######## filter_frame_scheduler ########
**filter_frame_scheduler: metal 3**

Scale: 1.5 px per um.
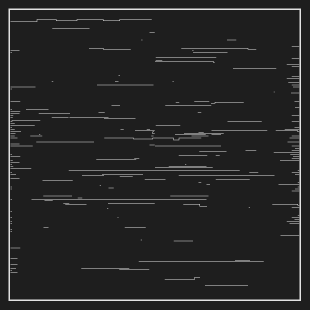

[src/rtl/filter_frame_scheduler.sv]
// filter_frame_scheduler: owns the filter mode and the 3x3 kernel for the VGA filter datapath,
// double-buffering both so that every change lands just after vertical sync falls.
module filter_frame_scheduler #(
    parameter int NUM_MODES       = 15,
    parameter int PRECISION       = 16,
    parameter int FRAMES_PER_MODE = 60
) (
    input  logic                           VGA_CLK,
    input  logic                           reset,
    input  logic                           iVGA_VS,
    input  logic [3:0]                     mode_req,
    input  logic                           auto_en,
    input  logic                           coef_wr,
    input  logic [3:0]                     coef_idx,
    input  logic [PRECISION-1:0]           coef_val,
    input  logic                           coef_commit,
    output logic [3:0]                     mode_sel,
    output logic [2:0][2:0][PRECISION-1:0] kernel,
    output logic                           coef_busy,
    output logic                           swap_pulse,
    output logic                           coef_err
);
    localparam logic [0:0] IDLE    = 1'b0;
    localparam logic [0:0] PENDING = 1'b1;
    localparam logic [4:0] MODE_COUNT = 5'(NUM_MODES);
    localparam logic [3:0] MODE_LAST  = 4'(NUM_MODES - 1);
    localparam logic [7:0] FRAME_LAST = 8'(FRAMES_PER_MODE - 1);

    logic                           vs_q, vs_qq, fs;
    logic [0:0]                     state;
    logic [7:0]                     frame_cnt, frame_cnt_next;
    logic [3:0]                     mode_next, mode_step;
    logic [2:0][2:0][PRECISION-1:0] shadow;
    logic                           wr_ok, kernel_swap, frame_wrap;

    assign fs          = vs_qq & ~vs_q;
    assign coef_busy   = state == PENDING;
    assign wr_ok       = coef_wr & ~coef_busy & (coef_idx <= 4'd8);
    assign kernel_swap = fs & coef_busy;
    assign frame_wrap  = frame_cnt == FRAME_LAST;

    always_comb begin
        mode_step      = (mode_sel == MODE_LAST) ? 4'd0 : mode_sel + 4'd1;
        mode_next      = auto_en ? (frame_wrap ? mode_step : mode_sel)
                                 : (({1'b0, mode_req} < MODE_COUNT) ? mode_req : 4'd0);
        frame_cnt_next = (auto_en & ~frame_wrap) ? frame_cnt + 8'd1 : 8'd0;
    end

    always_ff @(posedge VGA_CLK) begin
        if (reset) begin
            vs_q       <= 1'b1;
            vs_qq      <= 1'b1;
            state      <= IDLE;
            frame_cnt  <= 8'd0;
            mode_sel   <= 4'd0;
            shadow     <= '0;
            kernel     <= '0;
            swap_pulse <= 1'b0;
            coef_err   <= 1'b0;
        end else begin
            vs_q       <= iVGA_VS;
            vs_qq      <= vs_q;
            coef_err   <= coef_wr & (coef_busy | (coef_idx > 4'd8));
            // Only a visible change strobes the datapath, not every frame start.
            swap_pulse <= (fs & (mode_next != mode_sel)) | (kernel_swap & (shadow != kernel));
            if (fs) begin
                mode_sel  <= mode_next;
                frame_cnt <= frame_cnt_next;
            end
            if (kernel_swap)
                kernel <= shadow;
            for (int r = 0; r < 3; r++)
                for (int c = 0; c < 3; c++)
                    if (wr_ok && coef_idx == 4'(r * 3 + c))
                        shadow[r[1:0]][c[1:0]] <= coef_val;
            // A commit seen in the fs cycle itself waits for the following frame start.
            state <= coef_busy ? (fs ? IDLE : PENDING) : (coef_commit ? PENDING : IDLE);
        end
    end
endmodule

[config.mk]
export PLATFORM = sky130hd
export DESIGN_NAME = filter_frame_scheduler
export DESIGN_NICKNAME = d
export VERILOG_FILES = /design/src/rtl/filter_frame_scheduler.sv
export SDC_FILE = /design/constraint.sdc
export NUM_CORES = 1
export LEC_CHECK = 0
export CELL_PAD_IN_SITES_DETAIL_PLACEMENT = 1
export CELL_PAD_IN_SITES_GLOBAL_PLACEMENT = 2
export CORE_MARGIN = 2
export CORE_UTILIZATION = 35
export CTS_BUF_LIST = sky130_fd_sc_hd__clkbuf_16
export DETAILED_ROUTE_END_ITERATION = 7
export PLACE_DENSITY_LB_ADDON = 0.1
export SYNTH_ARGS = -nofsm -noshare
export SYNTH_HDL_FRONTEND = slang
export SYNTH_SLANG_ARGS = --single-unit
[constraint.sdc]
create_clock -name VGA_CLK -period 5.5 [get_ports VGA_CLK]
set_input_delay 1.1 -clock VGA_CLK [delete_from_list [all_inputs] [get_ports VGA_CLK]]
set_output_delay 1.1 -clock VGA_CLK [all_outputs]
set_load 0.005 [all_outputs]
######## cnn_addr_gen ########
==> src/rtl/cnn_pkg.sv <==
// Shared definitions for the CNN address generator: geometry helpers and the
// address bundle carried by the output stage of cnn_addr_gen.
package cnn_pkg;

  // Index width for a range of n values, never narrower than one bit.
  function automatic int unsigned cnn_w(input int unsigned n);
    return (n > 1) ? $clog2(n) : 1;
  endfunction

  // Input feature-map height needed to cover R output rows.
  function automatic int unsigned cnn_ih(input int unsigned r, input int unsigned k,
                                         input int unsigned s);
    return (r - 1) * s + k;
  endfunction

  // Input feature-map width needed to cover C output columns.
  function automatic int unsigned cnn_iw(input int unsigned c, input int unsigned k,
                                         input int unsigned s);
    return (c - 1) * s + k;
  endfunction

  function automatic int unsigned cnn_in_aw(input int unsigned n, input int unsigned r,
                                            input int unsigned c, input int unsigned k,
                                            input int unsigned s);
    return cnn_w(n * cnn_ih(r, k, s) * cnn_iw(c, k, s));
  endfunction

  function automatic int unsigned cnn_wt_aw(input int unsigned m, input int unsigned n,
                                            input int unsigned k);
    return cnn_w(m * n * k * k);
  endfunction

  function automatic int unsigned cnn_out_aw(input int unsigned m, input int unsigned r,
                                             input int unsigned c);
    return cnn_w(m * r * c);
  endfunction

  // Default layer geometry; the bundle fields are sized from it.
  localparam int unsigned CNN_N = 4;
  localparam int unsigned CNN_M = 4;
  localparam int unsigned CNN_K = 2;
  localparam int unsigned CNN_R = 16;
  localparam int unsigned CNN_C = 16;
  localparam int unsigned CNN_S = 1;

  localparam int unsigned CNN_IN_AW  = cnn_in_aw(CNN_N, CNN_R, CNN_C, CNN_K, CNN_S);
  localparam int unsigned CNN_WT_AW  = cnn_wt_aw(CNN_M, CNN_N, CNN_K);
  localparam int unsigned CNN_OUT_AW = cnn_out_aw(CNN_M, CNN_R, CNN_C);

  typedef struct packed {
    logic [CNN_IN_AW-1:0]  in_addr;
    logic [CNN_WT_AW-1:0]  wt_addr;
    logic [CNN_OUT_AW-1:0] out_addr;
    logic                  acc_clear;
    logic                  acc_last;
    logic                  done;
  } cnn_addr_bundle_t;

endpackage

==> src/rtl/cnn_pipe_stage.sv <==
// One valid/ready register slice: holds a single payload, loads when empty or
// when the successor takes the current payload in the same cycle.
module cnn_pipe_stage #(
  parameter int unsigned W = 8
) (
  input  logic         clk_i,
  input  logic         reset_n_i,
  input  logic         valid_i,
  output logic         ready_o,
  input  logic [W-1:0] data_i,
  output logic         valid_o,
  input  logic         ready_i,
  output logic [W-1:0] data_o
);

  logic         valid_q;
  logic [W-1:0] data_q;

  assign ready_o = ~valid_q | ready_i;
  assign valid_o = valid_q;
  assign data_o  = data_q;

  // Slice register: payload only updates on an actual transfer in.
  always_ff @(posedge clk_i or negedge reset_n_i) begin
    if (!reset_n_i) begin
      valid_q <= 1'b0;
      data_q  <= '0;
    end else if (ready_o) begin
      valid_q <= valid_i;
      if (valid_i) data_q <= data_i;
    end
  end

endmodule

==> src/rtl/cnn_addr_gen.sv <==
// CNN address generator: turns loop-index tuples into input, weight and output
// buffer addresses through a two-stage elastic pipeline.
// Optional: CNN_ADDR_BOUNDS_CHK_EN adds a sticky index-range error flag.
module cnn_addr_gen
  import cnn_pkg::*;
#(
  parameter int unsigned N_p  = 4,
  parameter int unsigned M_p  = 4,
  parameter int unsigned K_p  = 2,
  parameter int unsigned R_p  = 16,
  parameter int unsigned C_p  = 16,
  parameter int unsigned Tn_p = 2,
  parameter int unsigned Tm_p = 2,
  parameter int unsigned S_p  = 1
) (
  input  logic                                        clk_i,
  input  logic                                        reset_n_i,
  input  logic                                        valid_i,
  output logic                                        ready_o,
  input  logic [cnn_w(K_p)-1:0]                       j_i,
  input  logic [cnn_w(K_p)-1:0]                       i_i,
  input  logic [cnn_w(N_p)-1:0]                       ti_i,
  input  logic [cnn_w(M_p)-1:0]                       to_i,
  input  logic [cnn_w(C_p)-1:0]                       col_i,
  input  logic [cnn_w(R_p)-1:0]                       row_i,
  input  logic                                        done_i,
  output logic                                        valid_o,
  input  logic                                        ready_i,
  output logic [cnn_in_aw(N_p,R_p,C_p,K_p,S_p)-1:0]   in_addr_o,
  output logic [cnn_wt_aw(M_p,N_p,K_p)-1:0]           wt_addr_o,
  output logic [cnn_out_aw(M_p,R_p,C_p)-1:0]          out_addr_o,
  output logic                                        acc_clear_o,
  output logic                                        acc_last_o,
  output logic                                        done_o,
  output logic                                        err_o
);

  localparam int unsigned IH     = cnn_ih(R_p, K_p, S_p);
  localparam int unsigned IW     = cnn_iw(C_p, K_p, S_p);
  localparam int unsigned IN_AW  = cnn_in_aw(N_p, R_p, C_p, K_p, S_p);
  localparam int unsigned WT_AW  = cnn_wt_aw(M_p, N_p, K_p);
  localparam int unsigned OUT_AW = cnn_out_aw(M_p, R_p, C_p);
  localparam int unsigned KW     = cnn_w(K_p);
  localparam int unsigned NW     = cnn_w(N_p);

  localparam logic [IN_AW-1:0]  S_IN    = IN_AW'(S_p);
  localparam logic [IN_AW-1:0]  IH_IN   = IN_AW'(IH);
  localparam logic [IN_AW-1:0]  IW_IN   = IN_AW'(IW);
  localparam logic [WT_AW-1:0]  N_WT    = WT_AW'(N_p);
  localparam logic [WT_AW-1:0]  K_WT    = WT_AW'(K_p);
  localparam logic [OUT_AW-1:0] R_OUT   = OUT_AW'(R_p);
  localparam logic [OUT_AW-1:0] C_OUT   = OUT_AW'(C_p);
  localparam logic [NW-1:0]     TI_LAST = NW'(N_p - Tn_p);
  localparam logic [KW-1:0]     K_LAST  = KW'(K_p - 1);

  if (((N_p % Tn_p) != 0) || ((M_p % Tm_p) != 0)) begin : g_bad_tile
    $error("cnn_addr_gen: channel counts must be multiples of their tile sizes");
  end

  // Partial sums held between the stages. Everything is kept at the width of
  // the address it feeds, so wraparound matches the final modular result.
  typedef struct packed {
    logic [IN_AW-1:0]  ih;   // row*S + i
    logic [IN_AW-1:0]  iw;   // col*S + j
    logic [IN_AW-1:0]  ti;
    logic [WT_AW-1:0]  tn;   // to*N + ti
    logic [KW-1:0]     i;
    logic [KW-1:0]     j;
    logic [OUT_AW-1:0] tr;   // to*R + row
    logic [OUT_AW-1:0] col;
    logic              acc_clear;
    logic              acc_last;
    logic              done;
  } s1_t;

  s1_t              s1_d, s1_q;
  cnn_addr_bundle_t s2_d, s2_q;
  logic             s1_valid, s2_ready, s2_valid;

  // Stage 1 inputs: first level of the address arithmetic plus the flags.
  always_comb begin
    s1_d           = '0;
    s1_d.ih        = IN_AW'(row_i) * S_IN + IN_AW'(i_i);
    s1_d.iw        = IN_AW'(col_i) * S_IN + IN_AW'(j_i);
    s1_d.ti        = IN_AW'(ti_i);
    s1_d.tn        = WT_AW'(to_i) * N_WT + WT_AW'(ti_i);
    s1_d.i         = i_i;
    s1_d.j         = j_i;
    s1_d.tr        = OUT_AW'(to_i) * R_OUT + OUT_AW'(row_i);
    s1_d.col       = OUT_AW'(col_i);
    s1_d.acc_clear = (ti_i == '0) & (i_i == '0) & (j_i == '0);
    s1_d.acc_last  = (ti_i == TI_LAST) & (i_i == K_LAST) & (j_i == K_LAST);
    s1_d.done      = done_i;
  end

  // Stage 2 inputs: finish the three addresses from the stage-1 partials.
  always_comb begin
    s2_d           = '0;
    s2_d.in_addr   = (s1_q.ti * IH_IN + s1_q.ih) * IW_IN + s1_q.iw;
    s2_d.wt_addr   = (s1_q.tn * K_WT + WT_AW'(s1_q.i)) * K_WT + WT_AW'(s1_q.j);
    s2_d.out_addr  = s1_q.tr * C_OUT + s1_q.col;
    s2_d.acc_clear = s1_q.acc_clear;
    s2_d.acc_last  = s1_q.acc_last;
    s2_d.done      = s1_q.done;
  end

  cnn_pipe_stage #(.W($bits(s1_t))) u_stage1 (
    .clk_i     (clk_i),
    .reset_n_i (reset_n_i),
    .valid_i   (valid_i),
    .ready_o   (ready_o),
    .data_i    (s1_d),
    .valid_o   (s1_valid),
    .ready_i   (s2_ready),
    .data_o    (s1_q)
  );

  cnn_pipe_stage #(.W($bits(cnn_addr_bundle_t))) u_stage2 (
    .clk_i     (clk_i),
    .reset_n_i (reset_n_i),
    .valid_i   (s1_valid),
    .ready_o   (s2_ready),
    .data_i    (s2_d),
    .valid_o   (s2_valid),
    .ready_i   (ready_i),
    .data_o    (s2_q)
  );

  assign valid_o     = s2_valid;
  assign in_addr_o   = s2_q.in_addr;
  assign wt_addr_o   = s2_q.wt_addr;
  assign out_addr_o  = s2_q.out_addr;
  assign acc_clear_o = s2_q.acc_clear;
  assign acc_last_o  = s2_q.acc_last;
  // Stale payload stays in stage 2 after a pop; done must not outlive valid.
  assign done_o      = s2_valid & s2_q.done;

`ifdef CNN_ADDR_BOUNDS_CHK_EN
  logic idx_bad;
  logic err_q;

  // Range and tile-alignment violations of the incoming tuple.
  always_comb begin
    idx_bad = (32'(j_i) >= K_p) | (32'(i_i) >= K_p) |
              (32'(col_i) >= C_p) | (32'(row_i) >= R_p) |
              (32'(ti_i) > (N_p - Tn_p)) | ((32'(ti_i) % Tn_p) != 32'd0) |
              (32'(to_i) > (M_p - Tm_p)) | ((32'(to_i) % Tm_p) != 32'd0);
  end

  // Sticky error, set by any accepted out-of-range tuple.
  always_ff @(posedge clk_i or negedge reset_n_i) begin
    if (!reset_n_i) err_q <= 1'b0;
    else if (valid_i && ready_o && idx_bad) err_q <= 1'b1;
  end

  assign err_o = err_q;
`else
  assign err_o = 1'b0;
`endif

endmodule
==> config.mk <==
export PLATFORM = sky130hd
export DESIGN_NAME = cnn_addr_gen
export DESIGN_NICKNAME = d
export VERILOG_FILES = /design/src/rtl/cnn_pkg.sv /design/src/rtl/cnn_pipe_stage.sv /design/src/rtl/cnn_addr_gen.sv
export SDC_FILE = /design/constraint.sdc
export NUM_CORES = 1
export LEC_CHECK = 0
export CAP_MARGIN = 25
export CORE_MARGIN = 5
export CORE_UTILIZATION = 39
export DETAILED_ROUTE_END_ITERATION = 10
export MAX_ROUTING_LAYER = met4
export PLACE_DENSITY = 0.7
export SYNTH_ARGS = -nofsm -noshare
export SYNTH_HDL_FRONTEND = slang
export SYNTH_SLANG_ARGS = --single-unit
==> constraint.sdc <==
create_clock -name clk_i -period 9.2 [get_ports clk_i]
set_clock_uncertainty 0.05 [all_clocks]
set_input_delay 2.3 -clock clk_i [delete_from_list [all_inputs] [get_ports clk_i]]
set_output_delay 2.3 -clock clk_i [all_outputs]
set_load 0.005 [all_outputs]
######## multi_chan_filt ########
File: src/rtl/mcf_pkg.sv
// Shared types and constants for the multi-channel glitch filter / period monitor.
package mcf_pkg;

  // All-ones reference; each channel slices its own period width out of it.
  localparam logic [63:0] PER_MAX = '1;

  // Per-channel single-bit status, packed so the top can index it per lane.
  typedef struct packed {
    logic filt;
    logic raw_rise;
    logic filt_rise;
    logic filt_fall;
    logic period_vld;
    logic stalled;
  } mcf_flags_t;

  // Stability threshold: short one for simulation, full counter range otherwise.
  // Widths are expected below 32.
  function automatic int unsigned stbl_thresh(input int fast_sim, input int stbl_w,
                                              input int fast_w);
    if (fast_sim != 0) return (32'd1 << fast_w) - 32'd1;
    return (32'd1 << stbl_w) - 32'd1;
  endfunction

endpackage

File: src/rtl/mcf_chan.sv
// One channel: synchroniser, stability filter, filtered edges, rise-to-rise period.
module mcf_chan
  import mcf_pkg::*;
#(
  parameter int FAST_SIM = 1,
  parameter int STBL_W   = 16,
  parameter int FAST_W   = 9,
  parameter int PER_W    = 24
) (
  input  logic             clk,
  input  logic             rst_n,
  input  logic             sig_i,
  output mcf_flags_t       flags_o,
  output logic [PER_W-1:0] period_o
);

  localparam logic [STBL_W-1:0] STBL     = STBL_W'(stbl_thresh(FAST_SIM, STBL_W, FAST_W));
  localparam logic [PER_W-1:0]  PCNT_MAX = PER_W'(PER_MAX);

  // sync_q[0]=q1, sync_q[1]=q2, sync_q[2]=q3 (q3 is the compare/delay stage)
  logic [2:0]        sync_q;
  logic [STBL_W-1:0] cnt_q, cnt_d;
  logic              filt_q, filt_d;
  logic              dly_q;
  logic              rise_q, rise_d;
  logic              fall_q, fall_d;
  logic              vld_q, vld_d;
  logic              seen_q, seen_d;
  logic [PER_W-1:0]  pcnt_q, pcnt_d;
  logic [PER_W-1:0]  period_q, period_d;

  // Next-state: saturating stability count, filtered level, edges, period capture.
  always_comb begin
    cnt_d = cnt_q;
    if (sync_q[1] != sync_q[2])  cnt_d = '0;
    else if (cnt_q != STBL)      cnt_d = cnt_q + STBL_W'(1);

    // Level only follows the synchronised input once it has been stable long enough.
    filt_d = (cnt_q == STBL) ? sync_q[2] : filt_q;

    rise_d = filt_q & ~dly_q;
    fall_d = ~filt_q & dly_q;
    // The first filtered rise only arms the period measurement.
    vld_d  = rise_d & seen_q;
    seen_d = seen_q | rise_d;

    pcnt_d = pcnt_q;
    if (rise_d)                   pcnt_d = PER_W'(1);
    else if (pcnt_q != PCNT_MAX)  pcnt_d = pcnt_q + PER_W'(1);

    // A saturated counter is captured as all-ones, which flags a stalled input.
    period_d = vld_d ? pcnt_q : period_q;
  end

  // State registers; reset aborts every count in progress.
  always_ff @(posedge clk or negedge rst_n) begin
    if (!rst_n) begin
      sync_q   <= '0;
      cnt_q    <= '0;
      filt_q   <= 1'b0;
      dly_q    <= 1'b0;
      rise_q   <= 1'b0;
      fall_q   <= 1'b0;
      vld_q    <= 1'b0;
      seen_q   <= 1'b0;
      pcnt_q   <= '0;
      period_q <= '0;
    end else begin
      sync_q   <= {sync_q[1:0], sig_i};
      cnt_q    <= cnt_d;
      filt_q   <= filt_d;
      dly_q    <= filt_q;
      rise_q   <= rise_d;
      fall_q   <= fall_d;
      vld_q    <= vld_d;
      seen_q   <= seen_d;
      pcnt_q   <= pcnt_d;
      period_q <= period_d;
    end
  end

  assign flags_o.filt       = filt_q;
  assign flags_o.raw_rise   = sync_q[1] & ~sync_q[2];
  assign flags_o.filt_rise  = rise_q;
  assign flags_o.filt_fall  = fall_q;
  assign flags_o.period_vld = vld_q;
  assign flags_o.stalled    = (pcnt_q == PCNT_MAX);
  assign period_o           = period_q;

endmodule

File: src/rtl/multi_chan_filt.sv
// N independent glitch-filter / period-monitor channels with packed outputs.
module multi_chan_filt
  import mcf_pkg::*;
#(
  parameter int NUM_CH   = 4,
  parameter int FAST_SIM = 1,
  parameter int STBL_W   = 16,
  parameter int FAST_W   = 9,
  parameter int PER_W    = 24
) (
  input  logic                    clk,
  input  logic                    rst_n,
  input  logic [NUM_CH-1:0]       sig_in,
  output logic [NUM_CH-1:0]       sig_filt,
  output logic [NUM_CH-1:0]       raw_rise,
  output logic [NUM_CH-1:0]       filt_rise,
  output logic [NUM_CH-1:0]       filt_fall,
  output logic [NUM_CH*PER_W-1:0] period,
  output logic [NUM_CH-1:0]       period_vld,
  output logic [NUM_CH-1:0]       stalled
);

  mcf_flags_t [NUM_CH-1:0] flags;

  for (genvar i = 0; i < NUM_CH; i++) begin : g_ch
    mcf_chan #(
      .FAST_SIM (FAST_SIM),
      .STBL_W   (STBL_W),
      .FAST_W   (FAST_W),
      .PER_W    (PER_W)
    ) u_chan (
      .clk      (clk),
      .rst_n    (rst_n),
      .sig_i    (sig_in[i]),
      .flags_o  (flags[i]),
      .period_o (period[i*PER_W +: PER_W])
    );

    assign sig_filt[i]   = flags[i].filt;
    assign raw_rise[i]   = flags[i].raw_rise;
    assign filt_rise[i]  = flags[i].filt_rise;
    assign filt_fall[i]  = flags[i].filt_fall;
    assign period_vld[i] = flags[i].period_vld;
    assign stalled[i]    = flags[i].stalled;
  end

endmodule

File: config.mk
export PLATFORM = sky130hd
export DESIGN_NAME = multi_chan_filt
export DESIGN_NICKNAME = d
export VERILOG_FILES = /design/src/rtl/mcf_pkg.sv /design/src/rtl/mcf_chan.sv /design/src/rtl/multi_chan_filt.sv
export SDC_FILE = /design/constraint.sdc
export NUM_CORES = 1
export LEC_CHECK = 0
export CAP_MARGIN = 5
export CORE_MARGIN = 1
export CORE_UTILIZATION = 60
export DETAILED_ROUTE_END_ITERATION = 8
export HOLD_SLACK_MARGIN = 0.05
export PLACE_DENSITY = 0.87
export SYNTH_ARGS = -nofsm -noshare
export SYNTH_HDL_FRONTEND = slang
export SYNTH_SLANG_ARGS = --single-unit
File: constraint.sdc
create_clock -name clk -period 5.3 [get_ports clk]
set_input_delay 1.06 -clock clk [delete_from_list [all_inputs] [get_ports clk]]
set_output_delay 1.06 -clock clk [all_outputs]
set_load 0.02 [all_outputs]
######## ffs_vector_packer ########
File: src/rtl/ffs_pkg.sv
// Widths shared between the vector packer and the 1024-bit find-first-set pipeline.
package ffs_pkg;

   localparam int FFS_VEC_W  = 1024;
   localparam int FFS_IDX_W  = 10;
   localparam int FFS_WORD_W = 32;

   typedef enum logic {
      PK_FILL,
      PK_FULL
   } packState_e;

endpackage

File: src/rtl/ffs_vector_packer.sv
// Assembles narrow input words into one wide search vector for the FFS pipeline,
// with early termination, zero fill and a single registered output slot.
module ffs_vector_packer
   import ffs_pkg::*;
#(
   parameter int  VEC_W   = FFS_VEC_W,
   parameter int  WORD_W  = FFS_WORD_W,
   localparam int N_WORDS = VEC_W / WORD_W,
   localparam int IDX_W   = $clog2(N_WORDS)
) (
   input  logic              clk,
   input  logic              reset,
   input  logic              in_valid,
   output logic              in_ready,
   input  logic [WORD_W-1:0] in_word,
   input  logic              in_last,
   output logic              out_valid,
   input  logic              out_ready,
   output logic [VEC_W-1:0]  out_vec,
   output logic              out_zero,
   output logic [IDX_W:0]    out_words
);

   packState_e       state_q, state_d;
   logic [VEC_W-1:0] asmVec_q, asmVec_d;
   logic [IDX_W-1:0] wordIdx_q, wordIdx_d;
   logic             nonzero_q, nonzero_d;
   logic             inReady_q, inReady_d;
   logic [IDX_W:0]   heldWords_q, heldWords_d;
   logic             heldZero_q, heldZero_d;
   logic             outValid_q, outValid_d;
   logic [VEC_W-1:0] outVec_q, outVec_d;
   logic             outZero_q, outZero_d;
   logic [IDX_W:0]   outWords_q, outWords_d;

   logic             accept;
   logic             complete;
   logic             slotFree;
   logic             nonzeroNext;
   logic [IDX_W:0]   curWords;
   logic [VEC_W-1:0] mergedVec;

   // in_ready is gated by reset so it reads 0 during reset and 1 straight after.
   assign in_ready    = inReady_q & ~reset;
   assign accept      = in_valid & in_ready;
   assign complete    = accept & (in_last | (wordIdx_q == IDX_W'(N_WORDS - 1)));
   assign slotFree    = ~outValid_q | out_ready;
   assign nonzeroNext = nonzero_q | (|in_word);
   assign curWords    = {1'b0, wordIdx_q} + (IDX_W + 1)'(1);

   // Slots above the current index are forced to zero, so stale words never leak.
   always_comb begin
      mergedVec = '0;
      for (int j = 0; j < N_WORDS; j++) begin
         if (j < int'(wordIdx_q)) begin
            mergedVec[j*WORD_W +: WORD_W] = asmVec_q[j*WORD_W +: WORD_W];
         end else if (j == int'(wordIdx_q)) begin
            mergedVec[j*WORD_W +: WORD_W] = in_word;
         end
      end
   end

   always_comb begin
      state_d     = state_q;
      asmVec_d    = asmVec_q;
      wordIdx_d   = wordIdx_q;
      nonzero_d   = nonzero_q;
      inReady_d   = inReady_q;
      heldWords_d = heldWords_q;
      heldZero_d  = heldZero_q;
      outValid_d  = outValid_q;
      outVec_d    = outVec_q;
      outZero_d   = outZero_q;
      outWords_d  = outWords_q;
      case (state_q)
         PK_FILL: begin
            inReady_d = 1'b1;
            if (accept) begin
               asmVec_d  = mergedVec;
               wordIdx_d = wordIdx_q + 1'b1;
               nonzero_d = nonzeroNext;
            end
            if (complete) begin
               wordIdx_d = '0;
               nonzero_d = 1'b0;
               if (slotFree) begin
                  outValid_d = 1'b1;
                  outVec_d   = mergedVec;
                  outZero_d  = ~nonzeroNext;
                  outWords_d = curWords;
               end else begin
                  state_d     = PK_FULL;
                  inReady_d   = 1'b0;
                  heldWords_d = curWords;
                  heldZero_d  = ~nonzeroNext;
               end
            end else if (out_ready) begin
               outValid_d = 1'b0;
            end
         end
         PK_FULL: begin
            // The held vector lives in the assembly register until the slot drains.
            inReady_d = 1'b0;
            if (out_ready) begin
               state_d    = PK_FILL;
               outValid_d = 1'b1;
               outVec_d   = asmVec_q;
               outZero_d  = heldZero_q;
               outWords_d = heldWords_q;
            end
         end
         default: state_d = PK_FILL;
      endcase
   end

   always_ff @(posedge clk) begin
      if (reset) begin
         state_q     <= PK_FILL;
         asmVec_q    <= '0;
         wordIdx_q   <= '0;
         nonzero_q   <= 1'b0;
         inReady_q   <= 1'b1;
         heldWords_q <= '0;
         heldZero_q  <= 1'b0;
         outValid_q  <= 1'b0;
         outVec_q    <= '0;
         outZero_q   <= 1'b0;
         outWords_q  <= '0;
      end else begin
         state_q     <= state_d;
         asmVec_q    <= asmVec_d;
         wordIdx_q   <= wordIdx_d;
         nonzero_q   <= nonzero_d;
         inReady_q   <= inReady_d;
         heldWords_q <= heldWords_d;
         heldZero_q  <= heldZero_d;
         outValid_q  <= outValid_d;
         outVec_q    <= outVec_d;
         outZero_q   <= outZero_d;
         outWords_q  <= outWords_d;
      end
   end

   assign out_valid = outValid_q;
   assign out_vec   = outVec_q;
   assign out_zero  = outZero_q;
   assign out_words = outWords_q;

endmodule

File: config.mk
export PLATFORM = sky130hd
export DESIGN_NAME = ffs_vector_packer
export DESIGN_NICKNAME = d
export VERILOG_FILES = /design/src/rtl/ffs_pkg.sv /design/src/rtl/ffs_vector_packer.sv
export SDC_FILE = /design/constraint.sdc
export NUM_CORES = 2
export LEC_CHECK = 0
export ABC_CLOCK_PERIOD_IN_PS = 8100
export CORE_ASPECT_RATIO = 0.8
export CORE_MARGIN = 2
export CORE_UTILIZATION = 45
export CTS_CLUSTER_SIZE = 16
export DETAILED_ROUTE_END_ITERATION = 8
export GPL_TIMING_DRIVEN = 0
export PLACE_DENSITY_LB_ADDON = 0.1
export REMOVE_ABC_BUFFERS = 1
export SLEW_MARGIN = 20
export SYNTH_ARGS = -nofsm -noshare
export SYNTH_HDL_FRONTEND = slang
export SYNTH_SLANG_ARGS = --single-unit
File: constraint.sdc
create_clock -name clk -period 8.1 [get_ports clk]
set_input_delay 0.81 -clock clk [delete_from_list [all_inputs] [get_ports clk]]
set_output_delay 0.81 -clock clk [all_outputs]
set_load 0.005 [all_outputs]
**multi_chan_filt: track usage over the die**

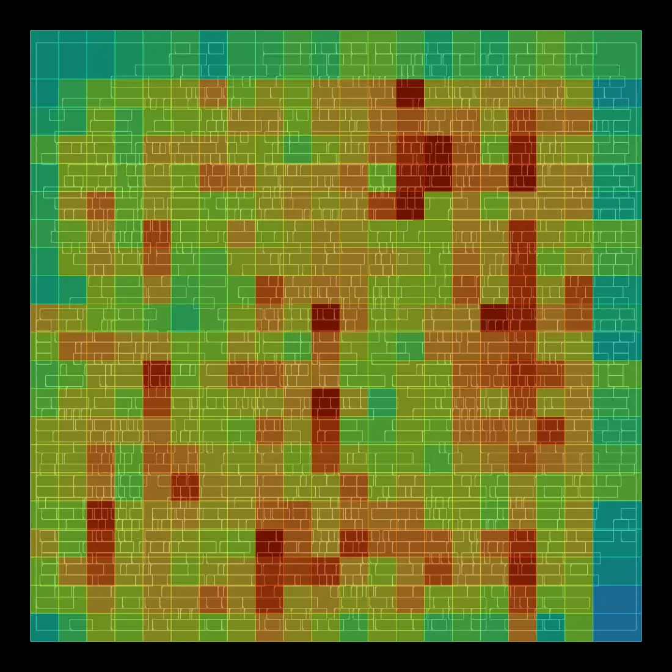
post-layout util: 73.57%
wire per inst: 17.19 um
met2 Use GR: 41.48%
total routing usage reported by global routing: 24.91%

==> Slide: Implementation Results, multi_chan_filt <==
Physical Implementation Snapshot

Power and ir drop
  • Maximum vdd drop: 0.2858 mV
  • Flop pwr share: 47.8%
  • Overall power: 4.742 mW

Critical path
  • R2R setup slack: 2.42 ns
  • Startpoint Class: flop
  • Crit path to: stalled[1]
  • Worst EP arrival: 3.05 ns
  • Crit path required time: 4.24 ns

STA
  • Worst relative slew slack: 24.55%
  • Final Max Tran Viols: 0
  • Final Skew: 0.01935 ns
  • Cycle use final: 77.57%

Synthesis
  • Share of the synthesized area in the top cell type: 55.69%
  • Post-Synth Adder-Cell Area: 1.144%
  • Post-Synthesis Cells: 1176
  • XOR Share, Synth: 6.408%
  • Cells in synth_stat.txt: 1176
  • YS warnings: 0

Layout
  • MI comb cells: 802
  • Post-layout instance area: 15610 um^2
  • Fin nets: 1297
  • Clock-cell share of area: 7.253%

Drt
  • Met3 Routed Length: 1399 um
  • Metal-1 WL: 11860 um

Global routing
  • GRT busiest layer: met2
  • Vias in the first global route: 9123

CTS
  • H-tree levels: 1
  • Number of clock sinks: 292
  • Post-cts gate resize count: 0

Floorplan
  • Well Taps: 275
  • Die W: 149.9 um

Status
  • Status: complete, no violations

Placed design
  • Dpl hpwl: 17590 um
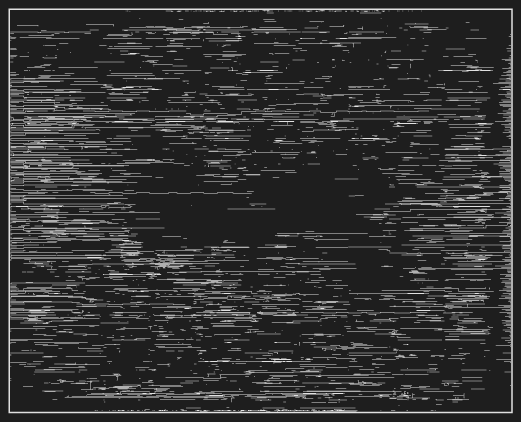
**Above:** ffs_vector_packer (metal 3).
Scale: 1 px per um.
share of all routed wire	9.9%
longest straight run	124 um

==> Slide: Implementation Results, ffs_vector_packer <==
Physical Implementation Snapshot

Min path
  • Hold path depth: 3

Critical path
  • WP buf/inv: 7
  • Critical path's slowest cell: dfxtp_2
  • Worst R2R End: out_vec[242]
  • Crit Path Class: reg2reg

Synthesis
  • Share of the synthesized area in the top cell type: 46.56%
  • Syn avg cell area: 8.602 um^2
  • Yosys simple share: 14.72%

Layout
  • Inverters, non-clock: 136
  • Most frequently placed logic cells in the final layout: dfxtp_1 (2065), a21oi_1 (1039), clkdlybuf4s50_1 (1036), nor2_1 (944), nand2_1 (783)
  • Logic gate fraction of the total cell area: 37.42%
  • Fin nets: 10586
  • Layout cells sized above 1: 9.156%

STA
  • RSZ-0062 raised after global routing: false
  • Worst relative slew slack: 29.06%
  • Final Max Tran Viols: 0

Power and ir drop
  • Flop pwr share: 46.8%
  • Gate power share: 10.0%
  • Sw Ratio: 26.55%

Drt
  • Wire per inst: 29.69 um
  • Post-DRT Antenna Nets: 0
  • # DRC: 0

Status
  • Status: complete, no violations

Global routing
  • Total routing usage reported by global routing: 37.04%
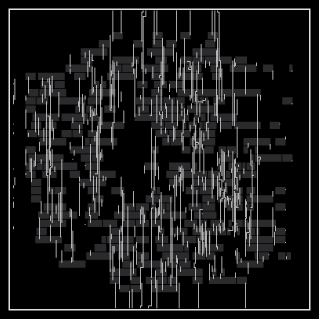
**Above:** cnn_addr_gen (the metal 2 layer).
Scale: 3 px per um. Cells faint in the background.
longest straight run	56.4 um
wire length on this layer	2460 um
main direction	vertical
share of all routed wire	46%
nets with wire on the layer	294

==> Slide: Implementation Results, cnn_addr_gen <==
Physical Implementation Snapshot

Global routing
  • Total routing usage reported by global routing: 12.16%
  • Vias in the first global route: 1980
  • Met2 Use GR: 18.06%

Synthesis
  • Synth area leader: dfrtp_1
  • Top cells by area: dfrtp_1 (45%), mux2_2 (14%), ha_1 (12%)
  • Unique cell types: 39
  • Net count after synthesis: 312

Power and ir drop
  • P_seq: 0.339 mW
  • Maximum vdd drop: 0.1067 mV
  • Gate power share: 40.7%
  • Overall power: 0.9004 mW
  • Leak pwr: 1.616 nW
  • Net Switching: 0.2900 mW

Layout
  • Layout cells sized above 1: 21.31%
  • MI comb cells: 161
  • Clock-cell share of area: 4.373%
  • Comb area: 1415 um^2

Critical path
  • Startpoint Class: input port
  • Worst path cell trace: clkdlybuf4s50_1 > nand3b_1 > clkdlybuf4s50_1
  • Crit path to: ready_o
  • Reg2Reg Launch Point: u_stage1.data_o[32]

Min path
  • Hold EP: u_stage2.data_o[28]
  • Hold Path Class: reg2reg

Drt
  • Detailed-route wire length: 5308 um
  • DR vias: 1880
  • DR WL met2: 2463 um
  • Initial DRC count: 27

STA
  • Cycle use final: 62.92%
  • Worst relative slew slack: 51.59%

Placed design
  • Dpl hpwl: 3854 um

Status
  • Status: complete, no violations

Floorplan
  • IO Pins: 52
  • Chip area: 9933 um^2
  • Core box area: 7767 um^2

CTS
  • Number of setup buffers added after CTS: 0
  • Root buf cell: clkbuf_8
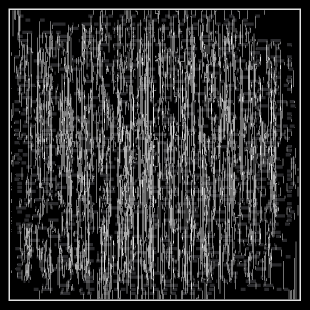
**Above:** filter_frame_scheduler (the metal 2 layer).
Scale: 1.5 px per um. Cells faint in the background.
longest straight run	115 um
wire length on this layer	22.1 mm
main direction	vertical
share of all routed wire	47%

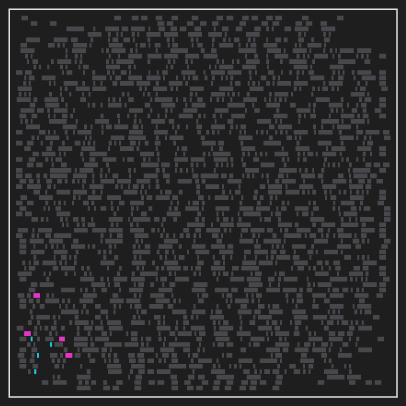
**Above:** filter_frame_scheduler (gate families picked out).
Scale: 2 px per um.
color	family	cells	where
cyan	inv cells	4	south-west
magenta	non-inverting ao/oa cells	4	south-west

Notes on 'metal 3' of filter_frame_scheduler above:
nets with wire on the layer	139
main direction	horizontal
share of all routed wire	4.7%

==> Slide: Implementation Results, filter_frame_scheduler <==
Physical Implementation Snapshot

Status
  • Status: complete, no violations

CTS
  • Number of clock sinks: 305
  • Clock transition at path regs: 0.06 ns

Layout
  • Seq/total area: 39.09%
  • Layout cells sized above 1: 4.050%

Placed design
  • Placement Cell Area: 14540 um^2

Drt
  • Metal-1 WL: 21680 um

STA
  • Setup TNS: 0 ns
  • Cycle use final: 60.61%

Floorplan
  • Die height: 193.1 um

Global routing
  • GRT busiest layer: met2

Synthesis
  • Yosys top cell by instances: nand2_1
  • Top cell types by occurrence after synthesis: nand2_1 (477), dfxtp_1 (305), a21oi_1 (248), xnor2_1 (113), clkbuf_1 (78)
  • Synth mux share: 3.930%

Power and ir drop
  • Flop pwr share: 47.5%

Critical path
  • Startpoint Class: input port
  • Crit path to: shadow[100]

######## gsr_seq_flat ########
**gsr_seq_flat: cell sizes after repair**

Scale: 10 px per um.
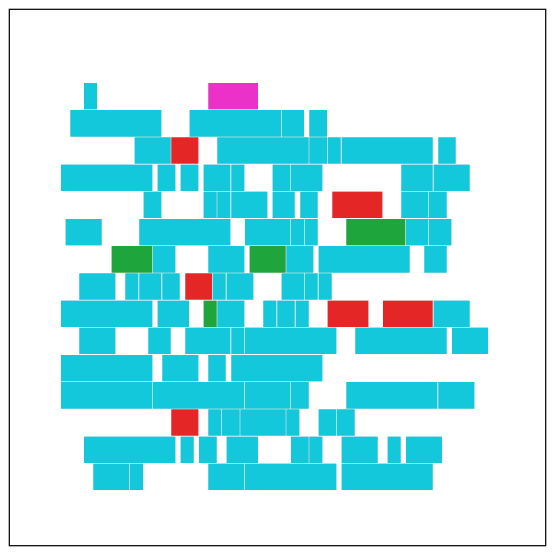

==> src/rtl/gsr_seq_if.sv <==
// Status/control bundle for the global reset sequencer: lock and soft-reset
// inputs toward the sequencer, staggered resets and status back out.
interface gsr_seq_if #(
    parameter int CHANNELS = 4
);
    logic                LOCK;
    logic                SRST_REQ;
    logic [CHANNELS-1:0] RSTN_OUT;
    logic                READY;
    logic [2:0]          STATE;

    // Environment side: drives lock/soft-reset, observes the reset outputs.
    modport master (
        output LOCK,
        output SRST_REQ,
        input  RSTN_OUT,
        input  READY,
        input  STATE
    );

    // Sequencer side.
    modport slave (
        input  LOCK,
        input  SRST_REQ,
        output RSTN_OUT,
        output READY,
        output STATE
    );
endinterface

==> src/rtl/gsr_seq.sv <==
// Global set/reset sequencer. Holds every channel in reset while GSR is low,
// waits for a synchronised GSR release and clock lock, stretches for STRETCH
// cycles, then releases the channels one by one, STAGGER cycles apart.
// Lock loss or a soft-reset request drops all channels and restarts the wait.
module gsr_seq #(
    parameter int CHANNELS    = 4,
    parameter int SYNC_STAGES = 2,
    parameter int STRETCH     = 16,
    parameter int STAGGER     = 4
) (
    input  logic       CLK,
    input  logic       GSR,
    gsr_seq_if.slave   bus
);

    typedef enum logic [2:0] {
        ST_HOLD      = 3'd0,
        ST_WAIT_LOCK = 3'd1,
        ST_STRETCH   = 3'd2,
        ST_RELEASE   = 3'd3,
        ST_RUN       = 3'd4
    } state_t;

    localparam int MAX_COUNT = (STRETCH > STAGGER) ? STRETCH : STAGGER;
    localparam int CW        = (MAX_COUNT > 1) ? $clog2(MAX_COUNT) : 1;
    localparam int IW        = (CHANNELS > 1) ? $clog2(CHANNELS) : 1;

    localparam logic [CW-1:0]       STRETCH_LAST = CW'(STRETCH - 1);
    localparam logic [CW-1:0]       STAGGER_LAST = CW'(STAGGER - 1);
    localparam logic [IW:0]         LAST_IDX     = (IW + 1)'(CHANNELS - 1);
    localparam logic [CHANNELS-1:0] FIRST_BIT    = CHANNELS'(1);

    logic [SYNC_STAGES-1:0] gsrSync_q;
    logic [SYNC_STAGES-1:0] lockSync_q;
    logic                   gsrS;
    logic                   lockS;

    state_t              state_q, state_d;
    logic [CW-1:0]       cnt_q, cnt_d;
    logic [IW-1:0]       idx_q, idx_d;
    logic [CHANNELS-1:0] rstn_q, rstn_d;
    logic                ready_q;
    logic [IW:0]         nextIdx;
    logic                abortSeq;

    // GSR release and LOCK are brought into the clock domain through equal-depth chains.
    always_ff @(posedge CLK or negedge GSR) begin
        if (!GSR) begin
            gsrSync_q  <= '0;
            lockSync_q <= '0;
        end else begin
            gsrSync_q  <= {gsrSync_q[SYNC_STAGES-2:0], 1'b1};
            lockSync_q <= {lockSync_q[SYNC_STAGES-2:0], bus.LOCK};
        end
    end

    assign gsrS  = gsrSync_q[SYNC_STAGES-1];
    assign lockS = lockSync_q[SYNC_STAGES-1];

    // A soft reset anywhere past HOLD, or lock loss once sequencing has begun, restarts the wait.
    assign abortSeq = (state_q inside {ST_WAIT_LOCK, ST_STRETCH, ST_RELEASE, ST_RUN}) &&
                      (bus.SRST_REQ ||
                       (!lockS && (state_q inside {ST_STRETCH, ST_RELEASE, ST_RUN})));

    // Next-state, counter, channel index and release mask; unused codes fall back to HOLD.
    always_comb begin
        state_d = state_q;
        cnt_d   = cnt_q;
        idx_d   = idx_q;
        rstn_d  = rstn_q;
        nextIdx = {1'b0, idx_q} + (IW + 1)'(1);
        if (abortSeq) begin
            state_d = ST_WAIT_LOCK;
            cnt_d   = '0;
            idx_d   = '0;
            rstn_d  = '0;
        end else begin
            case (state_q)
                ST_HOLD: begin
                    rstn_d = '0;
                    if (gsrS) state_d = ST_WAIT_LOCK;
                end
                ST_WAIT_LOCK: begin
                    rstn_d = '0;
                    cnt_d  = '0;
                    idx_d  = '0;
                    if (lockS) state_d = ST_STRETCH;
                end
                ST_STRETCH: begin
                    if (cnt_q == STRETCH_LAST) begin
                        cnt_d   = '0;
                        idx_d   = '0;
                        rstn_d  = FIRST_BIT;
                        state_d = (CHANNELS == 1) ? ST_RUN : ST_RELEASE;
                    end else begin
                        cnt_d = cnt_q + 1'b1;
                    end
                end
                ST_RELEASE: begin
                    if (cnt_q == STAGGER_LAST) begin
                        cnt_d  = '0;
                        idx_d  = nextIdx[IW-1:0];
                        rstn_d = rstn_q | (FIRST_BIT << nextIdx);
                        if (nextIdx == LAST_IDX) state_d = ST_RUN;
                    end else begin
                        cnt_d = cnt_q + 1'b1;
                    end
                end
                ST_RUN: begin
                    rstn_d = '1;
                end
                default: begin
                    state_d = ST_HOLD;
                    cnt_d   = '0;
                    idx_d   = '0;
                    rstn_d  = '0;
                end
            endcase
        end
    end

    // Sequencer registers; READY trails RUN by one edge so it only reports a settled sequence.
    always_ff @(posedge CLK or negedge GSR) begin
        if (!GSR) begin
            state_q <= ST_HOLD;
            cnt_q   <= '0;
            idx_q   <= '0;
            rstn_q  <= '0;
            ready_q <= 1'b0;
        end else begin
            state_q <= state_d;
            cnt_q   <= cnt_d;
            idx_q   <= idx_d;
            rstn_q  <= rstn_d;
            ready_q <= (state_q == ST_RUN);
        end
    end

    assign bus.RSTN_OUT = rstn_q;
    assign bus.READY    = ready_q;
    assign bus.STATE    = state_q;

endmodule
==> src/flat_wrapper.sv <==
// flat-port wrapper written by rule: the top's interface ports become plain ports
module gsr_seq_flat 
#(
    parameter int CHANNELS    = 4,
    parameter int SYNC_STAGES = 2,
    parameter int STRETCH     = 16,
    parameter int STAGGER     = 4
)
  (CLK, GSR, bus_LOCK, bus_SRST_REQ, bus_RSTN_OUT, bus_READY, bus_STATE);
  gsr_seq_if #(.CHANNELS(CHANNELS)) bus_i ();
  input  logic CLK;
  input  logic GSR;
  input wire logic [$bits(bus_i.LOCK)-1:0] bus_LOCK;
  input wire logic [$bits(bus_i.SRST_REQ)-1:0] bus_SRST_REQ;
  output wire logic [$bits(bus_i.RSTN_OUT)-1:0] bus_RSTN_OUT;
  output wire logic [$bits(bus_i.READY)-1:0] bus_READY;
  output wire logic [$bits(bus_i.STATE)-1:0] bus_STATE;
  assign bus_i.LOCK = bus_LOCK;
  assign bus_i.SRST_REQ = bus_SRST_REQ;
  assign bus_RSTN_OUT = bus_i.RSTN_OUT;
  assign bus_READY = bus_i.READY;
  assign bus_STATE = bus_i.STATE;
  gsr_seq #(.CHANNELS(CHANNELS), .SYNC_STAGES(SYNC_STAGES), .STRETCH(STRETCH), .STAGGER(STAGGER)) u_core (.CLK(CLK), .GSR(GSR), .bus(bus_i));
endmodule
==> config.mk <==
export PLATFORM = sky130hd
export DESIGN_NAME = gsr_seq_flat
export DESIGN_NICKNAME = d
export VERILOG_FILES = /design/src/rtl/gsr_seq_if.sv /design/src/rtl/gsr_seq.sv /design/src/flat_wrapper.sv
export SDC_FILE = /design/constraint.sdc
export NUM_CORES = 1
export LEC_CHECK = 0
export CAP_MARGIN = 40
export CORE_MARGIN = 5
export CORE_UTILIZATION = 50
export CTS_CLUSTER_DIAMETER = 100
export DETAILED_ROUTE_END_ITERATION = 16
export GPL_ROUTABILITY_DRIVEN = 0
export PLACE_DENSITY = 0.73
export RECOVER_POWER = 50
export SETUP_SLACK_MARGIN = 0.02
export SLEW_MARGIN = 30
export SYNTH_ARGS = -nofsm -noshare
export SYNTH_HDL_FRONTEND = slang
export SYNTH_SLANG_ARGS = --single-unit
export TNS_END_PERCENT = 30
==> constraint.sdc <==
create_clock -name CLK -period 2.1 [get_ports CLK]
set_clock_uncertainty 0.15 [all_clocks]
set_input_delay 0.21 -clock CLK [delete_from_list [all_inputs] [get_ports CLK]]
set_output_delay 0.21 -clock CLK [all_outputs]
set_load 0.01 [all_outputs]
######## voice_sample_mixer_flat ########
`src/rtl/voice_sample_mixer_pkg.sv`:
```
// Shared constants and FSM encoding
// for the voice sample mixer.
package voice_mixer_pkg;

  localparam int DEF_SAMPLE_W = 18;
  localparam int SAMPLE_MAX = (1 << (DEF_SAMPLE_W - 1)) - 1;
  localparam int SAMPLE_MIN = -(1 << (DEF_SAMPLE_W - 1));

  typedef enum logic [2:0] {
    S_IDLE = 3'd0,
    S_REQ  = 3'd1,
    S_WAIT = 3'd2,
    S_SUM  = 3'd3,
    S_SAT  = 3'd4,
    S_OUT  = 3'd5
  } state_t;

endpackage

```
`src/rtl/voice_sample_mixer_if.sv`:
```
// Codec-side and voice-side signals
// of the voice sample mixer.
interface voice_sample_mixer_if
  import voice_mixer_pkg::*;
#(
  parameter int NUM_VOICES = 3,
  parameter int SAMPLE_W   = DEF_SAMPLE_W
);

  logic                         play_enable;
  logic                         codec_sample_request;
  logic                         generate_next_sample;
  logic [NUM_VOICES-1:0]        voice_sample_ready;
  logic [NUM_VOICES*SAMPLE_W-1:0] voice_samples;
  logic signed [SAMPLE_W-1:0]   mixed_sample;
  logic                         mixed_valid;
  logic                         overrun;
  logic                         timeout_flag;

  modport master (
    input  play_enable,
    input  codec_sample_request,
    input  voice_sample_ready,
    input  voice_samples,
    output generate_next_sample,
    output mixed_sample,
    output mixed_valid,
    output overrun,
    output timeout_flag
  );

  modport slave (
    output play_enable,
    output codec_sample_request,
    output voice_sample_ready,
    output voice_samples,
    input  generate_next_sample,
    input  mixed_sample,
    input  mixed_valid,
    input  overrun,
    input  timeout_flag
  );

endinterface

```
`src/rtl/voice_sample_mixer_sat_shift_clamp.sv`:
```
// Arithmetic right shift followed by
// saturation down to the output width.
module sat_shift_clamp #(
  parameter int ACC_W = 21,
  parameter int OUT_W = 18,
  parameter int SHIFT = 2
) (
  input  logic signed [ACC_W-1:0] acc,
  output logic signed [OUT_W-1:0] sample
);

  localparam logic signed [ACC_W-1:0] HI =
    ACC_W'((64'sd1 <<< (OUT_W - 1)) - 64'sd1);
  localparam logic signed [ACC_W-1:0] LO = ~HI;

  logic signed [ACC_W-1:0] shifted;

  always_comb begin
    shifted = acc >>> SHIFT;
    if (shifted > HI)
      sample = HI[OUT_W-1:0];
    else if (shifted < LO)
      sample = LO[OUT_W-1:0];
    else
      sample = shifted[OUT_W-1:0];
  end

endmodule

```
`src/rtl/voice_sample_mixer.sv`:
```
// Requests one sample from every voice per
// codec request, sums, scales and saturates.
module voice_sample_mixer
  import voice_mixer_pkg::*;
#(
  parameter int NUM_VOICES     = 3,
  parameter int SAMPLE_W       = DEF_SAMPLE_W,
  parameter int SHIFT          = 2,
  parameter int TIMEOUT_CYCLES = 64
) (
  input logic clk,
  input logic reset,
  voice_sample_mixer_if.master bus
);

  localparam int ACC_W = SAMPLE_W + $clog2(NUM_VOICES) + 1;
  localparam int CNT_W = $clog2(TIMEOUT_CYCLES + 1);
  localparam int IDX_W =
    (NUM_VOICES > 1) ? $clog2(NUM_VOICES) : 1;
  localparam logic [NUM_VOICES-1:0] ALL = '1;

  state_t                     state;
  logic [NUM_VOICES-1:0]      mask;
  logic [NUM_VOICES-1:0]      take;
  logic [NUM_VOICES-1:0]      mask_nxt;
  logic signed [SAMPLE_W-1:0] cap [NUM_VOICES];
  logic signed [ACC_W-1:0]    acc;
  logic signed [ACC_W-1:0]    addend;
  logic signed [SAMPLE_W-1:0] sat_out;
  logic [CNT_W-1:0]           wait_cnt;
  logic [IDX_W-1:0]           idx;
  logic                       pending;
  logic                       req_any;

  assign take     = bus.voice_sample_ready & ~mask;
  assign mask_nxt = mask | take;
  assign req_any  = bus.codec_sample_request | pending;

  // voices that never answered add nothing
  always_comb begin
    addend = '0;
    if (mask[idx])
      addend = ACC_W'(cap[idx]);
  end

  sat_shift_clamp #(
    .ACC_W (ACC_W),
    .OUT_W (SAMPLE_W),
    .SHIFT (SHIFT)
  ) u_clamp (
    .acc    (acc),
    .sample (sat_out)
  );

  always_ff @(posedge clk) begin
    if (reset) begin
      state    <= S_IDLE;
      mask     <= '0;
      cap      <= '{default: '0};
      acc      <= '0;
      wait_cnt <= '0;
      idx      <= '0;
      pending  <= 1'b0;
      bus.generate_next_sample <= 1'b0;
      bus.mixed_sample         <= '0;
      bus.mixed_valid          <= 1'b0;
      bus.overrun              <= 1'b0;
      bus.timeout_flag         <= 1'b0;
    end else begin
      bus.generate_next_sample <= 1'b0;
      bus.mixed_valid          <= 1'b0;
      bus.overrun              <= 1'b0;

      if (state != S_IDLE && bus.codec_sample_request) begin
        if (pending)
          bus.overrun <= 1'b1;
        else
          pending <= 1'b1;
      end

      if (state == S_REQ || state == S_WAIT) begin
        for (int i = 0; i < NUM_VOICES; i++)
          if (take[i])
            cap[i] <= bus.voice_samples[i*SAMPLE_W +: SAMPLE_W];
        mask <= mask_nxt;
      end

      unique case (state)
        S_IDLE: begin
          if (req_any) begin
            // a fresh request alongside a pended one stays pended
            pending <= pending & bus.codec_sample_request;
            acc     <= '0;
            if (bus.play_enable) begin
              state    <= S_REQ;
              mask     <= '0;
              wait_cnt <= '0;
              bus.generate_next_sample <= 1'b1;
            end else begin
              // silence: saturate a cleared accumulator
              state <= S_SAT;
            end
          end
        end
        S_REQ: state <= S_WAIT;
        S_WAIT: begin
          if (mask_nxt == ALL) begin
            state <= S_SUM;
            idx   <= '0;
          end else if (wait_cnt == CNT_W'(TIMEOUT_CYCLES - 1)) begin
            bus.timeout_flag <= 1'b1;
            state <= S_SUM;
            idx   <= '0;
          end else begin
            wait_cnt <= wait_cnt + 1'b1;
          end
        end
        S_SUM: begin
          acc <= acc + addend;
          idx <= idx + 1'b1;
          if (idx == IDX_W'(NUM_VOICES - 1))
            state <= S_SAT;
        end
        S_SAT: begin
          bus.mixed_sample <= sat_out;
          bus.mixed_valid  <= 1'b1;
          state <= S_OUT;
        end
        S_OUT: state <= S_IDLE;
        default: state <= S_IDLE;
      endcase
    end
  end

endmodule

```
`src/flat_wrapper.sv`:
```
// flat-port wrapper written by rule: the top's interface ports become plain ports
module voice_sample_mixer_flat import voice_mixer_pkg::*;
#(
  parameter int NUM_VOICES     = 3,
  parameter int SAMPLE_W       = DEF_SAMPLE_W,
  parameter int SHIFT          = 2,
  parameter int TIMEOUT_CYCLES = 64
)
  (clk, reset, bus_play_enable, bus_codec_sample_request, bus_voice_sample_ready, bus_voice_samples, bus_generate_next_sample, bus_mixed_sample, bus_mixed_valid, bus_overrun, bus_timeout_flag);
  voice_sample_mixer_if #(.NUM_VOICES(NUM_VOICES), .SAMPLE_W(SAMPLE_W)) bus_i ();
  input logic clk;
  input logic reset;
  input wire logic [$bits(bus_i.play_enable)-1:0] bus_play_enable;
  input wire logic [$bits(bus_i.codec_sample_request)-1:0] bus_codec_sample_request;
  input wire logic [$bits(bus_i.voice_sample_ready)-1:0] bus_voice_sample_ready;
  input wire logic [$bits(bus_i.voice_samples)-1:0] bus_voice_samples;
  output wire logic [$bits(bus_i.generate_next_sample)-1:0] bus_generate_next_sample;
  output wire logic [$bits(bus_i.mixed_sample)-1:0] bus_mixed_sample;
  output wire logic [$bits(bus_i.mixed_valid)-1:0] bus_mixed_valid;
  output wire logic [$bits(bus_i.overrun)-1:0] bus_overrun;
  output wire logic [$bits(bus_i.timeout_flag)-1:0] bus_timeout_flag;
  assign bus_i.play_enable = bus_play_enable;
  assign bus_i.codec_sample_request = bus_codec_sample_request;
  assign bus_i.voice_sample_ready = bus_voice_sample_ready;
  assign bus_i.voice_samples = bus_voice_samples;
  assign bus_generate_next_sample = bus_i.generate_next_sample;
  assign bus_mixed_sample = bus_i.mixed_sample;
  assign bus_mixed_valid = bus_i.mixed_valid;
  assign bus_overrun = bus_i.overrun;
  assign bus_timeout_flag = bus_i.timeout_flag;
  voice_sample_mixer #(.NUM_VOICES(NUM_VOICES), .SAMPLE_W(SAMPLE_W), .SHIFT(SHIFT), .TIMEOUT_CYCLES(TIMEOUT_CYCLES)) u_core (.clk(clk), .reset(reset), .bus(bus_i));
endmodule
```
`config.mk`:
```
export PLATFORM = sky130hd
export DESIGN_NAME = voice_sample_mixer_flat
export DESIGN_NICKNAME = d
export VERILOG_FILES = /design/src/rtl/voice_sample_mixer_pkg.sv /design/src/rtl/voice_sample_mixer_if.sv /design/src/rtl/voice_sample_mixer_sat_shift_clamp.sv /design/src/rtl/voice_sample_mixer.sv /design/src/flat_wrapper.sv
export SDC_FILE = /design/constraint.sdc
export NUM_CORES = 1
export LEC_CHECK = 0
export ABC_AREA = 1
export CAP_MARGIN = 10
export CELL_PAD_IN_SITES_DETAIL_PLACEMENT = 0
export CELL_PAD_IN_SITES_GLOBAL_PLACEMENT = 1
export CORE_MARGIN = 2
export CORE_UTILIZATION = 30
export DETAILED_ROUTE_END_ITERATION = 10
export PLACE_DENSITY_LB_ADDON = 0.1
export SYNTH_ARGS = -nofsm -noshare
export SYNTH_HDL_FRONTEND = slang
export SYNTH_SLANG_ARGS = --single-unit
```
`constraint.sdc`:
```
create_clock -name clk -period 3 [get_ports clk]
set_input_delay 0.6 -clock clk [delete_from_list [all_inputs] [get_ports clk]]
set_output_delay 0.6 -clock clk [all_outputs]
set_load 0.05 [all_outputs]
```
######## dm_arbiter_flat ########
===== config.mk =====
export PLATFORM = sky130hd
export DESIGN_NAME = dm_arbiter_flat
export DESIGN_NICKNAME = d
export VERILOG_FILES = /design/src/rtl/dm_arbiter_if.sv /design/src/rtl/dm_arbiter.sv /design/src/flat_wrapper.sv
export SDC_FILE = /design/constraint.sdc
export NUM_CORES = 1
export LEC_CHECK = 0
export ABC_AREA = 0
export ABC_CLOCK_PERIOD_IN_PS = 3660
export CAP_MARGIN = 25
export CORE_AREA = 2 2 95 97
export CTS_CLUSTER_DIAMETER = 100
export DETAILED_ROUTE_END_ITERATION = 6
export DIE_AREA = 0 0 97 99
export PLACE_DENSITY = 0.8
export SYNTH_ARGS = -nofsm -noshare
export SYNTH_HDL_FRONTEND = slang
export SYNTH_SLANG_ARGS = --single-unit

===== constraint.sdc =====
create_clock -name clk -period 3.66 [get_ports clk]
set_clock_uncertainty 0.2 [all_clocks]
set_input_delay 0.549 -clock clk [delete_from_list [all_inputs] [get_ports clk]]
set_output_delay 0.549 -clock clk [all_outputs]
set_load 0.01 [all_outputs]

===== src/rtl/dm_arbiter_if.sv =====
`default_nettype none
// ============================================================================
// Module      : dm_arbiter_if
// Description : Bundle of the two master request/response channels and the
//               data-memory port seen by the data-memory arbiter.
// Revision    : 1.0 - initial release
// ============================================================================
interface dm_arbiter_if #(
    parameter int AW = 12
);
    // master 0: pipeline MEM stage, single-word accesses
    logic          m0_req;
    logic          m0_we;
    logic [AW-1:0] m0_addr;
    logic [31:0]   m0_wdata;
    logic          m0_ack;
    logic [31:0]   m0_rdata;

    // master 1: DMA/debug port, locked bursts
    logic          m1_req;
    logic          m1_we;
    logic [AW-1:0] m1_addr;
    logic [3:0]    m1_len;
    logic [31:0]   m1_wdata;
    logic          m1_ack;
    logic [31:0]   m1_rdata;
    logic          m1_done;

    // single-port data memory
    logic          dm_str;
    logic [AW-1:0] dm_a;
    logic [31:0]   dm_d;
    logic [31:0]   dm_rd;

    logic          busy;

    // arbiter side
    modport slave (
        input  m0_req, m0_we, m0_addr, m0_wdata,
        input  m1_req, m1_we, m1_addr, m1_len, m1_wdata,
        input  dm_rd,
        output m0_ack, m0_rdata,
        output m1_ack, m1_rdata, m1_done,
        output dm_str, dm_a, dm_d,
        output busy
    );

    // masters and memory side
    modport master (
        output m0_req, m0_we, m0_addr, m0_wdata,
        output m1_req, m1_we, m1_addr, m1_len, m1_wdata,
        output dm_rd,
        input  m0_ack, m0_rdata,
        input  m1_ack, m1_rdata, m1_done,
        input  dm_str, dm_a, dm_d,
        input  busy
    );
endinterface
`default_nettype wire


===== src/rtl/dm_arbiter.sv =====
`default_nettype none
// ============================================================================
// Module      : dm_arbiter
// Description : Round-robin arbiter/sequencer between the MEM stage (master 0)
//               and a burst DMA/debug port (master 1) in front of the
//               single-port data memory.
// Revision    : 1.0 - initial release
// ============================================================================
module dm_arbiter #(
    parameter int AW        = 12,
    parameter int MAX_BURST = 8
) (
    input  wire logic    clk,
    input  wire logic    rst,
    dm_arbiter_if.slave  bus
);
    localparam logic [1:0] ST_IDLE = 2'd0;
    localparam logic [1:0] ST_S0   = 2'd1;
    localparam logic [1:0] ST_S1   = 2'd2;

    localparam logic [4:0] MAXB     = 5'(MAX_BURST);
    localparam logic [3:0] LEN_CLMP = 4'(MAX_BURST - 1);

    logic [1:0] state_q, state_d;
    logic       last_gnt_q, last_gnt_d;
    logic [3:0] cnt_q, cnt_d;
    logic [3:0] len_eff;
    logic       last_beat;

    // Winner selection: a lone requester wins; on a tie the master that was
    // not served last wins (lg=1 means master 1 was served last).
    function automatic logic [1:0] pick(input logic r0, input logic r1, input logic lg);
        if (r0 && r1)
            return lg ? ST_S0 : ST_S1;
        else if (r0)
            return ST_S0;
        else if (r1)
            return ST_S1;
        else
            return ST_IDLE;
    endfunction

    // Clamp oversized burst lengths and flag the final beat.
    always_comb begin
        len_eff   = ({1'b0, bus.m1_len} >= MAXB) ? LEN_CLMP : bus.m1_len;
        last_beat = (state_q == ST_S1) && (cnt_q == len_eff);
    end

    // Next-state logic. The request of the master being served this cycle
    // is consumed by its ack; if it stays high it is seen as a new request
    // in the following cycle.
    always_comb begin
        state_d    = state_q;
        last_gnt_d = last_gnt_q;
        cnt_d      = 4'd0;
        case (state_q)
            ST_IDLE: state_d = pick(bus.m0_req, bus.m1_req, last_gnt_q);
            ST_S0: begin
                last_gnt_d = 1'b0;
                state_d    = pick(1'b0, bus.m1_req, 1'b0);
            end
            ST_S1: begin
                if (last_beat) begin
                    last_gnt_d = 1'b1;
                    state_d    = pick(bus.m0_req, 1'b0, 1'b1);
                end else begin
                    cnt_d = cnt_q + 4'd1;
                end
            end
            default: state_d = ST_IDLE;
        endcase
    end

    // State, fairness and beat-counter registers.
    always_ff @(posedge clk) begin
        if (rst) begin
            state_q    <= ST_IDLE;
            last_gnt_q <= 1'b1;
            cnt_q      <= 4'd0;
        end else begin
            state_q    <= state_d;
            last_gnt_q <= last_gnt_d;
            cnt_q      <= cnt_d;
        end
    end

    // Memory port and master responses; everything is forced low while rst
    // is high so an abandoned burst never stores in the reset cycle.
    always_comb begin
        bus.m0_ack   = 1'b0;
        bus.m0_rdata = 32'd0;
        bus.m1_ack   = 1'b0;
        bus.m1_rdata = 32'd0;
        bus.m1_done  = 1'b0;
        bus.dm_str   = 1'b0;
        bus.dm_a     = '0;
        bus.dm_d     = 32'd0;
        bus.busy     = 1'b0;
        if (!rst) begin
            case (state_q)
                ST_S0: begin
                    bus.busy     = 1'b1;
                    bus.dm_a     = bus.m0_addr;
                    bus.dm_d     = bus.m0_wdata;
                    bus.dm_str   = bus.m0_we;
                    bus.m0_ack   = 1'b1;
                    bus.m0_rdata = bus.dm_rd;
                end
                ST_S1: begin
                    bus.busy     = 1'b1;
                    bus.dm_a     = bus.m1_addr + AW'(cnt_q);
                    bus.dm_d     = bus.m1_wdata;
                    bus.dm_str   = bus.m1_we;
                    bus.m1_ack   = 1'b1;
                    bus.m1_rdata = bus.dm_rd;
                    bus.m1_done  = last_beat;
                end
                default: ;
            endcase
        end
    end
endmodule
`default_nettype wire


===== src/flat_wrapper.sv =====
// flat-port wrapper written by rule: the top's interface ports become plain ports
module dm_arbiter_flat 
#(
    parameter int AW        = 12,
    parameter int MAX_BURST = 8
)
  (clk, rst, bus_m0_req, bus_m0_we, bus_m0_addr, bus_m0_wdata, bus_m1_req, bus_m1_we, bus_m1_addr, bus_m1_len, bus_m1_wdata, bus_dm_rd, bus_m0_ack, bus_m0_rdata, bus_m1_ack, bus_m1_rdata, bus_m1_done, bus_dm_str, bus_dm_a, bus_dm_d, bus_busy);
  dm_arbiter_if #(.AW(AW)) bus_i ();
  input  wire logic clk;
  input  wire logic rst;
  input wire logic [$bits(bus_i.m0_req)-1:0] bus_m0_req;
  input wire logic [$bits(bus_i.m0_we)-1:0] bus_m0_we;
  input wire logic [$bits(bus_i.m0_addr)-1:0] bus_m0_addr;
  input wire logic [$bits(bus_i.m0_wdata)-1:0] bus_m0_wdata;
  input wire logic [$bits(bus_i.m1_req)-1:0] bus_m1_req;
  input wire logic [$bits(bus_i.m1_we)-1:0] bus_m1_we;
  input wire logic [$bits(bus_i.m1_addr)-1:0] bus_m1_addr;
  input wire logic [$bits(bus_i.m1_len)-1:0] bus_m1_len;
  input wire logic [$bits(bus_i.m1_wdata)-1:0] bus_m1_wdata;
  input wire logic [$bits(bus_i.dm_rd)-1:0] bus_dm_rd;
  output wire logic [$bits(bus_i.m0_ack)-1:0] bus_m0_ack;
  output wire logic [$bits(bus_i.m0_rdata)-1:0] bus_m0_rdata;
  output wire logic [$bits(bus_i.m1_ack)-1:0] bus_m1_ack;
  output wire logic [$bits(bus_i.m1_rdata)-1:0] bus_m1_rdata;
  output wire logic [$bits(bus_i.m1_done)-1:0] bus_m1_done;
  output wire logic [$bits(bus_i.dm_str)-1:0] bus_dm_str;
  output wire logic [$bits(bus_i.dm_a)-1:0] bus_dm_a;
  output wire logic [$bits(bus_i.dm_d)-1:0] bus_dm_d;
  output wire logic [$bits(bus_i.busy)-1:0] bus_busy;
  assign bus_i.m0_req = bus_m0_req;
  assign bus_i.m0_we = bus_m0_we;
  assign bus_i.m0_addr = bus_m0_addr;
  assign bus_i.m0_wdata = bus_m0_wdata;
  assign bus_i.m1_req = bus_m1_req;
  assign bus_i.m1_we = bus_m1_we;
  assign bus_i.m1_addr = bus_m1_addr;
  assign bus_i.m1_len = bus_m1_len;
  assign bus_i.m1_wdata = bus_m1_wdata;
  assign bus_i.dm_rd = bus_dm_rd;
  assign bus_m0_ack = bus_i.m0_ack;
  assign bus_m0_rdata = bus_i.m0_rdata;
  assign bus_m1_ack = bus_i.m1_ack;
  assign bus_m1_rdata = bus_i.m1_rdata;
  assign bus_m1_done = bus_i.m1_done;
  assign bus_dm_str = bus_i.dm_str;
  assign bus_dm_a = bus_i.dm_a;
  assign bus_dm_d = bus_i.dm_d;
  assign bus_busy = bus_i.busy;
  dm_arbiter #(.AW(AW), .MAX_BURST(MAX_BURST)) u_core (.clk(clk), .rst(rst), .bus(bus_i));
endmodule

######## microwave_timer ########
===== src/rtl/microwave_timer.sv =====
// Microwave countdown timer: shifts BCD keypad digits into an MM:SS register,
// then counts it down to 00:00 at one decrement per TICKS_PER_SEC clocks.
module microwave_timer #(
    parameter int TICKS_PER_SEC = 1000,
    parameter int CNT_W         = 10
) (
    input  logic       clk,
    input  logic       resetn,
    input  logic [3:0] data,
    input  logic       loadn,
    input  logic       start,
    input  logic       stop,
    input  logic       clear,
    output logic [3:0] min_tens,
    output logic [3:0] min_ones,
    output logic [3:0] sec_tens,
    output logic [3:0] sec_ones,
    output logic       running,
    output logic       done
);

    typedef enum logic [1:0] {
        S_IDLE,
        S_RUN,
        S_PAUSE,
        S_DONE
    } state_t;

    localparam logic [CNT_W-1:0] LP_TOP = CNT_W'(TICKS_PER_SEC - 1);
    localparam logic [CNT_W-1:0] LP_ONE = CNT_W'(1);

    state_t           r_state;
    state_t           w_nxt_state;
    logic [3:0]       r_mt, r_mo, r_st, r_so;
    logic [3:0]       w_nxt_mt, w_nxt_mo, w_nxt_st, w_nxt_so;
    logic [3:0]       w_dec_mt, w_dec_mo, w_dec_st, w_dec_so;
    logic [CNT_W-1:0] r_presc;
    logic [CNT_W-1:0] w_nxt_presc;
    logic             r_running;
    logic             r_done;
    logic             w_key_ok;
    logic             w_nonzero;
    logic             w_dec_zero;

    assign w_key_ok  = !loadn && (data <= 4'd9);
    assign w_nonzero = |{r_mt, r_mo, r_st, r_so};

    // One-second BCD decrement with borrow chain (seconds tens wrap to 5).
    // NOTE: every combinational output gets a default first so no path leaves it unassigned (no latches).
    always_comb begin
        w_dec_mt = r_mt;
        w_dec_mo = r_mo;
        w_dec_st = r_st;
        w_dec_so = r_so;
        if (r_so != 4'd0) begin
            w_dec_so = r_so - 4'd1;
        end else begin
            w_dec_so = 4'd9;
            if (r_st != 4'd0) begin
                w_dec_st = r_st - 4'd1;
            end else begin
                w_dec_st = 4'd5;
                if (r_mo != 4'd0) begin
                    w_dec_mo = r_mo - 4'd1;
                end else begin
                    w_dec_mo = 4'd9;
                    w_dec_mt = r_mt - 4'd1;
                end
            end
        end
    end

    assign w_dec_zero = ({w_dec_mt, w_dec_mo, w_dec_st, w_dec_so} == 16'h0000);

    // Next state, digits and prescaler; priority clear > stop > start > loadn.
    always_comb begin
        w_nxt_state = r_state;
        w_nxt_mt    = r_mt;
        w_nxt_mo    = r_mo;
        w_nxt_st    = r_st;
        w_nxt_so    = r_so;
        w_nxt_presc = r_presc;
        if (clear) begin
            w_nxt_state = S_IDLE;
            w_nxt_mt    = 4'd0;
            w_nxt_mo    = 4'd0;
            w_nxt_st    = 4'd0;
            w_nxt_so    = 4'd0;
            w_nxt_presc = '0;
        end else begin
            unique case (r_state)
                S_IDLE: begin
                    if (stop) begin
                        w_nxt_state = S_IDLE;
                    end else if (start) begin
                        if (w_nonzero) begin
                            w_nxt_presc = '0;
                            w_nxt_state = S_RUN;
                        end
                    end else if (w_key_ok) begin
                        w_nxt_mt = r_mo;
                        w_nxt_mo = r_st;
                        w_nxt_st = r_so;
                        w_nxt_so = data;
                    end
                end
                S_RUN: begin
                    if (stop) begin
                        w_nxt_state = S_PAUSE;
                    end else if (r_presc == LP_TOP) begin
                        w_nxt_presc = '0;
                        w_nxt_mt    = w_dec_mt;
                        w_nxt_mo    = w_dec_mo;
                        w_nxt_st    = w_dec_st;
                        w_nxt_so    = w_dec_so;
                        if (w_dec_zero) begin
                            w_nxt_state = S_DONE;
                        end
                    end else begin
                        w_nxt_presc = r_presc + LP_ONE;
                    end
                end
                S_PAUSE: begin
                    if (!stop && start) begin
                        w_nxt_state = S_RUN;
                    end
                end
                S_DONE: begin
                    // A new digit lands in the already-zeroed register.
                    if (!stop && !start && w_key_ok) begin
                        w_nxt_mt    = 4'd0;
                        w_nxt_mo    = 4'd0;
                        w_nxt_st    = 4'd0;
                        w_nxt_so    = data;
                        w_nxt_state = S_IDLE;
                    end
                end
                default: w_nxt_state = S_IDLE;
            endcase
        end
    end

    // State, digit, prescaler and status registers with synchronous reset.
    // NOTE: sequential state uses non-blocking assignments so every register samples pre-edge values.
    always_ff @(posedge clk) begin
        if (!resetn) begin
            r_state   <= S_IDLE;
            r_mt      <= 4'd0;
            r_mo      <= 4'd0;
            r_st      <= 4'd0;
            r_so      <= 4'd0;
            r_presc   <= '0;
            r_running <= 1'b0;
            r_done    <= 1'b0;
        end else begin
            r_state   <= w_nxt_state;
            r_mt      <= w_nxt_mt;
            r_mo      <= w_nxt_mo;
            r_st      <= w_nxt_st;
            r_so      <= w_nxt_so;
            r_presc   <= w_nxt_presc;
            r_running <= (w_nxt_state == S_RUN);
            r_done    <= (w_nxt_state == S_DONE);
        end
    end

    assign min_tens = r_mt;
    assign min_ones = r_mo;
    assign sec_tens = r_st;
    assign sec_ones = r_so;
    assign running  = r_running;
    assign done     = r_done;

endmodule


===== config.mk =====
export PLATFORM = sky130hd
export DESIGN_NAME = microwave_timer
export DESIGN_NICKNAME = d
export VERILOG_FILES = /design/src/rtl/microwave_timer.sv
export SDC_FILE = /design/constraint.sdc
export NUM_CORES = 1
export LEC_CHECK = 0
export ABC_AREA = 1
export ABC_CLOCK_PERIOD_IN_PS = 1400
export CORE_ASPECT_RATIO = 2
export CORE_MARGIN = 5
export CORE_UTILIZATION = 24
export CTS_BUF_LIST = sky130_fd_sc_hd__clkbuf_8
export DETAILED_ROUTE_END_ITERATION = 10
export GPL_TIMING_DRIVEN = 0
export PLACE_DENSITY = 0.45
export SKIP_CTS_REPAIR_TIMING = 1
export SYNTH_ARGS = -nofsm -noshare
export SYNTH_HDL_FRONTEND = slang
export SYNTH_SLANG_ARGS = --single-unit

===== constraint.sdc =====
create_clock -name clk -period 1.4 [get_ports clk]
set_clock_uncertainty 0.05 [all_clocks]
set_input_delay 0.28 -clock clk [delete_from_list [all_inputs] [get_ports clk]]
set_output_delay 0.28 -clock clk [all_outputs]
set_load 0.005 [all_outputs]

**voice_sample_mixer_flat: gate families picked out**

Scale: 3 px per um.
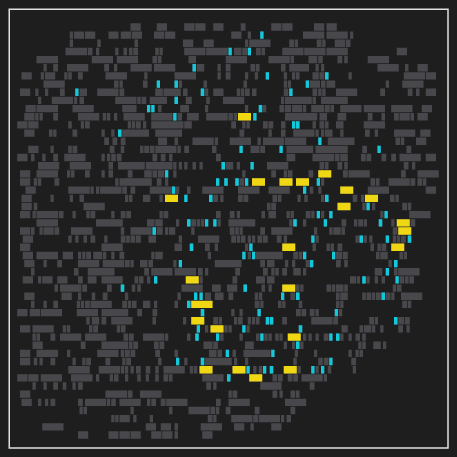
color	family	cells
yellow	fa/ha/maj cells	23
cyan	inv cells	100

==> Slide: Implementation Results, voice_sample_mixer_flat <==
Physical Implementation Snapshot

CTS
  • Clock transition at path regs: 0.06 ns
  • Root buf cell: clkbuf_16

Status
  • Status: complete, no violations

STA
  • Least-Margin Pin Slew: 0.7402 ns
  • FMAX: 376.8 MHz

Global routing
  • Largest net degree at the start of global routing: 62
  • Met2 Use GR: 30.83%
  • Antenna violations before repair: 0

Drt
  • # DRC: 0
  • DR WL met2: 8947 um

Critical path
  • Worst path cell trace: buf_4 > nand2_1 > nand3_1 > nand2_2 > buf_4 > nand2_1 > inv_1 > ha_1 > nand2_1 > nor2_1 > inv_1 > nor2_1 > nand3b_1 > nand3_1 > nand2_1 > nand3_1 > a21oi_1
  • R2R setup slack: 0.35 ns
  • Crit-path leading delay family: simple AND/OR/NAND/NOR gates
  • Reg2Reg Launch Point: u_core.idx[0]

Synthesis
  • Cells in synth_stat.txt: 927
  • Top logic family: simple AND/OR/NAND/NOR gates
  • Post-synth seq share: 37.53%

Layout
  • Most instantiated logic cell after routing: nand2_1
  • Seq/total area: 28.97%

Placed design
  • Placement Cell Area: 7163 um^2

Floorplan
  • Core box area: 19590 um^2

Power and ir drop
  • Cell Pwr Density: 740.7 nW/um^2
  • Clk. pwr: 2.21 mW
  • Net Switching: 2.053 mW
  • P_comb: 1.59 mW
  • Overall power: 5.785 mW
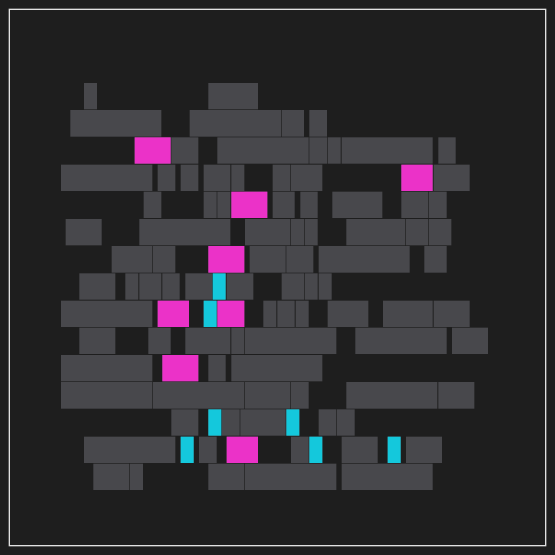
**Above:** gsr_seq_flat (gate families picked out).
Scale: 10 px per um.
color	family	cells
magenta	non-inverting ao/oa cells	8
cyan	inv cells	7

Notes on 'cell sizes after repair' of gsr_seq_flat above:
color	size	cells
red	_3 and _4 cells	6
green	_2 cells	4
cyan	_0 and _1 cells	93
magenta	_6 and larger	1

==> Slide: Implementation Results, gsr_seq_flat <==
Physical Implementation Snapshot

Critical path
  • WP buf/inv: 1
  • Reg2Reg Launch Point: u_core.cnt_q[0]
  • R2R setup slack: 0.27 ns
  • Worst EP arrival: 1.48 ns
  • Worst path max stage delay: 0.61 ns

STA
  • Cycle use final: 87.73%
  • Final Max Tran Viols: 0
  • Least-Margin Pin Slew: 0.9515 ns
  • Hold Fails Final Rpt: 0
  • Setup ws final: 0.2576 ns

Synthesis
  • Yosys simple share: 18.39%
  • Ys flops: 18
  • Share of the synthesized area in the top cell type: 47.62%
  • AND-OR/OR-AND Cells, Area Fraction: 20.63%
  • Synth mux share: 1.190%

Layout
  • Area-dominant cell class after layout: sequential cells
  • Most instantiated logic cell after routing: dfrtp_1
  • Inverters, non-clock: 7
  • Antenna cells: 0
  • Fill cells: 162
  • Non-Filler Instances: 129

CTS
  • H-tree levels: 1
  • Number of clock sinks: 18
  • CTS tree: done
  • CTS Hold Buffers Added: 0

Status
  • Status: complete, no violations

Floorplan
  • Core box area: 1764 um^2
  • Chip area: 2862 um^2
  • Rows: 15
  • IO Pins: 12
  • Die W: 53.50 um

Power and ir drop
  • P_comb: 0.138 mW
  • Sw Ratio: 28.67%
  • Clk network pwr share: 28.4%
  • Clk. pwr: 0.216 mW
  • Net Switching: 0.2175 mW

Global routing
  • Global Route met3 Usage: 2.254%
  • Vias in the first global route: 707

Job
  • Log Warnings: 28

Placed design
  • Number of buffers added on ports: 11

Min path
  • Hold path depth: 0

Drt
  • Vias/cell: 5.504
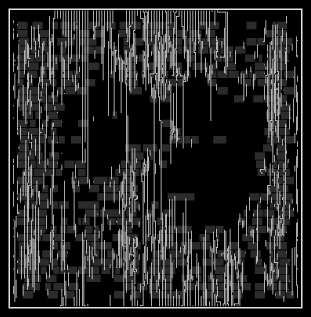
**Above:** dm_arbiter_flat (the metal 2 layer).
Scale: 3 px per um. Cells faint in the background.
longest straight run	57.4 um
share of all routed wire	51%
main direction	vertical

==> Slide: Implementation Results, dm_arbiter_flat <==
Physical Implementation Snapshot

Layout
  • Layout buffering overhead excluding clock cells: 56.99%
  • Layout cells sized above 1: 5.336%
  • Post-layout util: 51.81%
  • Antenna cells: 0

Power and ir drop
  • Largest power group: combinational logic
  • Cell internal pwr: 0.4521 mW

Synthesis
  • Async SR Flop Fraction: 0%
  • Unique cell types: 48
  • Share of the synthesized area in the top cell type: 22.73%
  • Yosys top cell by instances: and2_1

Global routing
  • Total routing usage reported by global routing: 17.98%

CTS
  • Post-cts gate resize count: 2

STA
  • Period minus WS final: 3.549 ns

Critical path
  • Cell mode on critical path: clkdlybuf4s50_1
  • WP buf/inv: 3
  • Critical path's slowest cell: clkdlybuf4s50_1
  • Startpoint Class: input port

Drt
  • DR vias: 2957

Status
  • Status: complete, no violations

Placed design
  • Placed insts: 610
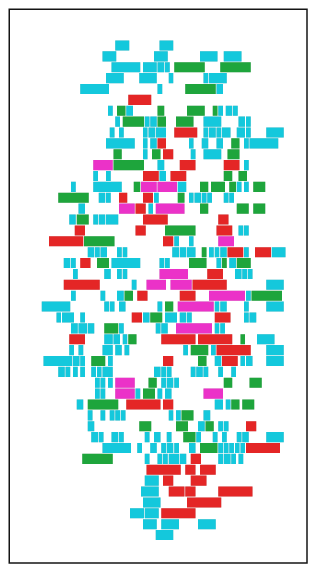
**Above:** microwave_timer (cell sizes after repair).
Scale: 4 px per um.
color	size	cells
magenta	_6 and larger	15
cyan	_0 and _1 cells	244
green	_2 cells	59
red	_3 and _4 cells	49

==> Slide: Implementation Results, microwave_timer <==
Physical Implementation Snapshot

Layout
  • Comb area: 1375 um^2
  • Fill cells: 849
  • Inverters, non-clock: 41
  • Flop area: 654.4 um^2
  • Area Growth Syn to Fin: 53.40%

CTS
  • Root buf cell: clkbuf_8
  • H-tree levels: 2
  • Number of clock sinks: 30
  • CTS Buf Count: 5

Critical path
  • Cell mode on critical path: a21oi_1
  • Worst R2R End: sec_tens[3]
  • Reg2Reg Launch Point: r_presc[1]
  • CP Depth: 8
  • Crit-path leading delay family: simple AND/OR/NAND/NOR gates
  • Critical path's slowest cell: dfxtp_2
  • WP buf/inv: 1

Power and ir drop
  • Net Switching: 0.7747 mW
  • Leak pwr: 1.528 nW
  • Clk. pwr: 0.751 mW
  • P_seq: 0.885 mW
  • Clk network pwr share: 32.5%
  • Cell internal pwr: 1.534 mW

STA
  • FMAX: 566.3 MHz
  • Final Max Tran Viols: 0
  • Setup ws final: -0.3657 ns
  • Setup violators final: 31
  • Final hold slack: 0.4219 ns

Drt
  • DR WL met2: 4159 um
  • Wire per inst: 14.82 um

Synthesis
  • Unique cell types: 31
  • XOR Share, Synth: 1.335%

Status
  • Failing checks: negative setup slack
  • Status: complete, but fails checks

Floorplan
  • Die W: 74.04 um


==> notes/layouts.md <==
Pictures saved along the way, in no particular order.

The metal 2 layer.
Plate I
Scale: 4 px per um. Cells faint in the background.
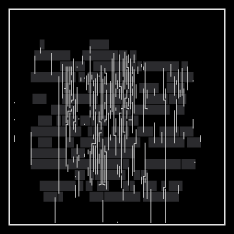
Plate II
Scale: 2 px per um. Cells faint in the background.
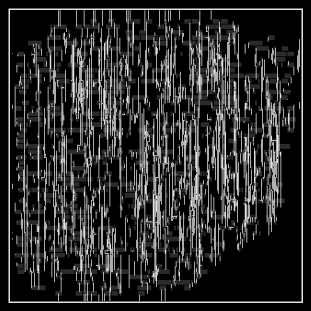
Plate III
Scale: 1 px per um. Cells faint in the background.
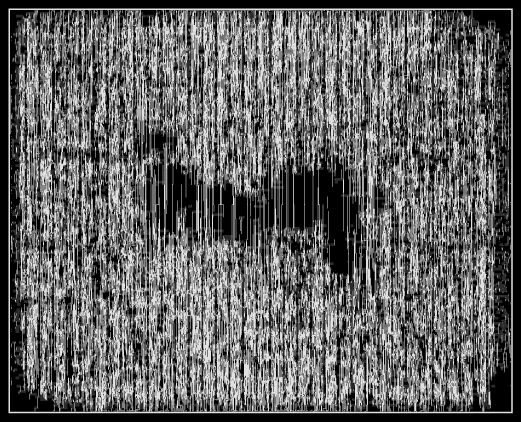
Plate IV
Scale: 3 px per um. Cells faint in the background.
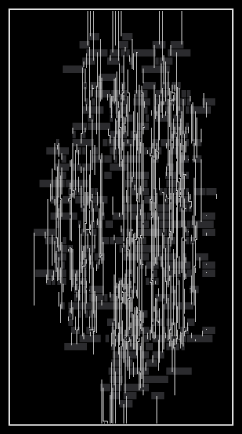
Plate V
Scale: 2 px per um. Cells faint in the background.
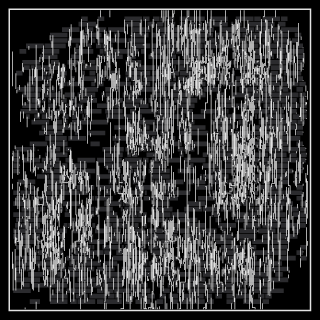
Plate I -> gsr_seq_flat
Plate V -> multi_chan_filt
Plate III -> ffs_vector_packer
Plate IV -> microwave_timer
Plate II -> voice_sample_mixer_flat
- largest die: Plate III

Key to Plate III:
longest straight run	129 um
wire length on this layer	169 mm
main direction	vertical
share of all routed wire	43%
nets with wire on the layer	8661


==> notes/layouts.md <==
Pictures saved along the way, in no particular order.

Cell sizes after repair.
image #1
Scale: 2 px per um.
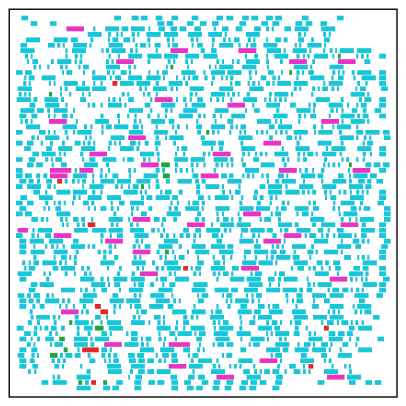
image #2
Scale: 3 px per um.
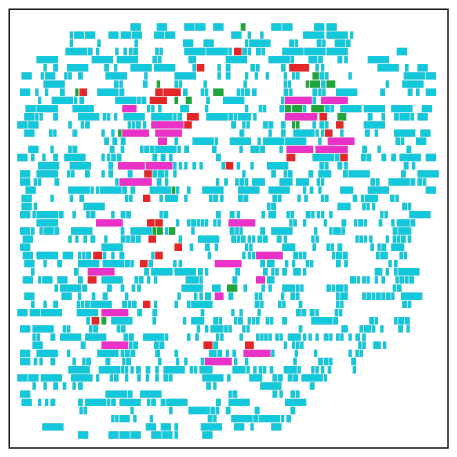
image #3
Scale: 4 px per um.
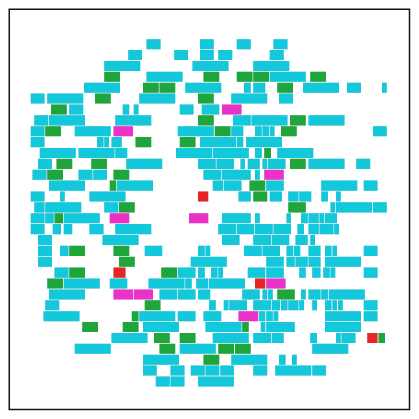
image #4
Scale: 4 px per um.
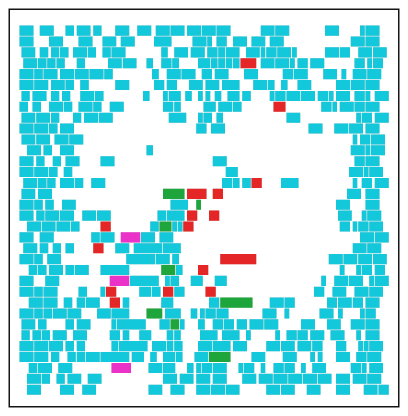
image #5
Scale: 3 px per um.
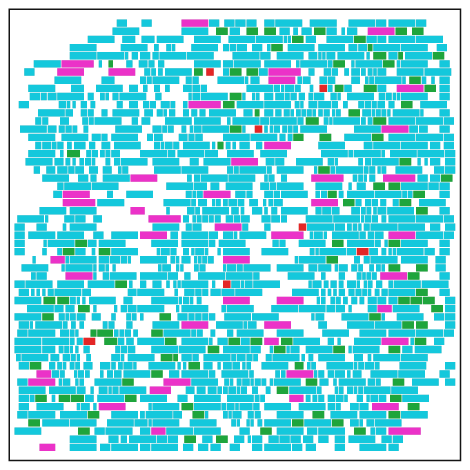
- largest die: image #1
| picture | from |
|---|---|
| image #1 | filter_frame_scheduler |
| image #2 | voice_sample_mixer_flat |
| image #3 | cnn_addr_gen |
| image #5 | multi_chan_filt |
| image #4 | dm_arbiter_flat |

Key to image #3:
color	size	cells
magenta	_6 and larger	9
red	_3 and _4 cells	4
green	_2 cells	49
cyan	_0 and _1 cells	229

No activity file was given, so power comes from the tool's default toggle rates.
